==================== block 1
==> block_1/final_congestion.png <==
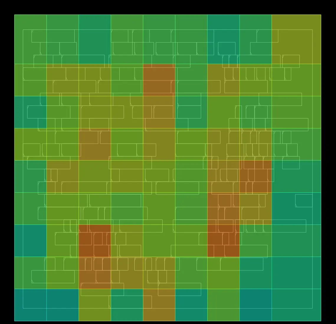

--- src/rtl/uart_pkg.sv ---
// Shared UART definitions: FSM encodings, frame width and the oversample divisor
// used by both the receive and transmit enables.
package uart_pkg;

  localparam int DATA_BITS = 8;

  localparam logic [2:0] IDLE    = 3'd0;
  localparam logic [2:0] START   = 3'd1;
  localparam logic [2:0] DATA    = 3'd2;
  localparam logic [2:0] STOP    = 3'd3;
  localparam logic [2:0] WAIT_HI = 3'd4;

  // Truncated clocks-per-oversample-tick, never below one.
  function automatic int calc_div(input int clk_hz, input int baud, input int ovs);
    int d;
    d = clk_hz / (baud * ovs);
    if (d < 1) d = 1;
    return d;
  endfunction

endpackage

--- src/rtl/uart_rx_if.sv ---
// Receiver-side bundle: serial line in, received byte and status strobes out.
interface uart_rx_if;
  logic       rx;
  logic [7:0] data;
  logic       data_valid;
  logic       frame_err;
  logic       busy;

  modport master (input rx, output data, data_valid, frame_err, busy);
  modport slave  (output rx, input data, data_valid, frame_err, busy);
endinterface

--- src/rtl/uart_os_tick.sv ---
// Free-running oversample enable: a one-clock tick every DIV system clocks.
module uart_os_tick
  import uart_pkg::*;
#(
  parameter int CLK_HZ = 50_000_000,
  parameter int BAUD   = 9600,
  parameter int OVS    = 16
) (
  input  logic clk,
  input  logic reset,
  output logic tick
);

  localparam int DIV = calc_div(CLK_HZ, BAUD, OVS);
  localparam int CW  = (DIV > 1) ? $clog2(DIV) : 1;

  logic [CW-1:0] cnt;

  always_ff @(posedge clk or posedge reset) begin
    if (reset) begin
      cnt  <= '0;
      tick <= 1'b0;
    end else if (cnt == CW'(DIV - 1)) begin
      cnt  <= '0;
      tick <= 1'b1;
    end else begin
      cnt  <= cnt + 1'b1;
      tick <= 1'b0;
    end
  end

endmodule

--- src/rtl/uart_rx.sv ---
// 8N1 UART receiver: synchronises rx, qualifies the start bit at mid-bit and
// samples each data and stop bit at mid-bit on the oversample tick.
module uart_rx
  import uart_pkg::*;
#(
  parameter int CLK_HZ = 50_000_000,
  parameter int BAUD   = 9600,
  parameter int OVS    = 16
) (
  input logic         clk,
  input logic         reset,
  uart_rx_if.master   bus
);

  localparam int SW = $clog2(OVS);

  logic [1:0]           sync;
  logic                 rx_s;
  logic                 tick;
  logic [2:0]           state;
  logic [SW-1:0]        scnt;
  logic [2:0]           bcnt;
  logic [DATA_BITS-1:0] sreg;
  logic [DATA_BITS-1:0] data_q;
  logic                 data_valid_q;
  logic                 frame_err_q;

  uart_os_tick #(.CLK_HZ(CLK_HZ), .BAUD(BAUD), .OVS(OVS)) u_tick (
    .clk   (clk),
    .reset (reset),
    .tick  (tick)
  );

  // Resets to the idle-line level so a reset never looks like a start bit.
  always_ff @(posedge clk or posedge reset) begin
    if (reset) sync <= 2'b11;
    else       sync <= {sync[0], bus.rx};
  end

  assign rx_s = sync[1];

  // WAIT_HI is the only state that reacts between ticks, so a break ends promptly.
  always_ff @(posedge clk or posedge reset) begin
    if (reset) begin
      state        <= IDLE;
      scnt         <= '0;
      bcnt         <= '0;
      sreg         <= '0;
      data_q       <= '0;
      data_valid_q <= 1'b0;
      frame_err_q  <= 1'b0;
    end else begin
      data_valid_q <= 1'b0;
      frame_err_q  <= 1'b0;
      case (state)
        IDLE: begin
          if (tick && !rx_s) begin
            state <= START;
            scnt  <= '0;
          end
        end
        START: begin
          if (tick) begin
            if (scnt == SW'(OVS / 2 - 1)) begin
              scnt <= '0;
              bcnt <= '0;
              state <= rx_s ? IDLE : DATA;
            end else begin
              scnt <= scnt + 1'b1;
            end
          end
        end
        DATA: begin
          if (tick) begin
            if (scnt == SW'(OVS - 1)) begin
              sreg <= {rx_s, sreg[DATA_BITS-1:1]};
              scnt <= '0;
              bcnt <= bcnt + 1'b1;
              if (bcnt == 3'd7) state <= STOP;
            end else begin
              scnt <= scnt + 1'b1;
            end
          end
        end
        STOP: begin
          if (tick) begin
            if (scnt == SW'(OVS - 1)) begin
              scnt <= '0;
              if (rx_s) begin
                data_q       <= sreg;
                data_valid_q <= 1'b1;
                state        <= IDLE;
              end else begin
                frame_err_q <= 1'b1;
                state       <= WAIT_HI;
              end
            end else begin
              scnt <= scnt + 1'b1;
            end
          end
        end
        WAIT_HI: begin
          if (rx_s) state <= IDLE;
        end
        default: state <= IDLE;
      endcase
    end
  end

  assign bus.data       = data_q;
  assign bus.data_valid = data_valid_q;
  assign bus.frame_err  = frame_err_q;
  assign bus.busy       = (state != IDLE);

endmodule
--- src/flat_wrapper.sv ---
// flat-port wrapper written by rule: the top's interface ports become plain ports
module uart_rx_flat import uart_pkg::*;
#(
  parameter int CLK_HZ = 50_000_000,
  parameter int BAUD   = 9600,
  parameter int OVS    = 16
)
  (clk, reset, bus_rx, bus_data, bus_data_valid, bus_frame_err, bus_busy);
  uart_rx_if bus_i ();
  input logic clk;
  input logic reset;
  input wire logic [$bits(bus_i.rx)-1:0] bus_rx;
  output wire logic [$bits(bus_i.data)-1:0] bus_data;
  output wire logic [$bits(bus_i.data_valid)-1:0] bus_data_valid;
  output wire logic [$bits(bus_i.frame_err)-1:0] bus_frame_err;
  output wire logic [$bits(bus_i.busy)-1:0] bus_busy;
  assign bus_i.rx = bus_rx;
  assign bus_data = bus_i.data;
  assign bus_data_valid = bus_i.data_valid;
  assign bus_frame_err = bus_i.frame_err;
  assign bus_busy = bus_i.busy;
  uart_rx #(.CLK_HZ(CLK_HZ), .BAUD(BAUD), .OVS(OVS)) u_core (.clk(clk), .reset(reset), .bus(bus_i));
endmodule
--- config.mk ---
export PLATFORM = sky130hd
export DESIGN_NAME = uart_rx_flat
export DESIGN_NICKNAME = d
export VERILOG_FILES = /design/src/rtl/uart_pkg.sv /design/src/rtl/uart_rx_if.sv /design/src/rtl/uart_os_tick.sv /design/src/rtl/uart_rx.sv /design/src/flat_wrapper.sv
export SDC_FILE = /design/constraint.sdc
export NUM_CORES = 1
export LEC_CHECK = 0
export CORE_MARGIN = 1.5
export CORE_UTILIZATION = 45
export DETAILED_ROUTE_END_ITERATION = 6
export RECOVER_POWER = 25
export SKIP_LAST_GASP = 1
export SYNTH_ARGS = -nofsm -noshare
export SYNTH_HDL_FRONTEND = slang
export SYNTH_SLANG_ARGS = --single-unit
--- constraint.sdc ---
create_clock -name clk -period 4.1 [get_ports clk]
set_input_delay 0.615 -clock clk [delete_from_list [all_inputs] [get_ports clk]]
set_output_delay 0.615 -clock clk [all_outputs]
set_load 0.01 [all_outputs]
==================== block 2
[src/rtl/risc_pkg.sv]
// Shared definitions for the 16-bit, 8-register RISC pipeline:
// opcodes, instruction field positions and small decode helpers.
package risc_pkg;

  localparam int NUM_REGS = 8;

  localparam logic [3:0] OP_ADI  = 4'b0000;
  localparam logic [3:0] OP_ADD  = 4'b0001;
  localparam logic [3:0] OP_NAND = 4'b0010;
  localparam logic [3:0] OP_LLI  = 4'b0011;
  localparam logic [3:0] OP_LW   = 4'b0100;
  localparam logic [3:0] OP_SW   = 4'b0101;
  localparam logic [3:0] OP_LM   = 4'b0110;
  localparam logic [3:0] OP_SM   = 4'b0111;
  localparam logic [3:0] OP_BEQ  = 4'b1000;
  localparam logic [3:0] OP_BLT  = 4'b1001;
  localparam logic [3:0] OP_BLE  = 4'b1010;
  localparam logic [3:0] OP_JAL  = 4'b1100;
  localparam logic [3:0] OP_JLR  = 4'b1101;
  localparam logic [3:0] OP_JRI  = 4'b1111;

  localparam int OPC_MSB = 15;
  localparam int OPC_LSB = 12;
  localparam int RA_MSB  = 11;
  localparam int RA_LSB  = 9;
  localparam int RB_MSB  = 8;
  localparam int RB_LSB  = 6;
  localparam int RC_MSB  = 5;
  localparam int RC_LSB  = 3;
  localparam int SUB_MSB = 2;
  localparam int SUB_LSB = 0;

  function automatic logic [NUM_REGS-1:0] onehot3to8(input logic [2:0] idx);
    return 8'b0000_0001 << idx;
  endfunction

endpackage

[src/rtl/decode_comb.sv]
// Purely combinational instruction decode: instruction word to register
// addresses, write mask and ALU/NAND sub-op controls.
module decode_comb
  import risc_pkg::*;
(
  input  logic [15:0] instr,
  input  logic        instr_valid,
  output logic [2:0]  add1,
  output logic [2:0]  add2,
  output logic [2:0]  wadd,
  output logic [7:0]  wen,
  output logic [2:0]  alu_ctrl,
  output logic [2:0]  nand_ctrl
);

  logic [3:0] opcode;
  logic [2:0] ra;
  logic [2:0] rb;
  logic [2:0] rc;
  logic [2:0] sub;

  assign opcode = instr[OPC_MSB:OPC_LSB];
  assign ra     = instr[RA_MSB:RA_LSB];
  assign rb     = instr[RB_MSB:RB_LSB];
  assign rc     = instr[RC_MSB:RC_LSB];
  assign sub    = instr[SUB_MSB:SUB_LSB];

  // Bubbles and unassigned opcodes fall through with every field at zero.
  always_comb begin
    add1      = 3'd0;
    add2      = 3'd0;
    wadd      = 3'd0;
    wen       = 8'd0;
    alu_ctrl  = 3'd0;
    nand_ctrl = 3'd0;
    if (instr_valid) begin
      case (opcode)
        OP_ADI: begin
          add1 = ra;
          wadd = rb;
          wen  = onehot3to8(rb);
        end
        OP_ADD: begin
          add1     = ra;
          add2     = rb;
          wadd     = rc;
          wen      = onehot3to8(rc);
          alu_ctrl = sub;
        end
        OP_NAND: begin
          add1      = ra;
          add2      = rb;
          wadd      = rc;
          wen       = onehot3to8(rc);
          nand_ctrl = sub;
        end
        OP_LLI, OP_JAL: begin
          wadd = ra;
          wen  = onehot3to8(ra);
        end
        OP_LW, OP_JLR: begin
          add1 = rb;
          wadd = ra;
          wen  = onehot3to8(ra);
        end
        OP_SW, OP_BEQ, OP_BLT, OP_BLE: begin
          add1 = ra;
          add2 = rb;
        end
        // LM mask is bit-reversed: instr[7] selects R0, instr[0] selects R7.
        OP_LM: begin
          add1 = ra;
          wen  = {instr[0], instr[1], instr[2], instr[3],
                  instr[4], instr[5], instr[6], instr[7]};
        end
        OP_SM, OP_JRI: begin
          add1 = ra;
        end
        default: ;
      endcase
    end
  end

endmodule

[src/rtl/decoder.sv]
// ID stage: combinational decode followed by the control half of the
// ID pipeline register. Reset clears outputs immediately, like a bubble.
module decoder
  import risc_pkg::*;
(
  input  logic        clk,
  input  logic        rst,
  input  logic [15:0] instr,
  input  logic        instr_valid,
  output logic        out_valid,
  output logic [2:0]  reg_add1,
  output logic [2:0]  reg_add2,
  output logic [2:0]  reg_write_add,
  output logic [7:0]  reg_write_en,
  output logic [2:0]  alu_ctrl,
  output logic [2:0]  nand_ctrl
);

  logic [2:0] add1_d, add2_d, wadd_d, alu_d, nand_d;
  logic [7:0] wen_d;
  logic       valid_q;
  logic [2:0] add1_q, add2_q, wadd_q, alu_q, nand_q;
  logic [7:0] wen_q;

  decode_comb u_decode_comb (
    .instr       (instr),
    .instr_valid (instr_valid),
    .add1        (add1_d),
    .add2        (add2_d),
    .wadd        (wadd_d),
    .wen         (wen_d),
    .alu_ctrl    (alu_d),
    .nand_ctrl   (nand_d)
  );

  always_ff @(posedge clk or posedge rst) begin
    if (rst) begin
      valid_q <= 1'b0;
      add1_q  <= 3'd0;
      add2_q  <= 3'd0;
      wadd_q  <= 3'd0;
      wen_q   <= 8'd0;
      alu_q   <= 3'd0;
      nand_q  <= 3'd0;
    end else begin
      valid_q <= instr_valid;
      add1_q  <= add1_d;
      add2_q  <= add2_d;
      wadd_q  <= wadd_d;
      wen_q   <= wen_d;
      alu_q   <= alu_d;
      nand_q  <= nand_d;
    end
  end

  assign out_valid     = valid_q;
  assign reg_add1      = add1_q;
  assign reg_add2      = add2_q;
  assign reg_write_add = wadd_q;
  assign reg_write_en  = wen_q;
  assign alu_ctrl      = alu_q;
  assign nand_ctrl     = nand_q;

endmodule

[config.mk]
export PLATFORM = sky130hd
export DESIGN_NAME = decoder
export DESIGN_NICKNAME = d
export VERILOG_FILES = /design/src/rtl/risc_pkg.sv /design/src/rtl/decode_comb.sv /design/src/rtl/decoder.sv
export SDC_FILE = /design/constraint.sdc
export NUM_CORES = 1
export LEC_CHECK = 0
export ABC_AREA = 1
export CAP_MARGIN = 5
export CORE_ASPECT_RATIO = 2
export CORE_UTILIZATION = 43
export DETAILED_ROUTE_END_ITERATION = 8
export GPL_ROUTABILITY_DRIVEN = 0
export PLACE_DENSITY_LB_ADDON = 0.08
export SLEW_MARGIN = 10
export SYNTH_ARGS = -nofsm -noshare
export SYNTH_HDL_FRONTEND = slang
export SYNTH_SLANG_ARGS = --single-unit
[constraint.sdc]
create_clock -name clk -period 0.8 [get_ports clk]
set_input_delay 0.12 -clock clk [delete_from_list [all_inputs] [get_ports clk]]
set_output_delay 0.12 -clock clk [all_outputs]
set_load 0.005 [all_outputs]
==================== block 3
`src/rtl/operand_fetch.sv`:
```
// Decode-to-execute stage: architectural register file, two-operand read with
// same-cycle writeback bypass, one-bubble RAW interlock, and registered operand bundle.
module operand_fetch #(
  parameter int unsigned ADDR   = 16,
  parameter int unsigned W_OPR  = 32,
  parameter int unsigned W_RD   = 5,
  parameter int unsigned W_IMM  = 16,
  parameter int unsigned D_INFO = 16,
  parameter int unsigned WRSV   = 0
) (
  input  logic              clk,
  input  logic              reset,
  input  logic              v_i,
  input  logic [ADDR-1:0]   pc_i,
  input  logic [W_IMM-1:0]  imm_i,
  input  logic [D_INFO-1:0] d_info_i,
  input  logic [W_RD-1:0]   rs0_i,
  input  logic [W_RD-1:0]   rs1_i,
  input  logic              use0_i,
  input  logic              use1_i,
  input  logic [W_RD-1:0]   wb_r_i,
  input  logic              wb_i,
  input  logic [W_RD-1:0]   wb_addr_i,
  input  logic [W_OPR-1:0]  wb_data_i,
  input  logic              flush_i,
  input  logic              stall_i,
  output logic              stall_o,
  output logic              v_o,
  output logic [ADDR-1:0]   pc_o,
  output logic [W_IMM-1:0]  imm_o,
  output logic [D_INFO-1:0] d_info_o,
  output logic [W_RD-1:0]   wb_r_o,
  output logic [W_OPR-1:0]  opr0_o,
  output logic [W_OPR-1:0]  opr1_o
);

  localparam int unsigned NumRegs = 1 << W_RD;

  logic [W_OPR-1:0]  rf_q [NumRegs];
  logic [W_OPR-1:0]  rd0, rd1;
  logic              pend, hazard;

  logic              v_d, v_q;
  logic [ADDR-1:0]   pc_d, pc_q;
  logic [W_IMM-1:0]  imm_d, imm_q;
  logic [D_INFO-1:0] d_info_d, d_info_q;
  logic [W_RD-1:0]   wb_r_d, wb_r_q;
  logic [W_OPR-1:0]  opr0_d, opr0_q;
  logic [W_OPR-1:0]  opr1_d, opr1_q;

  // Writeback lands even while the stage is stalled.
  always_ff @(posedge clk or negedge reset) begin
    if (!reset) begin
      for (int i = 0; i < NumRegs; i++) rf_q[i] <= '0;
    end else if (wb_i) begin
      rf_q[wb_addr_i] <= wb_data_i;
    end
  end

  always_comb begin
    rd0 = (wb_i && (wb_addr_i == rs0_i)) ? wb_data_i : rf_q[rs0_i];
    rd1 = (wb_i && (wb_addr_i == rs1_i)) ? wb_data_i : rf_q[rs1_i];
  end

  // The instruction in execute produces its result next cycle, so one bubble suffices.
  always_comb begin
    pend    = v_q & d_info_q[WRSV];
    hazard  = v_i & ~flush_i & pend &
              ((use0_i & (rs0_i == wb_r_q)) | (use1_i & (rs1_i == wb_r_q)));
    stall_o = stall_i | hazard;
  end

  always_comb begin
    v_d      = v_q;
    pc_d     = pc_q;
    imm_d    = imm_q;
    d_info_d = d_info_q;
    wb_r_d   = wb_r_q;
    opr0_d   = opr0_q;
    opr1_d   = opr1_q;
    if (!stall_i) begin
      if (flush_i || hazard) begin
        v_d = 1'b0;
      end else begin
        v_d      = v_i;
        pc_d     = pc_i;
        imm_d    = imm_i;
        d_info_d = d_info_i;
        wb_r_d   = wb_r_i;
        opr0_d   = rd0;
        opr1_d   = rd1;
      end
    end
  end

  always_ff @(posedge clk or negedge reset) begin
    if (!reset) begin
      v_q      <= 1'b0;
      pc_q     <= '0;
      imm_q    <= '0;
      d_info_q <= '0;
      wb_r_q   <= '0;
      opr0_q   <= '0;
      opr1_q   <= '0;
    end else begin
      v_q      <= v_d;
      pc_q     <= pc_d;
      imm_q    <= imm_d;
      d_info_q <= d_info_d;
      wb_r_q   <= wb_r_d;
      opr0_q   <= opr0_d;
      opr1_q   <= opr1_d;
    end
  end

  assign v_o      = v_q;
  assign pc_o     = pc_q;
  assign imm_o    = imm_q;
  assign d_info_o = d_info_q;
  assign wb_r_o   = wb_r_q;
  assign opr0_o   = opr0_q;
  assign opr1_o   = opr1_q;

endmodule

```
`config.mk`:
```
export PLATFORM = sky130hd
export DESIGN_NAME = operand_fetch
export DESIGN_NICKNAME = d
export VERILOG_FILES = /design/src/rtl/operand_fetch.sv
export SDC_FILE = /design/constraint.sdc
export NUM_CORES = 2
export LEC_CHECK = 0
export CAP_MARGIN = 10
export CORE_MARGIN = 10
export CORE_UTILIZATION = 46
export CTS_CLUSTER_DIAMETER = 50
export DETAILED_ROUTE_END_ITERATION = 8
export GPL_TIMING_DRIVEN = 0
export SLEW_MARGIN = 20
export SYNTH_ARGS = -nofsm -noshare
export SYNTH_HDL_FRONTEND = slang
export SYNTH_SLANG_ARGS = --single-unit
```
`constraint.sdc`:
```
create_clock -name clk -period 2.5 [get_ports clk]
set_clock_uncertainty 0.05 [all_clocks]
set_input_delay 0.375 -clock clk [delete_from_list [all_inputs] [get_ports clk]]
set_output_delay 0.375 -clock clk [all_outputs]
set_load 0.01 [all_outputs]
```
==================== block 4
### config.mk
export PLATFORM = sky130hd
export DESIGN_NAME = fifo_rd_scheduler
export DESIGN_NICKNAME = d
export VERILOG_FILES = /design/src/rtl/fifo_rd_sched_pkg.sv /design/src/rtl/fifo_rd_scheduler_rr_arbiter.sv /design/src/rtl/fifo_rd_scheduler.sv
export SDC_FILE = /design/constraint.sdc
export NUM_CORES = 1
export LEC_CHECK = 0
export CAP_MARGIN = 20
export CORE_ASPECT_RATIO = 1.75
export CORE_MARGIN = 10
export CORE_UTILIZATION = 42
export DETAILED_ROUTE_END_ITERATION = 10
export PLACE_DENSITY_LB_ADDON = 0.05
export SLEW_MARGIN = 10
export SYNTH_ARGS = -nofsm -noshare
export SYNTH_HDL_FRONTEND = slang
export SYNTH_SLANG_ARGS = --single-unit
### constraint.sdc
create_clock -name rclk -period 2.6 [get_ports rclk]
set_input_delay 0.26 -clock rclk [delete_from_list [all_inputs] [get_ports rclk]]
set_output_delay 0.26 -clock rclk [all_outputs]
set_load 0.01 [all_outputs]
### src/rtl/fifo_rd_sched_pkg.sv
// Shared definitions for the FIFO read-side scheduler: state encoding,
// default widths and the per-consumer burst-length slice helper.
package fifo_rd_sched_pkg;

    typedef enum logic [1:0] {
        IDLE  = 2'd0,
        BURST = 2'd1,
        FLUSH = 2'd2
    } sched_state_t;

    localparam int DEF_NUM_REQ = 4;
    localparam int DEF_DATA_W  = 8;
    localparam int DEF_LEN_W   = 4;
    localparam int DEF_TIMEOUT = 16;

    // Bit offset of consumer idx's field inside the packed req_len bus.
    function automatic int len_lsb(input int idx, input int len_w);
        return idx * len_w;
    endfunction

endpackage

### src/rtl/fifo_rd_scheduler_rr_arbiter.sv
// Combinational rotating-priority select: the search starts at ptr and
// wraps, returning the first eligible consumer as one-hot and as an index.
module rr_arbiter #(
    parameter int N     = 4,
    parameter int IDX_W = $clog2(N)
) (
    input  logic [N-1:0]     eligible,
    input  logic [IDX_W-1:0] ptr,
    output logic [N-1:0]     winner,
    output logic [IDX_W-1:0] win_idx,
    output logic             any_valid
);

    always_comb begin : pick
        logic [IDX_W-1:0] cand;
        winner    = '0;
        win_idx   = '0;
        any_valid = 1'b0;
        cand      = '0;
        for (int off = 0; off < N; off++) begin
            cand = IDX_W'((int'(ptr) + off) % N);
            if (!any_valid && eligible[cand]) begin
                winner[cand] = 1'b1;
                win_idx      = cand;
                any_valid    = 1'b1;
            end
        end
    end

endmodule

### src/rtl/fifo_rd_scheduler.sv
// Read-domain scheduler sharing one FIFO read port among NUM_REQ consumers
// in round-robin bursts. Define FIFO_RD_SCHED_TIMEOUT_EN for the starvation abort.
module fifo_rd_scheduler
    import fifo_rd_sched_pkg::*;
#(
    parameter int NUM_REQ = DEF_NUM_REQ,
    parameter int DATA_W  = DEF_DATA_W,
    parameter int LEN_W   = DEF_LEN_W,
    parameter int TIMEOUT = DEF_TIMEOUT,
    parameter int ID_W    = $clog2(NUM_REQ)
) (
    input  logic                     rclk,
    input  logic                     rst,
    input  logic [NUM_REQ-1:0]       req,
    input  logic [NUM_REQ*LEN_W-1:0] req_len,
    output logic [NUM_REQ-1:0]       gnt,
    input  logic                     fifo_empty,
    output logic                     fifo_r_en,
    input  logic [DATA_W-1:0]        fifo_rdata,
    output logic [DATA_W-1:0]        out_data,
    output logic                     out_valid,
    output logic [ID_W-1:0]          out_id,
    output logic                     out_last,
    output logic                     done,
    output logic                     abort
);

    if (NUM_REQ < 2 || TIMEOUT < 1) begin : g_bad_param
        $error("fifo_rd_scheduler: NUM_REQ must be >= 2 and TIMEOUT >= 1");
    end

    sched_state_t         state, next_state;
    logic [LEN_W-1:0]     remaining;
    logic [ID_W-1:0]      rr_ptr;
    logic [NUM_REQ-1:0]   eligible;
    logic [NUM_REQ-1:0]   win_onehot;
    logic [ID_W-1:0]      win_idx;
    logic                 any_elig;
    logic                 final_read;
    logic                 timeout_hit;
    logic [LEN_W-1:0]     len_arr [NUM_REQ];

    for (genvar i = 0; i < NUM_REQ; i++) begin : g_elig
        assign len_arr[i]  = req_len[len_lsb(i, LEN_W) +: LEN_W];
        assign eligible[i] = req[i] && (len_arr[i] != '0);
    end

    rr_arbiter #(.N(NUM_REQ), .IDX_W(ID_W)) u_arb (
        .eligible  (eligible),
        .ptr       (rr_ptr),
        .winner    (win_onehot),
        .win_idx   (win_idx),
        .any_valid (any_elig)
    );

    assign out_data   = fifo_rdata;
    assign final_read = fifo_r_en && (remaining == LEN_W'(1));

    always_ff @(posedge rclk) begin
        if (rst) state <= IDLE;
        else     state <= next_state;
    end

    always_comb begin
        next_state = state;
        fifo_r_en  = 1'b0;
        done       = 1'b0;
        case (state)
            IDLE: begin
                if (any_elig) next_state = BURST;
            end
            BURST: begin
                fifo_r_en = !fifo_empty;
                if (!fifo_empty && remaining == LEN_W'(1)) next_state = FLUSH;
                else if (timeout_hit)                      next_state = FLUSH;
            end
            FLUSH: begin
                done       = 1'b1;
                next_state = IDLE;
            end
            default: next_state = IDLE;
        endcase
    end

    // rr_ptr holds where the next search starts: one past the last winner.
    always_ff @(posedge rclk) begin
        if (rst) begin
            gnt       <= '0;
            remaining <= '0;
            out_id    <= '0;
            rr_ptr    <= '0;
            out_valid <= 1'b0;
            out_last  <= 1'b0;
        end else begin
            out_valid <= fifo_r_en;
            out_last  <= final_read;
            case (state)
                IDLE: begin
                    if (any_elig) begin
                        gnt       <= win_onehot;
                        remaining <= len_arr[win_idx];
                        out_id    <= win_idx;
                    end
                end
                BURST: begin
                    if (fifo_r_en) remaining <= remaining - LEN_W'(1);
                end
                FLUSH: begin
                    gnt    <= '0;
                    rr_ptr <= (out_id == ID_W'(NUM_REQ - 1)) ? '0 : out_id + ID_W'(1);
                end
                default: ;
            endcase
        end
    end

`ifdef FIFO_RD_SCHED_TIMEOUT_EN
    localparam int TO_W = $clog2(TIMEOUT + 1);

    logic [TO_W-1:0] empty_cnt;
    logic            aborted;

    assign timeout_hit = (state == BURST) && fifo_empty && (empty_cnt == TO_W'(TIMEOUT - 1));
    assign abort       = aborted;

    // Counts consecutive starved BURST cycles; any read or state exit clears it.
    always_ff @(posedge rclk) begin
        if (rst) begin
            empty_cnt <= '0;
            aborted   <= 1'b0;
        end else begin
            aborted <= timeout_hit;
            if (state == BURST && fifo_empty) empty_cnt <= empty_cnt + TO_W'(1);
            else                              empty_cnt <= '0;
        end
    end
`else
    assign timeout_hit = 1'b0;
    assign abort       = 1'b0;
`endif

endmodule
==> block_3/density.png <==
Scale bar: 100 µm. The die is cut into 38 by 38 equal tiles; black is low, pale yellow is high, 0 to 100% covered.
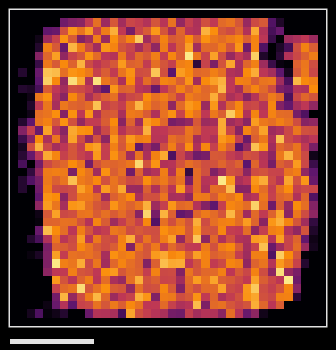
mean over tiles: 47%
tiles over 75% full: 11%
fullest tile: 96%
nearly empty tiles: 17%
emptiest ninth of the die: bottom left

==> impl_results.html, block 3 <==
<p>Metrics extracted from the flow reports.</p>
<table>
<tr><th>Metric</th><th>Value</th></tr>
<tr><th colspan="2">Timing</th></tr>
<tr><td>Hold violation total from the final report</td><td>72</td></tr>
<tr><td>Tightest hold margin</td><td>-0.103 ns</td></tr>
<tr><td>FMAX</td><td>353 MHz</td></tr>
<tr><td>Number of setup violations in the final report</td><td>256</td></tr>
<tr><td>Worst setup margin</td><td>-0.335 ns</td></tr>
<tr><th colspan="2">Flow run</th></tr>
<tr><td>Maxcap violations</td><td>0</td></tr>
<tr><th colspan="2">Floorplan</th></tr>
<tr><td>Die area</td><td>approximately 140000 µm²</td></tr>
<tr><td>Core Util at FP</td><td>46.2%</td></tr>
<tr><td>Core ar.</td><td>128000 µm²</td></tr>
<tr><th colspan="2">Pwr</th></tr>
<tr><td>Worst vdd rail ir drop</td><td>641 µV</td></tr>
<tr><td>P_clk</td><td>22.6 mW</td></tr>
<tr><th colspan="2">Global routing</th></tr>
<tr><td>Tot GR Track Use</td><td>36.1%</td></tr>
<tr><td>Number of antenna violations at the first check in global routing</td><td>21</td></tr>
<tr><th colspan="2">Routing</th></tr>
<tr><td>Iteration-0 DRC count of the detailed router</td><td>6062</td></tr>
<tr><th colspan="2">Run status</th></tr>
<tr><td>Status</td><td>complete, but fails checks</td></tr>
<tr><td>Violated checks</td><td>hold timing, setup timing</td></tr>
<tr><th colspan="2">Yosys</th></tr>
<tr><td>Most used standard cell by instance count after synthesis</td><td>dfrtp_1</td></tr>
<tr><td>Simple-gate area share of the yosys netlist</td><td>3.91%</td></tr>
<tr><td>Main area contributors after synthesis</td><td>dfrtp_1 (48%), mux2_2 (20%), mux4_2 (16%)</td></tr>
<tr><th colspan="2">Worst setup path</th></tr>
<tr><td>Endpoint of the worst-slack reg-to-reg timing path</td><td>opr1_o[11]</td></tr>
<tr><th colspan="2">Clock tree</th></tr>
<tr><td>Setup repair bufs after CTS</td><td>16</td></tr>
<tr><th colspan="2">Layout</th></tr>
<tr><td>Logic Gate Count</td><td>2537</td></tr>
</table>
==> block 3: kinds of logic after synthesis <==
group	after synthesis
compound gates	383
xor+xnor	20
buf+inv	410
flops	1142
mux	1626
simple gates	508
==> block 3: sequential cells by signal, summed over array words and instances, names as in the netlist <==
register / count
imm_o: 16
opr1_o: 32
wb_r_o: 5
opr0_o: 32
d_info_o: 16
pc_o: 16
rf_q: 1024
v_o: 1
==> block 3: metal layers <==
layer  up-vias  global-route usage [%]  share of wire (%)
met1     23319                    45.7                 37
met5         -                   0.808               0.10
met4        18                    23.9                7.8
met3       934                    14.3                 13
met2      3454                    50.8                 42
li1      16507                       -                  -
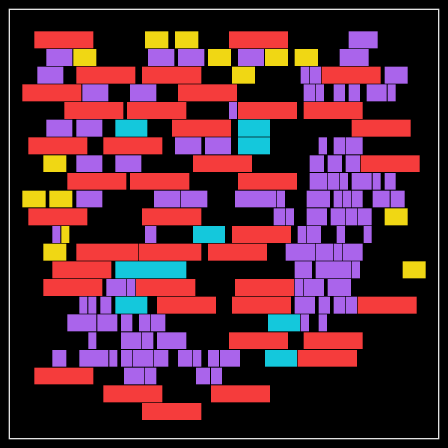
(block_1/cell_classes.png)
legend:
  flip-flops:
    color: red
    cells: 40
    share_of_their_area: 50%
  other buffers and delay cells:
    color: yellow
    cells: 14
    share_of_their_area: 6.7%
  clock drivers and dummy loads:
    color: cyan
    cells: 8
    share_of_their_area: 6.3%
  all other logic:
    color: purple
    cells: 104
    share_of_their_area: 37%

About block_1/final_congestion.png:
GR Util met2: 23.7%
Tot GR Track Use: 15.6%
WL/cell: 13.3 µm
final core utilization: 55.6%
global route hottest layer: met2

==> impl_results.html, block 1 <==
<p>Metrics extracted from the flow reports.</p>
<table>
<tr><th>Metric</th><th>Value</th></tr>
<tr><th colspan="2">Global routing</th></tr>
<tr><td>Grt total ovfl</td><td>0</td></tr>
<tr><td>Number of antenna violations at the first check in global routing</td><td>0</td></tr>
<tr><th colspan="2">Yosys</th></tr>
<tr><td>Most used standard cell by instance count after synthesis</td><td>dfrtp_1</td></tr>
<tr><td>Synthesized netlist cell count</td><td>between 100 and 150</td></tr>
<tr><td>Commonest cells in the netlist</td><td>dfrtp_1 (38), mux2_2 (16), nand2_1 (13), o21ai_0 (8)</td></tr>
<tr><th colspan="2">Min path</th></tr>
<tr><td>Startpoint of the worst hold path</td><td>u_core.sync[0]</td></tr>
<tr><th colspan="2">Place</th></tr>
<tr><td>RD Place Congestion</td><td>0.774</td></tr>
<tr><th colspan="2">Routing</th></tr>
<tr><td>Post-detailed-route via-to-cell ratio</td><td>5.14</td></tr>
<tr><th colspan="2">Worst setup path</th></tr>
<tr><td>Nature of the critical path startpoint</td><td>input pin</td></tr>
<tr><td>Delay-heaviest family, CP</td><td>buffers and inverters</td></tr>
<tr><td>Critical path required time</td><td>between 4 and 5 ns</td></tr>
<tr><td>Endpoint of the worst-slack reg-to-reg timing path</td><td>u_core.sreg[0]</td></tr>
<tr><td>Crit path largest cell delay</td><td>1.48 ns</td></tr>
<tr><th colspan="2">Timing</th></tr>
<tr><td>Clock Skew</td><td>between 0.004 and 0.005 ns</td></tr>
<tr><td>Final period utilization</td><td>62.6%</td></tr>
<tr><td>Final tally of max-slew violations</td><td>41</td></tr>
<tr><td>Final period demand of the worst path</td><td>2.56 ns</td></tr>
<tr><th colspan="2">Flow run</th></tr>
<tr><td>Maxcap violations</td><td>1</td></tr>
<tr><th colspan="2">Layout</th></tr>
<tr><td>Portion of the layout cell area used by non-clock buffers</td><td>6.48%</td></tr>
<tr><td>Number of logic inverters in the finished layout</td><td>7</td></tr>
<tr><th colspan="2">Floorplan</th></tr>
<tr><td>Die area</td><td>about 4300 µm²</td></tr>
<tr><th colspan="2">Run status</th></tr>
<tr><td>Status</td><td>complete, but fails checks</td></tr>
<tr><td>Violated checks</td><td>capacitance limit, slew limit</td></tr>
<tr><th colspan="2">Pwr</th></tr>
<tr><td>Largest power group</td><td>registers</td></tr>
</table>
[block 1: metrics by stage]
step                instances  setup WS [ns]
finish                    214           1.54
floorplan                 148           2.46
detailed placement        206           2.03
global placement          206           2.08
CTS                       214           1.87
global route              214           1.02
[block 1: cell families after synthesis]
kind of cell / Yosys count / synth area share, %
and+or+nand+nor: 45 / 14.6
DFF: 40 / 56.6
AOI/OAI and AO/OA: 24 / 8.61
muxes: 17 / 10.7
buffers and inverters: 11 / 2.96
xor gates and xnor gates: 6 / 2.96
adders and majority gates: 5 / 3.53
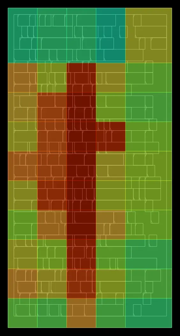
(block_2/final_congestion.png)
WL/cell: 16.3 µm
final core utilization: 79.8%

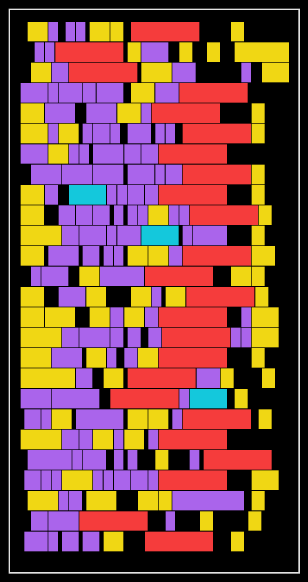
(block_2/cell_classes.png)
legend:
  all other logic:
    color: purple
    cells: 116
    share_of_their_area: 38%
  other buffers and delay cells:
    color: yellow
    cells: 74
    share_of_their_area: 30%
  cells driving clock nets:
    color: cyan
    cells: 3
    share_of_their_area: 2.1%
  flip-flops:
    color: red
    cells: 24
    share_of_their_area: 30%

==> impl_results.html, block 2 <==
<p>Metrics extracted from the flow reports.</p>
<table>
<tr><th>Metric</th><th>Value</th></tr>
<tr><th colspan="2">Layout</th></tr>
<tr><td>Layout fillers</td><td>163</td></tr>
<tr><td>Non-Filler Cell Area, Final</td><td>2030 µm²</td></tr>
<tr><td>Seq. cell area</td><td>approximately 600 µm²</td></tr>
<tr><th colspan="2">Routing</th></tr>
<tr><td>First drt pass iteration count</td><td>4</td></tr>
<tr><td>Routed length on met2</td><td>2470 µm</td></tr>
<tr><td>Via count</td><td>1284</td></tr>
<tr><td>Residual DRC count</td><td>0</td></tr>
<tr><th colspan="2">Yosys</th></tr>
<tr><td>FA/HA/MAJ Cells, Area Fraction</td><td>0%</td></tr>
<tr><td>Area fraction in mux cells</td><td>0%</td></tr>
<tr><td>Commonest cells in the netlist</td><td>nand2_1 (30), dfrtp_1 (24), nor2_1 (22), nand3_1 (15), inv_1 (14)</td></tr>
<tr><td>Main area contributors after synthesis</td><td>dfrtp_1 (52%), nand2_1 (9.8%), nor2_1 (7.2%)</td></tr>
<tr><td>Area share of the largest cell type after synthesis</td><td>between 50% and 60%</td></tr>
<tr><td>Synthesized netlist cell count</td><td>around 140</td></tr>
<tr><th colspan="2">Timing</th></tr>
<tr><td>Number of setup violations in the final report</td><td>38</td></tr>
<tr><td>Hold violation total from the final report</td><td>0</td></tr>
<tr><td>FMAX</td><td>927 MHz</td></tr>
<tr><td>Worst setup margin</td><td>-0.278 ns</td></tr>
<tr><td>Tightest hold margin</td><td>0.172 ns</td></tr>
<tr><th colspan="2">Worst setup path</th></tr>
<tr><td>CP dominant cell by count</td><td>nand2_4</td></tr>
<tr><td>Delay-heaviest family, CP</td><td>simple AND/OR/NAND/NOR gates</td></tr>
<tr><td>Start-to-end type of the worst setup path</td><td>in -&gt; reg</td></tr>
<tr><th colspan="2">Pwr</th></tr>
<tr><td>P_clk</td><td>699 µW</td></tr>
<tr><th colspan="2">Clock tree</th></tr>
<tr><td>CTS clk-pin slew, worst paths</td><td>approximately 0.08 ns</td></tr>
<tr><td>Count of H-tree levels built during CTS</td><td>1</td></tr>
<tr><th colspan="2">Run status</th></tr>
<tr><td>Status</td><td>complete, but fails checks</td></tr>
<tr><td>Violated checks</td><td>setup timing</td></tr>
<tr><th colspan="2">Floorplan</th></tr>
<tr><td>Core Util at FP</td><td>a little under half</td></tr>
</table>
==> block 2: final timing paths <==
path | from | end | cells past startpoint
min in group clk | instr[5] | reg_write_en[2] | 3
worst max-delay path | instr[14] | reg_write_en[4] | 10
max in group asynchronous | rst | alu_ctrl[1] | 3
worst min-delay path | rst | reg_write_add[0] | 3
==> block 2: flip-flops by register name (all words and copies together) (netlist names) <==
signal and cells:
alu_ctrl 3, nand_ctrl 3, out_valid 1, reg_add1 3, reg_add2 3, reg_write_add 3, reg_write_en 8
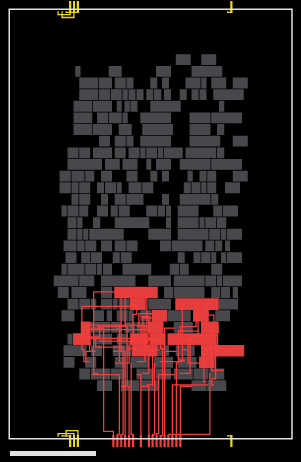
(block_4/port_nets.png)
Scale bar: 20 µm.
legend:
  req_len:
    color: red
    direction: input
    edge: bottom
    end_cells: 17
    buffers: 25
    wire: 786 µm
  out_data:
    color: yellow
    direction: output
    edge: 4 top, 4 bottom
    end_cells: 0
    buffers: 0
    wire: 27.9 µm

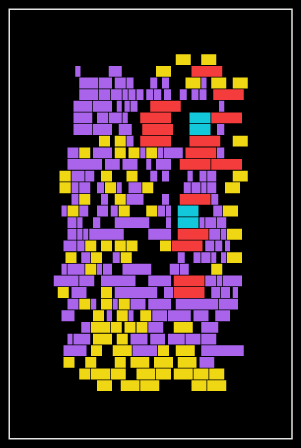
(block_4/cell_classes.png)
legend:
  all other logic:
    color: purple
    cells: 150
    share_of_their_area: 53%
  clock drivers and dummy loads:
    color: cyan
    cells: 4
    share_of_their_area: 2.4%
  flip-flops:
    color: red
    cells: 16
    share_of_their_area: 14%
  other buffers and delay cells:
    color: yellow
    cells: 77
    share_of_their_area: 30%

==> impl_results.html, block 4 <==
<p>Metrics extracted from the flow reports.</p>
<table>
<tr><th>Metric</th><th>Value</th></tr>
<tr><th colspan="2">Pwr</th></tr>
<tr><td>Sw frac</td><td>30.3%</td></tr>
<tr><th colspan="2">Min path</th></tr>
<tr><td>Path type of the worst min-delay path</td><td>reg -&gt; reg</td></tr>
<tr><td>Startpoint of the worst hold path</td><td>gnt[0]</td></tr>
<tr><th colspan="2">Layout</th></tr>
<tr><td>Top Registers</td><td>gnt (4), remaining (4)</td></tr>
<tr><td>Final core utilization</td><td>64.9%</td></tr>
<tr><th colspan="2">Floorplan</th></tr>
<tr><td>Number of primary I/O pins</td><td>50</td></tr>
<tr><td>Tapcells inserted</td><td>46</td></tr>
<tr><th colspan="2">Run status</th></tr>
<tr><td>Status</td><td>completed</td></tr>
<tr><th colspan="2">Timing</th></tr>
<tr><td>Max-Slew Margin vs Limit</td><td>62.5%</td></tr>
<tr><td>Worst setup margin</td><td>0.0813 ns</td></tr>
<tr><td>Tightest hold margin</td><td>approximately 0.47 ns</td></tr>
<tr><th colspan="2">Routing</th></tr>
<tr><td>Iteration-0 DRC count of the detailed router</td><td>103</td></tr>
<tr><th colspan="2">Place</th></tr>
<tr><td>Count of port buffers added during placement</td><td>32</td></tr>
<tr><th colspan="2">Yosys</th></tr>
<tr><td>Area fraction in mux cells</td><td>15.8%</td></tr>
<tr><th colspan="2">Clock tree</th></tr>
<tr><td>CTS clk-pin slew, worst paths</td><td>0.06 ns</td></tr>
<tr><th colspan="2">Worst setup path</th></tr>
<tr><td>Start-to-end type of the worst setup path</td><td>in -&gt; reg</td></tr>
<tr><th colspan="2">Flow run</th></tr>
<tr><td>Number of warnings in the stage logs</td><td>34</td></tr>
</table>
[block 4: layout by cell type (no fill, tap or decap), drive strengths merged, types with 3 or more instances in the layout]
master / n
nor2: 17
ha: 11
buf: 45
clkdlybuf4s50: 18
inv: 5
mux4: 3
o21ai: 8
nor3: 7
nand2b: 5
dlymetal6s2s: 14
mux2: 4
a22o: 4
clkbuf: 4
o22ai: 5
mux2i: 13
o41a: 5
a21oi: 13
o41ai: 5
nand3: 6
nand2: 10
dfxtp: 16
a22oi: 8

## Gallery

PDN straps and rails.
panel A
Scale bar: 20 µm. Pins as bars on the die edge.
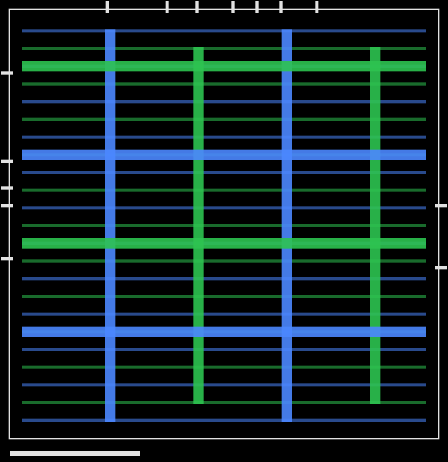
panel B
Scale bar: 20 µm. Pins as bars on the die edge.
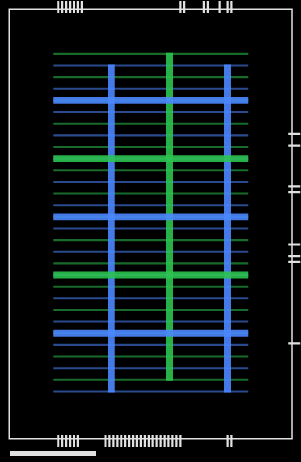
panel C
Scale bar: 10 µm. Pins as bars on the die edge.
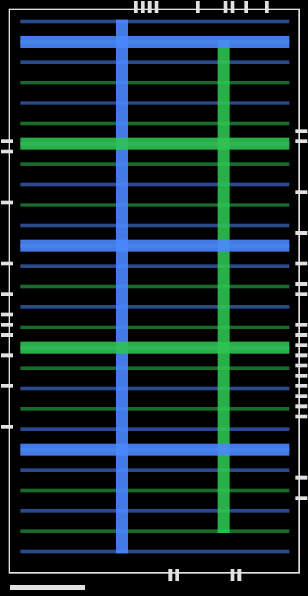
panel D
Scale bar: 100 µm. Pins as bars on the die edge.
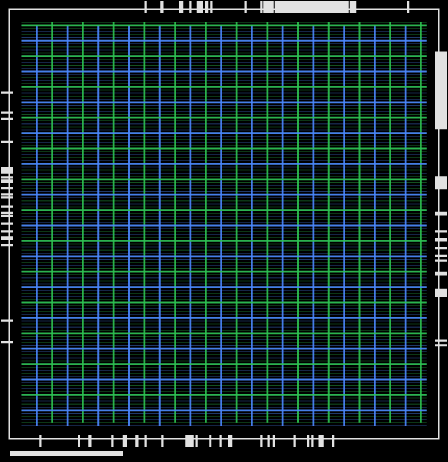
panel D: block 3
panel C: block 2
panel B: block 4
panel A: block 1


==================== block 5
==> block_5/cell_classes.png <==
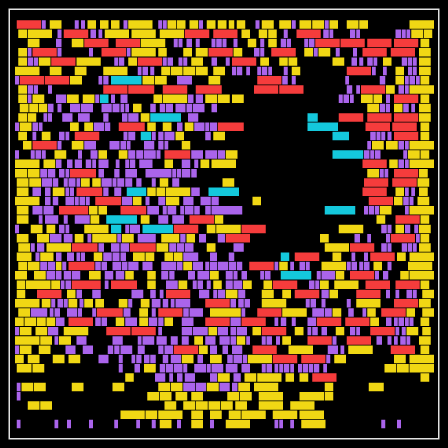

**config.mk**
```make
export PLATFORM = sky130hd
export DESIGN_NAME = pc_fetch_ctrl
export DESIGN_NICKNAME = d
export VERILOG_FILES = /design/src/rtl/pc_fetch_ctrl.sv
export SDC_FILE = /design/constraint.sdc
export NUM_CORES = 1
export LEC_CHECK = 0
export CORE_UTILIZATION = 36
export DETAILED_ROUTE_END_ITERATION = 8
export PLACE_DENSITY = 0.78
export SKIP_CTS_REPAIR_TIMING = 1
export SYNTH_ARGS = -nofsm -noshare
export SYNTH_HDL_FRONTEND = slang
export SYNTH_SLANG_ARGS = --single-unit
export TNS_END_PERCENT = 100
```
**constraint.sdc**
```tcl
create_clock -name clk_i -period 1.93 [get_ports clk_i]
set_input_delay 0.579 -clock clk_i [delete_from_list [all_inputs] [get_ports clk_i]]
set_output_delay 0.579 -clock clk_i [all_outputs]
set_load 0.05 [all_outputs]
```
**src/rtl/pc_fetch_ctrl.sv**
```systemverilog
// Program-counter owner and single-outstanding fetch sequencer with next-PC resolution.
// Optional misaligned-target trap enabled by defining PC_MISALIGN_TRAP_EN.
module pc_fetch_ctrl #(
    parameter logic [31:0] RESET_PC = 32'h0000_0000
`ifdef PC_MISALIGN_TRAP_EN
    ,
    parameter logic [31:0] TRAP_VEC = 32'h0000_0100
`endif
) (
    input  logic        clk_i,
    input  logic        rst_i,
    output logic        imem_req_o,
    output logic [31:0] imem_addr_o,
    input  logic        imem_ack_i,
    input  logic [31:0] imem_rdata_i,
    output logic        instr_valid_o,
    output logic [31:0] instr_o,
    output logic [31:0] instr_pc_o,
    input  logic        dec_ready_i,
    input  logic        br_taken_i,
    input  logic        is_jal_i,
    input  logic        is_jalr_i,
    input  logic [31:0] br_target_i,
    input  logic [31:0] jal_target_i,
    input  logic [31:0] jalr_target_i,
    output logic [1:0]  pc_sel_o,
    output logic [31:0] next_pc_o,
    output logic        trap_o,
    output logic [31:0] trap_addr_o
);

    typedef enum logic [1:0] {StIdle, StFetch, StValid} state_e;

    state_e      state_q, state_d;
    logic [31:0] pc_q, pc_d;
    logic [31:0] instr_q, instr_d;
    logic [31:0] instr_pc_q, instr_pc_d;
    logic [1:0]  pc_sel_q, pc_sel_d;
    logic [31:0] next_pc_q, next_pc_d;
    logic [1:0]  sel;
    logic [31:0] target;

    // Resolution priority: JALR > JAL > branch > sequential.
    always_comb begin
        sel    = 2'b00;
        target = pc_q + 32'd4;
        if (is_jalr_i) begin
            sel    = 2'b11;
            target = {jalr_target_i[31:1], 1'b0};
        end else if (is_jal_i) begin
            sel    = 2'b10;
            target = jal_target_i;
        end else if (br_taken_i) begin
            sel    = 2'b01;
            target = br_target_i;
        end
    end

`ifdef PC_MISALIGN_TRAP_EN
    logic        trap_q, trap_d;
    logic [31:0] trap_addr_q, trap_addr_d;
`endif

    always_comb begin
        state_d    = state_q;
        pc_d       = pc_q;
        instr_d    = instr_q;
        instr_pc_d = instr_pc_q;
        pc_sel_d   = pc_sel_q;
        next_pc_d  = next_pc_q;
`ifdef PC_MISALIGN_TRAP_EN
        trap_d      = 1'b0;
        trap_addr_d = trap_addr_q;
`endif
        case (state_q)
            StIdle: state_d = StFetch;
            StFetch: begin
                if (imem_ack_i) begin
                    instr_d    = imem_rdata_i;
                    instr_pc_d = pc_q;
                    state_d    = StValid;
                end
            end
            StValid: begin
                if (dec_ready_i) begin
                    pc_sel_d  = sel;
                    next_pc_d = target;
                    pc_d      = target;
                    state_d   = StFetch;
`ifdef PC_MISALIGN_TRAP_EN
                    if (target[1]) begin
                        next_pc_d   = TRAP_VEC;
                        pc_d        = TRAP_VEC;
                        trap_d      = 1'b1;
                        trap_addr_d = target;
                    end
`endif
                end
            end
            default: state_d = StIdle;
        endcase
    end

    always_ff @(posedge clk_i) begin
        if (rst_i) begin
            state_q    <= StIdle;
            pc_q       <= RESET_PC;
            instr_q    <= 32'h0;
            instr_pc_q <= 32'h0;
            pc_sel_q   <= 2'b00;
            next_pc_q  <= RESET_PC;
        end else begin
            state_q    <= state_d;
            pc_q       <= pc_d;
            instr_q    <= instr_d;
            instr_pc_q <= instr_pc_d;
            pc_sel_q   <= pc_sel_d;
            next_pc_q  <= next_pc_d;
        end
    end

`ifdef PC_MISALIGN_TRAP_EN
    always_ff @(posedge clk_i) begin
        if (rst_i) begin
            trap_q      <= 1'b0;
            trap_addr_q <= 32'h0;
        end else begin
            trap_q      <= trap_d;
            trap_addr_q <= trap_addr_d;
        end
    end
    assign trap_o      = trap_q;
    assign trap_addr_o = trap_addr_q;
`else
    assign trap_o      = 1'b0;
    assign trap_addr_o = 32'h0;
`endif

    assign imem_req_o    = (state_q == StFetch);
    assign imem_addr_o   = pc_q;
    assign instr_valid_o = (state_q == StValid);
    assign instr_o       = instr_q;
    assign instr_pc_o    = instr_pc_q;
    assign pc_sel_o      = pc_sel_q;
    assign next_pc_o     = next_pc_q;

endmodule

```
==================== block 6
--- src/rtl/cpu_pkg.sv ---
// Shared CPU types: op classes driving flag capture and the {N,V,Z} flag
// struct exchanged with PC control.
package cpu_pkg;

   typedef enum logic [1:0] {
      CLS_NONE = 2'd0,
      CLS_Z    = 2'd1,
      CLS_NVZ  = 2'd2
   } flg_cls_t;

   localparam int FLG_Z = 0;
   localparam int FLG_V = 1;
   localparam int FLG_N = 2;

   // Member order yields bit2=N, bit1=V, bit0=Z when packed.
   typedef struct packed {
      logic n;
      logic v;
      logic z;
   } flag_t;

endpackage

--- src/rtl/flag_register_unit_if.sv ---
// Pipeline-side bundle of the flag register unit: EX results, ID issue
// tracking and the branch flag req/ack handshake.
interface flag_register_unit_if
   import cpu_pkg::*;
#(
   parameter int DW       = 16,
   parameter int MAX_INFL = 3
);
   localparam int CW = $clog2(MAX_INFL + 1);

   logic          id_issue;
   logic          id_sets_flg;
   logic          ex_valid;
   flg_cls_t      ex_cls;
   logic [DW-1:0] ex_result;
   logic          ex_ovfl;
   logic          stall;
   logic          flush;
   logic          br_req;
   logic          br_ack;
   flag_t         flags;
   logic [CW-1:0] infl_cnt;

   modport master (
      output id_issue, id_sets_flg, ex_valid, ex_cls, ex_result, ex_ovfl,
             stall, flush, br_req,
      input  br_ack, flags, infl_cnt
   );

   modport slave (
      input  id_issue, id_sets_flg, ex_valid, ex_cls, ex_result, ex_ovfl,
             stall, flush, br_req,
      output br_ack, flags, infl_cnt
   );

endinterface

--- src/rtl/flag_register_unit_infl_counter.sv ---
// Saturating up/down counter of flag writers between ID issue and EX commit;
// clear has priority over inc/dec.
module flag_infl_counter #(
   parameter  int MAX_INFL = 3,
   localparam int CW       = $clog2(MAX_INFL + 1)
) (
   input  logic          clk,
   input  logic          rst_n,
   input  logic          inc_i,
   input  logic          dec_i,
   input  logic          clr_i,
   output logic [CW-1:0] cnt_o
);

   localparam logic [CW-1:0] CNT_MAX = CW'(MAX_INFL);

   logic [CW-1:0] cnt_q;
   logic [CW-1:0] cnt_d;

   // NOTE: default assignment first so no path through the block leaves cnt_d unassigned (no latch).
   always_comb begin
      cnt_d = cnt_q;
      if (clr_i) begin
         cnt_d = '0;
      end else if (inc_i && !dec_i) begin
         if (cnt_q != CNT_MAX) cnt_d = cnt_q + 1'b1;
      end else if (dec_i && !inc_i) begin
         if (cnt_q != '0) cnt_d = cnt_q - 1'b1;
      end
   end

   // NOTE: state registers use non-blocking assignment so all flops update together at the edge.
   always_ff @(posedge clk or negedge rst_n) begin
      if (!rst_n) cnt_q <= '0;
      else        cnt_q <= cnt_d;
   end

   assign cnt_o = cnt_q;

   // More writers issued than can be tracked, or a commit with none tracked.
   a_no_overflow: assert property (@(posedge clk) disable iff (!rst_n)
      !(inc_i && !dec_i && !clr_i && cnt_q == CNT_MAX));
   a_no_underflow: assert property (@(posedge clk) disable iff (!rst_n)
      !(dec_i && !inc_i && !clr_i && cnt_q == '0));

endmodule

--- src/rtl/flag_register_unit.sv ---
// Architectural {N,V,Z} flags captured from EX commits, plus the in-flight
// writer tracking that gates the branch flag handshake.
module flag_register_unit
   import cpu_pkg::*;
#(
   parameter  int DW       = 16,
   parameter  int MAX_INFL = 3,
   localparam int CW       = $clog2(MAX_INFL + 1)
) (
   input logic                  clk,
   input logic                  rst_n,
   flag_register_unit_if.slave  bus
);

   logic          commit;
   logic          wr_commit;
   logic          inc;
   logic [CW-1:0] cnt;
   flag_t         flags_q;
   flag_t         flags_d;

   assign commit    = bus.ex_valid & ~bus.stall & ~bus.flush;
   assign wr_commit = commit & (bus.ex_cls != CLS_NONE);
   assign inc       = bus.id_issue & bus.id_sets_flg & ~bus.flush;

   always_comb begin
      flags_d = flags_q;
      if (commit) begin
         unique case (bus.ex_cls)
            CLS_NVZ: begin
               flags_d.z = (bus.ex_result == '0);
               flags_d.v = bus.ex_ovfl;
               flags_d.n = bus.ex_result[DW-1];
            end
            CLS_Z:   flags_d.z = (bus.ex_result == '0);
            default: flags_d = flags_q;
         endcase
      end
   end

   always_ff @(posedge clk or negedge rst_n) begin
      if (!rst_n) flags_q <= '0;
      else        flags_q <= flags_d;
   end

   flag_infl_counter #(.MAX_INFL(MAX_INFL)) u_infl_counter (
      .clk   (clk),
      .rst_n (rst_n),
      .inc_i (inc),
      .dec_i (wr_commit),
      .clr_i (bus.flush),
      .cnt_o (cnt)
   );

   // Ack only once every older writer has landed; a writer committing now
   // would make the registered flags stale, so it blocks ack this cycle.
   assign bus.br_ack   = bus.br_req & (cnt == '0) & ~wr_commit;
   assign bus.flags    = flags_q;
   assign bus.infl_cnt = cnt;

endmodule

--- src/flat_wrapper.sv ---
// flat-port wrapper written by rule: the top's interface ports become plain ports
module flag_register_unit_flat import cpu_pkg::*;
#(
   parameter  int DW       = 16,
   parameter  int MAX_INFL = 3,
   localparam int CW       = $clog2(MAX_INFL + 1)
)
  (clk, rst_n, bus_id_issue, bus_id_sets_flg, bus_ex_valid, bus_ex_cls, bus_ex_result, bus_ex_ovfl, bus_stall, bus_flush, bus_br_req, bus_br_ack, bus_flags, bus_infl_cnt);
  flag_register_unit_if #(.DW(DW), .MAX_INFL(MAX_INFL)) bus_i ();
  input logic clk;
  input logic rst_n;
  input wire logic [$bits(bus_i.id_issue)-1:0] bus_id_issue;
  input wire logic [$bits(bus_i.id_sets_flg)-1:0] bus_id_sets_flg;
  input wire logic [$bits(bus_i.ex_valid)-1:0] bus_ex_valid;
  input wire logic [$bits(bus_i.ex_cls)-1:0] bus_ex_cls;
  input wire logic [$bits(bus_i.ex_result)-1:0] bus_ex_result;
  input wire logic [$bits(bus_i.ex_ovfl)-1:0] bus_ex_ovfl;
  input wire logic [$bits(bus_i.stall)-1:0] bus_stall;
  input wire logic [$bits(bus_i.flush)-1:0] bus_flush;
  input wire logic [$bits(bus_i.br_req)-1:0] bus_br_req;
  output wire logic [$bits(bus_i.br_ack)-1:0] bus_br_ack;
  output wire logic [$bits(bus_i.flags)-1:0] bus_flags;
  output wire logic [$bits(bus_i.infl_cnt)-1:0] bus_infl_cnt;
  assign bus_i.id_issue = bus_id_issue;
  assign bus_i.id_sets_flg = bus_id_sets_flg;
  assign bus_i.ex_valid = bus_ex_valid;
  assign bus_i.ex_cls = bus_ex_cls;
  assign bus_i.ex_result = bus_ex_result;
  assign bus_i.ex_ovfl = bus_ex_ovfl;
  assign bus_i.stall = bus_stall;
  assign bus_i.flush = bus_flush;
  assign bus_i.br_req = bus_br_req;
  assign bus_br_ack = bus_i.br_ack;
  assign bus_flags = bus_i.flags;
  assign bus_infl_cnt = bus_i.infl_cnt;
  flag_register_unit #(.DW(DW), .MAX_INFL(MAX_INFL)) u_core (.clk(clk), .rst_n(rst_n), .bus(bus_i));
endmodule
--- config.mk ---
export PLATFORM = sky130hd
export DESIGN_NAME = flag_register_unit_flat
export DESIGN_NICKNAME = d
export VERILOG_FILES = /design/src/rtl/cpu_pkg.sv /design/src/rtl/flag_register_unit_if.sv /design/src/rtl/flag_register_unit_infl_counter.sv /design/src/rtl/flag_register_unit.sv /design/src/flat_wrapper.sv
export SDC_FILE = /design/constraint.sdc
export NUM_CORES = 1
export LEC_CHECK = 0
export CAP_MARGIN = 10
export CORE_AREA = 3 3 40 42
export CTS_CLUSTER_SIZE = 28
export DETAILED_ROUTE_END_ITERATION = 16
export DIE_AREA = 0 0 43 45
export PLACE_DENSITY = 0.7
export SLEW_MARGIN = 15
export SYNTH_ARGS = -nofsm -noshare
export SYNTH_HDL_FRONTEND = slang
export SYNTH_SLANG_ARGS = --single-unit
--- constraint.sdc ---
create_clock -name clk -period 2.8 [get_ports clk]
set_input_delay 0.28 -clock clk [delete_from_list [all_inputs] [get_ports clk]]
set_output_delay 0.28 -clock clk [all_outputs]
set_load 0.05 [all_outputs]
==================== block 7
===== src/rtl/ifetch_basic_pkg.sv =====
// Shared types and constants for the instruction-fetch stage.
// Packet layout and helpers used by the fetch FSM and its selector.
package ifetch_basic_pkg;

  localparam int XLEN = 32;

  // RISC-V canonical NOP: addi x0, x0, 0
  localparam logic [31:0] NOP = 32'h0000_0013;

  // Request / grant bit positions, highest priority first.
  localparam int REQ_CERTAIN = 3;
  localparam int REQ_ROB     = 2;
  localparam int REQ_PRED    = 1;
  localparam int REQ_SEQ     = 0;

  typedef struct packed {
    logic [31:0]     inst;
    logic [XLEN-1:0] pc;
    logic [XLEN-1:0] npc;
    logic            valid;
  } if_id_packet_t;

  localparam if_id_packet_t IDLE_PACKET = '{
    inst:  NOP,
    pc:    '0,
    npc:   '0,
    valid: 1'b0
  };

  function automatic logic [XLEN-1:0] block_addr(input logic [XLEN-1:0] pc);
    return {pc[XLEN-1:3], 3'b000};
  endfunction

  function automatic logic [31:0] select_inst(input logic [XLEN-1:0] pc,
                                              input logic [63:0]     blk);
    return pc[2] ? blk[63:32] : blk[31:0];
  endfunction

endpackage


===== src/rtl/ifetch_basic_psel.sv =====
// Fixed-priority one-hot selector: grants the highest-index set request.
// The sequential request is always set, so the grant is never empty.
module psel_fixed
  import ifetch_basic_pkg::*;
#(
  parameter int WIDTH = 4
) (
  input  logic [WIDTH-1:0] req,
  output logic [WIDTH-1:0] gnt
);

  // Scanning upward lets the highest set bit overwrite any lower one.
  always_comb begin
    gnt = '0;
    for (int i = 0; i < WIDTH; i++) begin
      if (req[i]) begin
        gnt    = '0;
        gnt[i] = 1'b1;
      end
    end
  end

endmodule


===== src/rtl/ifetch_basic.sv =====
// Instruction-fetch stage: holds the fetch PC, addresses the icache and
// emits one registered IF/ID packet per completed fetch.
//
//   state  | meaning
//   FETCH  | waiting for if_valid and icache data at the current PC
//   ISSUED | packet valid this cycle; icache data ignored, back to FETCH
module ifetch_basic
  import ifetch_basic_pkg::*;
(
  input  logic            clock,
  input  logic            reset,
  input  logic            if_valid,
  input  logic [XLEN-1:0] certain_branch_pc,
  input  logic            certain_branch_req,
  input  logic [XLEN-1:0] rob_target_pc,
  input  logic            rob_target_req,
  input  logic [XLEN-1:0] branch_pred_pc,
  input  logic            branch_pred_req,
  input  logic [63:0]     Icache2proc_data,
  input  logic            Icache2proc_data_valid,
  output if_id_packet_t   if_packet,
  output logic [XLEN-1:0] proc2Icache_addr,
  output logic [3:0]      req_debug,
  output logic [3:0]      gnt_debug,
  output logic [XLEN-1:0] PC_reg_debug
);

  localparam logic [0:0] FETCH  = 1'b0;
  localparam logic [0:0] ISSUED = 1'b1;

  logic [XLEN-1:0] pc_q, pc_d;
  logic [0:0]      state_q, state_d;
  if_id_packet_t   pkt_q, pkt_d;

  logic [3:0]      req;
  logic [3:0]      gnt;
  logic [XLEN-1:0] pc_plus4;
  logic [XLEN-1:0] next_pc;
  logic            redirect;
  logic            fetch_done;

  assign req[REQ_CERTAIN] = certain_branch_req;
  assign req[REQ_ROB]     = rob_target_req;
  assign req[REQ_PRED]    = branch_pred_req;
  assign req[REQ_SEQ]     = 1'b1;

  psel_fixed #(.WIDTH(4)) u_psel (
    .req (req),
    .gnt (gnt)
  );

  assign pc_plus4 = pc_q + 32'd4;

  always_comb begin
    next_pc = pc_plus4;
    case (gnt)
      4'b1000: next_pc = certain_branch_pc;
      4'b0100: next_pc = rob_target_pc;
      4'b0010: next_pc = branch_pred_pc;
      default: next_pc = pc_plus4;
    endcase
  end

  assign redirect   = gnt[REQ_CERTAIN] | gnt[REQ_ROB];
  assign fetch_done = (state_q == FETCH) && if_valid && Icache2proc_data_valid;

  // A redirect wins over everything, including a fetch completing this cycle.
  always_comb begin
    pc_d    = pc_q;
    state_d = state_q;
    pkt_d   = IDLE_PACKET;
    if (redirect) begin
      pc_d    = next_pc;
      state_d = FETCH;
    end else if (state_q == ISSUED) begin
      state_d = FETCH;
    end else if (fetch_done) begin
      pkt_d.inst  = select_inst(pc_q, Icache2proc_data);
      pkt_d.pc    = pc_q;
      pkt_d.npc   = pc_plus4;
      pkt_d.valid = 1'b1;
      pc_d        = next_pc;
      state_d     = ISSUED;
    end
  end

  always_ff @(posedge clock) begin
    if (reset) begin
      pc_q    <= '0;
      state_q <= FETCH;
      pkt_q   <= IDLE_PACKET;
    end else begin
      pc_q    <= pc_d;
      state_q <= state_d;
      pkt_q   <= pkt_d;
    end
  end

  assign if_packet        = pkt_q;
  assign proc2Icache_addr = block_addr(pc_q);
  assign req_debug        = req;
  assign gnt_debug        = gnt;
  assign PC_reg_debug     = pc_q;

endmodule


===== config.mk =====
export PLATFORM = sky130hd
export DESIGN_NAME = ifetch_basic
export DESIGN_NICKNAME = d
export VERILOG_FILES = /design/src/rtl/ifetch_basic_pkg.sv /design/src/rtl/ifetch_basic_psel.sv /design/src/rtl/ifetch_basic.sv
export SDC_FILE = /design/constraint.sdc
export NUM_CORES = 1
export LEC_CHECK = 0
export CAP_MARGIN = 20
export CORE_MARGIN = 8
export CORE_UTILIZATION = 38
export CTS_BUF_LIST = sky130_fd_sc_hd__clkbuf_4 sky130_fd_sc_hd__clkbuf_8
export DETAILED_ROUTE_END_ITERATION = 12
export GPL_TIMING_DRIVEN = 1
export PLACE_DENSITY = 0.79
export SKIP_LAST_GASP = 1
export SLEW_MARGIN = 40
export SYNTH_ARGS = -nofsm -noshare
export SYNTH_HDL_FRONTEND = slang
export SYNTH_SLANG_ARGS = --single-unit

===== constraint.sdc =====
create_clock -name clock -period 2.5 [get_ports clock]
set_clock_uncertainty 0.1 [all_clocks]
set_input_delay 0.5 -clock clock [delete_from_list [all_inputs] [get_ports clock]]
set_output_delay 0.5 -clock clock [all_outputs]
set_load 0.02 [all_outputs]

==================== block 8
File: config.mk
export PLATFORM = sky130hd
export DESIGN_NAME = seg7_scan_ctrl
export DESIGN_NICKNAME = d
export VERILOG_FILES = /design/src/rtl/seg7_pkg.sv /design/src/rtl/hex7seg_decode.sv /design/src/rtl/seg7_scan_ctrl.sv
export SDC_FILE = /design/constraint.sdc
export NUM_CORES = 1
export LEC_CHECK = 0
export ABC_AREA = 1
export CAP_MARGIN = 30
export CORE_UTILIZATION = 45
export DETAILED_ROUTE_END_ITERATION = 12
export PLACE_DENSITY = 0.65
export SYNTH_ARGS = -nofsm -noshare
export SYNTH_HDL_FRONTEND = slang
export SYNTH_SLANG_ARGS = --single-unit
File: constraint.sdc
create_clock -name fpga_clk -period 2.4 [get_ports fpga_clk]
set_clock_uncertainty 0.1 [all_clocks]
set_input_delay 0.48 -clock fpga_clk [delete_from_list [all_inputs] [get_ports fpga_clk]]
set_output_delay 0.48 -clock fpga_clk [all_outputs]
set_load 0.02 [all_outputs]
File: src/rtl/seg7_pkg.sv
// seg7_pkg: shared constants for the seven-segment scan controller.
//   NUM_DIGITS        number of multiplexed digits
//   DATA_OFS/MASK_OFS bus byte offsets of the pending registers
//   DATA_RST/MASK_RST reset values of the pending and shadow registers
//   GLYPH_*           active-low A..G patterns (bit 6 = A, bit 0 = G)
//   reg_sel_e         decoded register target of a bus offset
package seg7_pkg;

  localparam int NUM_DIGITS = 8;

  localparam logic [3:0] DATA_OFS = 4'h0;
  localparam logic [3:0] MASK_OFS = 4'h4;

  localparam logic [31:0] DATA_RST = '0;
  // MASK[7:0] digit enables, MASK[15:8] decimal points; upper half reads 0.
  localparam logic [15:0] MASK_RST = 16'h00FF;

  localparam logic [6:0] GLYPH_0 = 7'b0000001;
  localparam logic [6:0] GLYPH_1 = 7'b1001111;
  localparam logic [6:0] GLYPH_2 = 7'b0010010;
  localparam logic [6:0] GLYPH_3 = 7'b0000110;
  localparam logic [6:0] GLYPH_4 = 7'b1001100;
  localparam logic [6:0] GLYPH_5 = 7'b0100100;
  localparam logic [6:0] GLYPH_6 = 7'b0100000;
  localparam logic [6:0] GLYPH_7 = 7'b0001111;
  localparam logic [6:0] GLYPH_8 = 7'b0000000;
  localparam logic [6:0] GLYPH_9 = 7'b0000100;
  localparam logic [6:0] GLYPH_A = 7'b0001000;
  localparam logic [6:0] GLYPH_B = 7'b1100000;
  localparam logic [6:0] GLYPH_C = 7'b0110001;
  localparam logic [6:0] GLYPH_D = 7'b1000010;
  localparam logic [6:0] GLYPH_E = 7'b0110000;
  localparam logic [6:0] GLYPH_F = 7'b0111000;

  typedef enum logic [1:0] {
    REG_DATA,
    REG_MASK,
    REG_NONE
  } reg_sel_e;

  function automatic reg_sel_e decode_addr(input logic [3:0] addr);
    if (addr == DATA_OFS)      return REG_DATA;
    else if (addr == MASK_OFS) return REG_MASK;
    else                       return REG_NONE;
  endfunction

endpackage

File: src/rtl/hex7seg_decode.sv
// hex7seg_decode: combinational hex nibble to active-low seven-segment glyph.
//   nibble in  [3:0]  hex value 0..F
//   seg    out [6:0]  active-low segments, bit 6 = A ... bit 0 = G
module hex7seg_decode
  import seg7_pkg::*;
(
  input  logic [3:0] nibble,
  output logic [6:0] seg
);

  always_comb begin
    seg = '1;
    unique case (nibble)
      4'h0: seg = GLYPH_0;
      4'h1: seg = GLYPH_1;
      4'h2: seg = GLYPH_2;
      4'h3: seg = GLYPH_3;
      4'h4: seg = GLYPH_4;
      4'h5: seg = GLYPH_5;
      4'h6: seg = GLYPH_6;
      4'h7: seg = GLYPH_7;
      4'h8: seg = GLYPH_8;
      4'h9: seg = GLYPH_9;
      4'hA: seg = GLYPH_A;
      4'hB: seg = GLYPH_B;
      4'hC: seg = GLYPH_C;
      4'hD: seg = GLYPH_D;
      4'hE: seg = GLYPH_E;
      4'hF: seg = GLYPH_F;
    endcase
  end

endmodule

File: src/rtl/seg7_scan_ctrl.sv
// seg7_scan_ctrl: memory-mapped eight-digit seven-segment scan controller.
// Software writes DATA (eight hex nibbles) and MASK (digit enables in [7:0],
// decimal points in [15:8]); a shadow copy taken at frame boundaries drives
// the multiplexed pins so a frame is never torn by a write.
//   SCAN_DIV            clock cycles each digit stays lit (>= 2)
//   fpga_clk/fpga_rst   clock, synchronous active-high reset
//   bus_addr/we/wdata   register write port (0x0 DATA, 0x4 MASK)
//   bus_rdata           combinational readback of the pending registers
//   dig_en              active-low digit selects, bit 0 rightmost
//   DN_A..DN_G, DN_DP   active-low shared segment lines
// Optional feature: define SEG7_LZB_EN for leading-zero blanking.
module seg7_scan_ctrl
  import seg7_pkg::*;
#(
  parameter int SCAN_DIV = 20000
) (
  input  logic        fpga_clk,
  input  logic        fpga_rst,
  input  logic [3:0]  bus_addr,
  input  logic        bus_we,
  input  logic [31:0] bus_wdata,
  output logic [31:0] bus_rdata,
  output logic [7:0]  dig_en,
  output logic        DN_A,
  output logic        DN_B,
  output logic        DN_C,
  output logic        DN_D,
  output logic        DN_E,
  output logic        DN_F,
  output logic        DN_G,
  output logic        DN_DP
);

  localparam int PCW = (SCAN_DIV > 1) ? $clog2(SCAN_DIV) : 1;

  logic [PCW-1:0] pcnt;
  logic [2:0]     idx;
  logic [31:0]    data_q, shadow_data, data_d;
  logic [15:0]    mask_q, shadow_mask, mask_d;
  reg_sel_e       sel;
  logic           last_pcnt, boundary;

  logic [3:0]  nibble;
  logic [6:0]  glyph;
  logic [31:0] upper;
  logic        lit;
  logic [7:0]  dig_next;
  logic [6:0]  seg_next;
  logic        dp_next;
  logic [7:0]  dig_q;
  logic [6:0]  seg_q;
  logic        dp_q;

  assign sel       = decode_addr(bus_addr);
  assign last_pcnt = (pcnt == PCW'(SCAN_DIV - 1));
  assign boundary  = last_pcnt && (idx == 3'd7);

  // Next pending values double as the shadow source, so a write landing on
  // the boundary cycle reaches the shadow on that same edge.
  always_comb begin
    data_d = data_q;
    mask_d = mask_q;
    if (bus_we && sel == REG_DATA) data_d = bus_wdata;
    if (bus_we && sel == REG_MASK) mask_d = bus_wdata[15:0];
  end

  always_comb begin
    bus_rdata = '0;
    unique case (sel)
      REG_DATA: bus_rdata = data_q;
      REG_MASK: bus_rdata = {16'h0000, mask_q};
      REG_NONE: bus_rdata = '0;
      default:  bus_rdata = '0;
    endcase
  end

  assign nibble = shadow_data[{idx, 2'b00} +: 4];

  hex7seg_decode u_dec (
    .nibble (nibble),
    .seg    (glyph)
  );

  always_comb begin
    upper = shadow_data >> {idx, 2'b00};
    lit   = shadow_mask[idx];
`ifdef SEG7_LZB_EN
    if (idx != 3'd0 && upper == '0) lit = 1'b0;
`endif
    dig_next = '1;
    seg_next = '1;
    dp_next  = 1'b1;
    if (lit) begin
      dig_next = ~(8'd1 << idx);
      seg_next = glyph;
      dp_next  = ~shadow_mask[{1'b1, idx}];
    end
  end

  always_ff @(posedge fpga_clk) begin
    if (fpga_rst) begin
      pcnt        <= '0;
      idx         <= '0;
      data_q      <= DATA_RST;
      mask_q      <= MASK_RST;
      shadow_data <= DATA_RST;
      shadow_mask <= MASK_RST;
      dig_q       <= '1;
      seg_q       <= '1;
      dp_q        <= 1'b1;
    end else begin
      data_q <= data_d;
      mask_q <= mask_d;
      pcnt   <= last_pcnt ? '0 : pcnt + PCW'(1);
      if (last_pcnt) idx <= idx + 3'd1;
      if (boundary) begin
        shadow_data <= data_d;
        shadow_mask <= mask_d;
      end
      dig_q <= dig_next;
      seg_q <= seg_next;
      dp_q  <= dp_next;
    end
  end

  assign dig_en = dig_q;
  assign {DN_A, DN_B, DN_C, DN_D, DN_E, DN_F, DN_G} = seg_q;
  assign DN_DP  = dp_q;

endmodule


## Gallery

Placement density heat map.
(a)
Scale bar: 20 µm. The die is cut into 12 by 12 equal tiles; black is low, pale yellow is high, 0 to 100% covered.
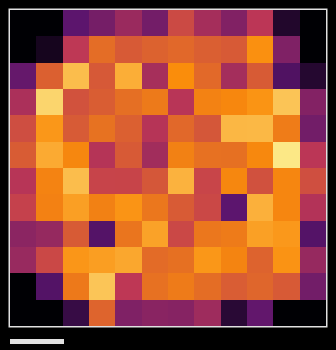
(b)
Scale bar: 50 µm. The die is cut into 14 by 14 equal tiles; black is low, pale yellow is high, 0 to 100% covered.
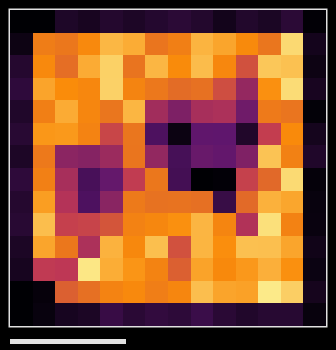
(c)
Scale bar: 10 µm. The die is cut into 9 by 9 equal tiles; black is low, pale yellow is high, 0 to 100% covered.
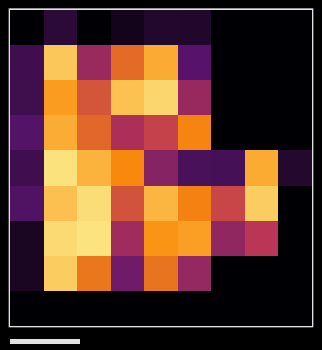
(d)
Scale bar: 50 µm. The die is cut into 13 by 13 equal tiles; black is low, pale yellow is high, 0 to 100% covered.
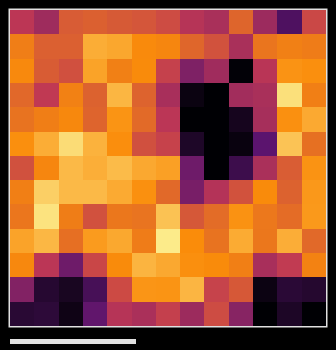
block 8 -> (a)
block 6 -> (c)
block 5 -> (d)
block 7 -> (b)
Of these, largest die: (b)

==> block_8/pdn.png <==
Scale bar: 20 µm. Pins as bars on the die edge.
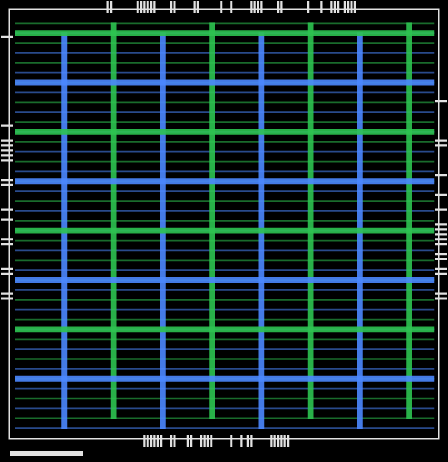
legend:
  VDD:
    color: green
  VSS:
    color: blue
met5 straps: 8
rows: 41

==> impl_results.html, block 8 <==
<p>Metrics extracted from the flow reports.</p>
<table>
<tr><th>Metric</th><th>Value</th></tr>
<tr><th colspan="2">Layout</th></tr>
<tr><td>Fraction of final layout cells sized beyond drive strength 1</td><td>about 12%</td></tr>
<tr><td>Seq Cell Count</td><td>130</td></tr>
<tr><td>Combinational gate area</td><td>2850 µm²</td></tr>
<tr><td>Layout fillers</td><td>approximately 1200</td></tr>
<tr><th colspan="2">Clock tree</th></tr>
<tr><td>Worst skew pair latency</td><td>~0.42 ns</td></tr>
<tr><td>Root Buffer</td><td>clkbuf_16</td></tr>
<tr><th colspan="2">Place</th></tr>
<tr><td>Post-Place Worst Slack</td><td>-0.483 ns</td></tr>
<tr><td>Dpl hpwl</td><td>10000 µm</td></tr>
<tr><th colspan="2">Worst setup path</th></tr>
<tr><td>Buffers plus inverters on the worst setup path</td><td>6</td></tr>
<tr><td>Worst reg2reg path startpoint</td><td>idx[0]</td></tr>
<tr><td>Signal arrival time at the worst endpoint</td><td>1.72 ns</td></tr>
<tr><th colspan="2">Timing</th></tr>
<tr><td>Worst setup margin</td><td>just under 0.1 ns</td></tr>
<tr><td>Final tally of max-slew violations</td><td>0</td></tr>
<tr><th colspan="2">Run status</th></tr>
<tr><td>Status</td><td>completed</td></tr>
<tr><th colspan="2">Yosys</th></tr>
<tr><td>Yosys stat cell total</td><td>847</td></tr>
<tr><td>Most used standard cell by instance count after synthesis</td><td>nand2_1</td></tr>
<tr><td>Dominant combinational family</td><td>simple AND/OR/NAND/NOR gates</td></tr>
<tr><td>Flip-flop and latch count after synthesis</td><td>130</td></tr>
<tr><th colspan="2">Global routing</th></tr>
<tr><td>Grt total ovfl</td><td>0</td></tr>
<tr><th colspan="2">Min path</th></tr>
<tr><td>Path type of the worst min-delay path</td><td>reg -&gt; reg</td></tr>
</table>
-- block 8: power by group --
part,leakage [nW],switching [mW],internal [mW]
registers,1.05,0.00947,2.19
clock network,0.284,0.874,1.58
logic,2.08,0.129,0.114
total,3.42,1.01,3.89
-- block 8: routing by layer --
| layer | wire [µm] | track usage, % |
|---|---|---|
| met3 | 432 | 5.14 |
| met5 | 0 | 0 |
| met4 | 230 | 9.94 |
| met1 | 6660 | 27.1 |
| met2 | 6890 | 35.5 |
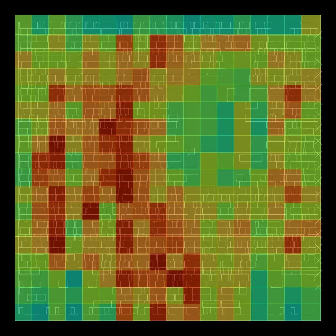
(block_5/final_congestion.png)
global route hottest layer: met2
Tot GR Track Use: 25.8%
final core utilization: 62.6%
WL/cell: 17.5 µm
met1 Usage GRT: 30.2%

## Picture notes: block_5/cell_classes.png
legend:
  all other logic:
    color: purple
    cells: 541
    share_of_their_area: 33%
  clock drivers and dummy loads:
    color: cyan
    cells: 16
    share_of_their_area: 3.3%
  flip-flops:
    color: red
    cells: 100
    share_of_their_area: 23%
  other buffers and delay cells:
    color: yellow
    cells: 349
    share_of_their_area: 41%

==> impl_results.html, block 5 <==
<p>Metrics extracted from the flow reports.</p>
<table>
<tr><th>Metric</th><th>Value</th></tr>
<tr><th colspan="2">Run status</th></tr>
<tr><td>Status</td><td>complete, but fails checks</td></tr>
<tr><td>Violated checks</td><td>DRC</td></tr>
<tr><th colspan="2">Layout</th></tr>
<tr><td>Number of logic inverters in the finished layout</td><td>7</td></tr>
<tr><th colspan="2">Yosys</th></tr>
<tr><td>Xor/xnor share</td><td>1.28%</td></tr>
<tr><td>Number of warnings reported in the yosys synthesis log</td><td>0</td></tr>
<tr><th colspan="2">Pwr</th></tr>
<tr><td>Worst vdd rail ir drop</td><td>387 µV</td></tr>
<tr><td>Switching component of the power</td><td>1.68 mW</td></tr>
<tr><th colspan="2">Worst setup path</th></tr>
<tr><td>Register-to-register setup slack</td><td>approximately 0.09 ns</td></tr>
<tr><td>Buffers plus inverters on the worst setup path</td><td>1</td></tr>
<tr><th colspan="2">Routing</th></tr>
<tr><td>Residual DRC count</td><td>20</td></tr>
<tr><td>First drt pass iteration count</td><td>7</td></tr>
<tr><th colspan="2">Clock tree</th></tr>
<tr><td>Clock tree from TritonCTS</td><td>built</td></tr>
<tr><th colspan="2">Timing</th></tr>
<tr><td>Hold violation total from the final report</td><td>0</td></tr>
<tr><td>Final tally of max-slew violations</td><td>0</td></tr>
<tr><td>Worst setup margin</td><td>between 0.05 and 0.06 ns</td></tr>
<tr><th colspan="2">Min path</th></tr>
<tr><td>Worst Hold Path EP</td><td>instr_o[18]</td></tr>
</table>
## block 5: layout by cell type (no fill, tap or decap), types with 8 or more instances in the layout
master           Yosys  layout
nand3_1             16      16
o21ai_0             17      15
nand2_1            159     158
dfxtp_1            100      84
a21oi_1             91      90
clkbuf_16            0      10
conb_1               1      33
buf_12               0      56
nand4_1              9       9
a31oi_1             11      11
dfxtp_2              0      14
nor2_1              42      39
clkdlybuf4s50_1      0     128
nor3_1              21      18
o211ai_1             8       8
buf_4               67     156
a221oi_1            18      17
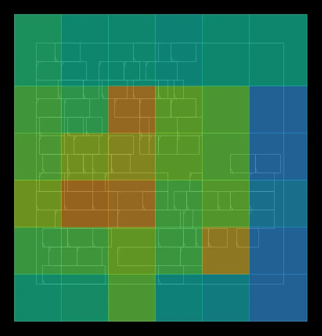
(block_6/final_congestion.png)
Tot GR Track Use: 11.1%
WL/cell: 11.0 µm
global route hottest layer: met2

==> impl_results.html, block 6 <==
<p>Metrics extracted from the flow reports.</p>
<table>
<tr><th>Metric</th><th>Value</th></tr>
<tr><th colspan="2">Clock tree</th></tr>
<tr><td>Clock tree from TritonCTS</td><td>built</td></tr>
<tr><td>Number of buffers on the longest clock path</td><td>2</td></tr>
<tr><td>Num CTS Buffers</td><td>3</td></tr>
<tr><th colspan="2">Yosys</th></tr>
<tr><td>Sequential-to-total area share from yosys stat</td><td>37.6%</td></tr>
<tr><td>Flip-flop and latch count after synthesis</td><td>5</td></tr>
<tr><td>Yosys stat cell total</td><td>34</td></tr>
<tr><td>Post-synth EDFFs</td><td>0</td></tr>
<tr><td>Predominant post-synthesis flop cell</td><td>dfrtp_1</td></tr>
<tr><th colspan="2">Worst setup path</th></tr>
<tr><td>Start-to-end type of the worst setup path</td><td>in -&gt; out</td></tr>
<tr><td>Number of cells traversed by the worst register-to-register path</td><td>3</td></tr>
<tr><th colspan="2">Flow run</th></tr>
<tr><td>Number of warnings in the stage logs</td><td>27</td></tr>
<tr><th colspan="2">Routing</th></tr>
<tr><td>First drt pass iteration count</td><td>1</td></tr>
<tr><th colspan="2">Floorplan</th></tr>
<tr><td>Core ar.</td><td>1280 µm²</td></tr>
<tr><td>Number of primary I/O pins</td><td>33</td></tr>
<tr><th colspan="2">Global routing</th></tr>
<tr><td>Number of antenna violations at the first check in global routing</td><td>0</td></tr>
<tr><th colspan="2">Pwr</th></tr>
<tr><td>Sum of internal, switching and leakage power</td><td>296 µW</td></tr>
<tr><th colspan="2">Run status</th></tr>
<tr><td>Status</td><td>completed</td></tr>
<tr><th colspan="2">Timing</th></tr>
<tr><td>Hold violation total from the final report</td><td>0</td></tr>
<tr><th colspan="2">Layout</th></tr>
<tr><td>Layout fillers</td><td>122</td></tr>
<tr><td>Area grow syn2layout</td><td>110%</td></tr>
</table>
## block 6: final cells by class
| class | count | area [µm²] | area share [%] |
|---|---|---|---|
| Inverter | 3 | 11.3 | 1.61 |
| Tap cell | 15 | 18.8 | 2.69 |
| Clock buffer | 4 | 26.3 | 3.76 |
| Multi-Input combinational cell | 26 | 196 | 28.1 |
| Timing Repair Buffer | 32 | 320 | 45.9 |
| Sequential cell | 5 | 125 | 17.9 |
## block 6: sequential cells by signal, indices dropped and copies added, names as in the netlist
signal and count:
u_core.u_infl_counter.cnt_o 2, u_core.bus.flags 3
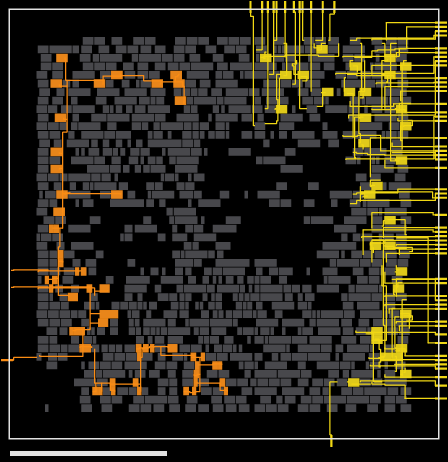
(block_7/port_nets.png)
Scale bar: 50 µm.
legend:
  certain_branch_req:
    color: orange
    direction: input
    edge: left
    end_cells: 53
    buffers: 5
    wire: 433 µm
  Icache2proc_data:
    color: yellow
    direction: input
    edge: 51 right, 12 top, 1 bottom
    end_cells: 32
    buffers: 64
    wire: 2060 µm

==> impl_results.html, block 7 <==
<p>Metrics extracted from the flow reports.</p>
<table>
<tr><th>Metric</th><th>Value</th></tr>
<tr><th colspan="2">Run status</th></tr>
<tr><td>Status</td><td>completed</td></tr>
<tr><th colspan="2">Timing</th></tr>
<tr><td>Number of setup violations in the final report</td><td>0</td></tr>
<tr><td>Total Negative Setup Slacks</td><td>0 ns</td></tr>
<tr><td>Worst setup margin</td><td>about 0.14 ns</td></tr>
<tr><th colspan="2">Routing</th></tr>
<tr><td>Aggregate routed wire length</td><td>about 22000 µm</td></tr>
<tr><td>Post-detailed-route via-to-cell ratio</td><td>~5.0</td></tr>
<tr><td>Residual DRC count</td><td>0</td></tr>
<tr><th colspan="2">Worst setup path</th></tr>
<tr><td>Register-to-register setup slack</td><td>0.39 ns</td></tr>
<tr><td>Critical path required time</td><td>1.90 ns</td></tr>
<tr><td>Number of cells traversed by the worst register-to-register path</td><td>5</td></tr>
<tr><th colspan="2">Layout</th></tr>
<tr><td>Dominant kind of cell by area</td><td>non-clock buffers</td></tr>
<tr><td>Non-Filler Instances</td><td>1106</td></tr>
<tr><td>Buffers outside the clock class</td><td>376</td></tr>
<tr><td>Layout fillers</td><td>around 1200</td></tr>
<tr><th colspan="2">Floorplan</th></tr>
<tr><td>Core ar.</td><td>14300 µm²</td></tr>
<tr><td>Height of the die</td><td>136 µm</td></tr>
<tr><th colspan="2">Place</th></tr>
<tr><td>Post-Place Worst Slack</td><td>-0.139 ns</td></tr>
<tr><td>Count of port buffers added during placement</td><td>between 300 and 400</td></tr>
<tr><th colspan="2">Yosys</th></tr>
<tr><td>Dominant combinational family</td><td>simple AND/OR/NAND/NOR gates</td></tr>
<tr><td>Compound Share, Synth</td><td>between 10 and 15%</td></tr>
<tr><td>Flip-flop and latch count after synthesis</td><td>127</td></tr>
<tr><td>Number of warnings reported in the yosys synthesis log</td><td>0</td></tr>
<tr><th colspan="2">Flow run</th></tr>
<tr><td>Number of warnings in the stage logs</td><td>26</td></tr>
<tr><th colspan="2">Clock tree</th></tr>
<tr><td>Number of buffers on the longest clock path</td><td>2</td></tr>
<tr><th colspan="2">Pwr</th></tr>
<tr><td>P_clk</td><td>1.96 mW</td></tr>
</table>
==> block 7: routing by layer <==
metal  routed length (µm)  GRT usage, %  share of wire (%)
met5                    0             0                  0
met4                  391          7.02                1.8
met3                 2110          7.72                9.7
met2                10500          38.2                 49
met1                 8630          26.2                 40
==> block 7: flip-flops by register name, indices dropped and copies added (netlist names) <==
name / count
if_packet: 95
PC_reg_debug: 32


==> gallery <==
PDN straps and rails.
Plate I
Scale bar: 50 µm. Pins as bars on the die edge.
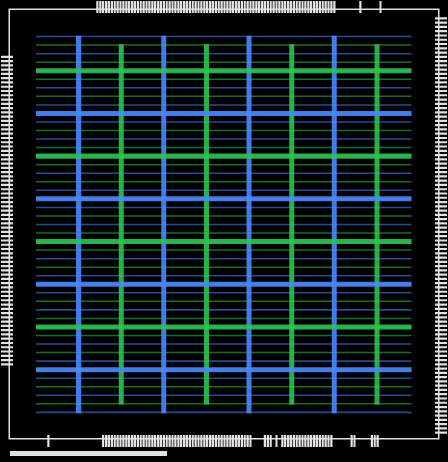
Plate II
Scale bar: 10 µm. Pins as bars on the die edge.
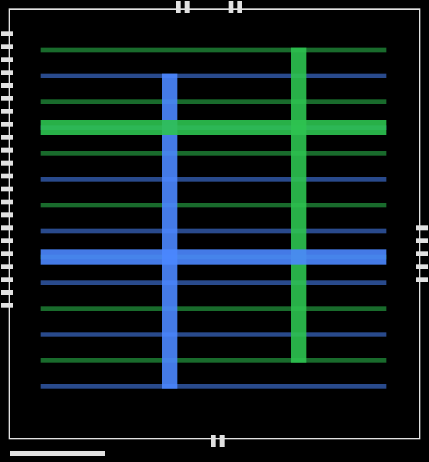
Plate III
Scale bar: 50 µm. Pins as bars on the die edge.
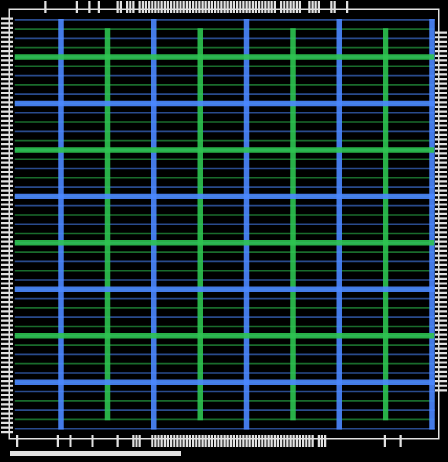
block 7: Plate I
block 6: Plate II
block 5: Plate III


==> layout pictures side by side <==
Port wiring.
picture 1
Scale bar: 20 µm.
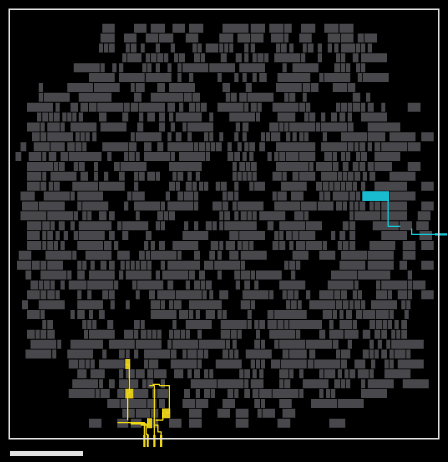
picture 2
Scale bar: 10 µm.
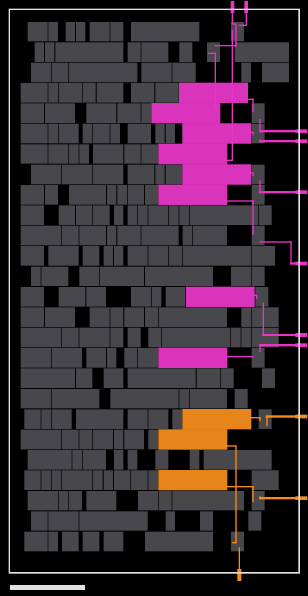
picture 3
Scale bar: 10 µm.
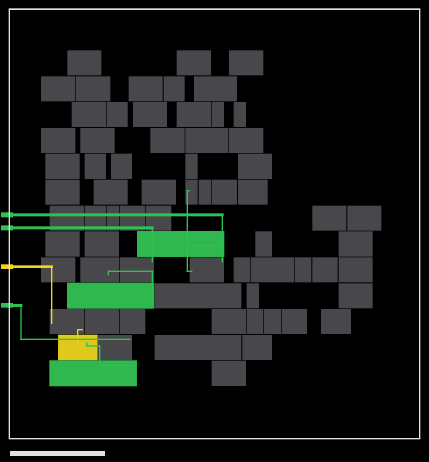
picture 4
Scale bar: 100 µm.
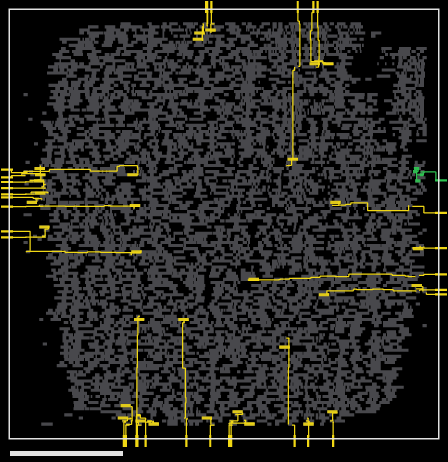
picture 5
Scale bar: 20 µm.
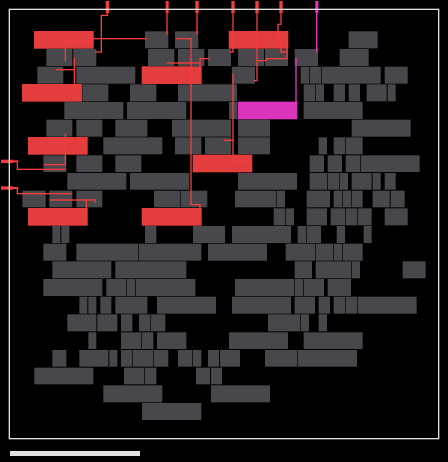
picture 6
Scale bar: 50 µm.
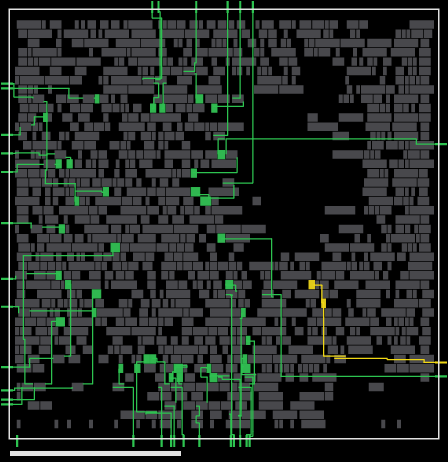
Block 5 is picture 6.
Block 3 is picture 4.
Block 8 is picture 1.
Block 2 is picture 2.
Block 1 is picture 5.
Block 6 is picture 3.
- largest die: picture 4

Power is estimated from default activity; no workload was simulated.
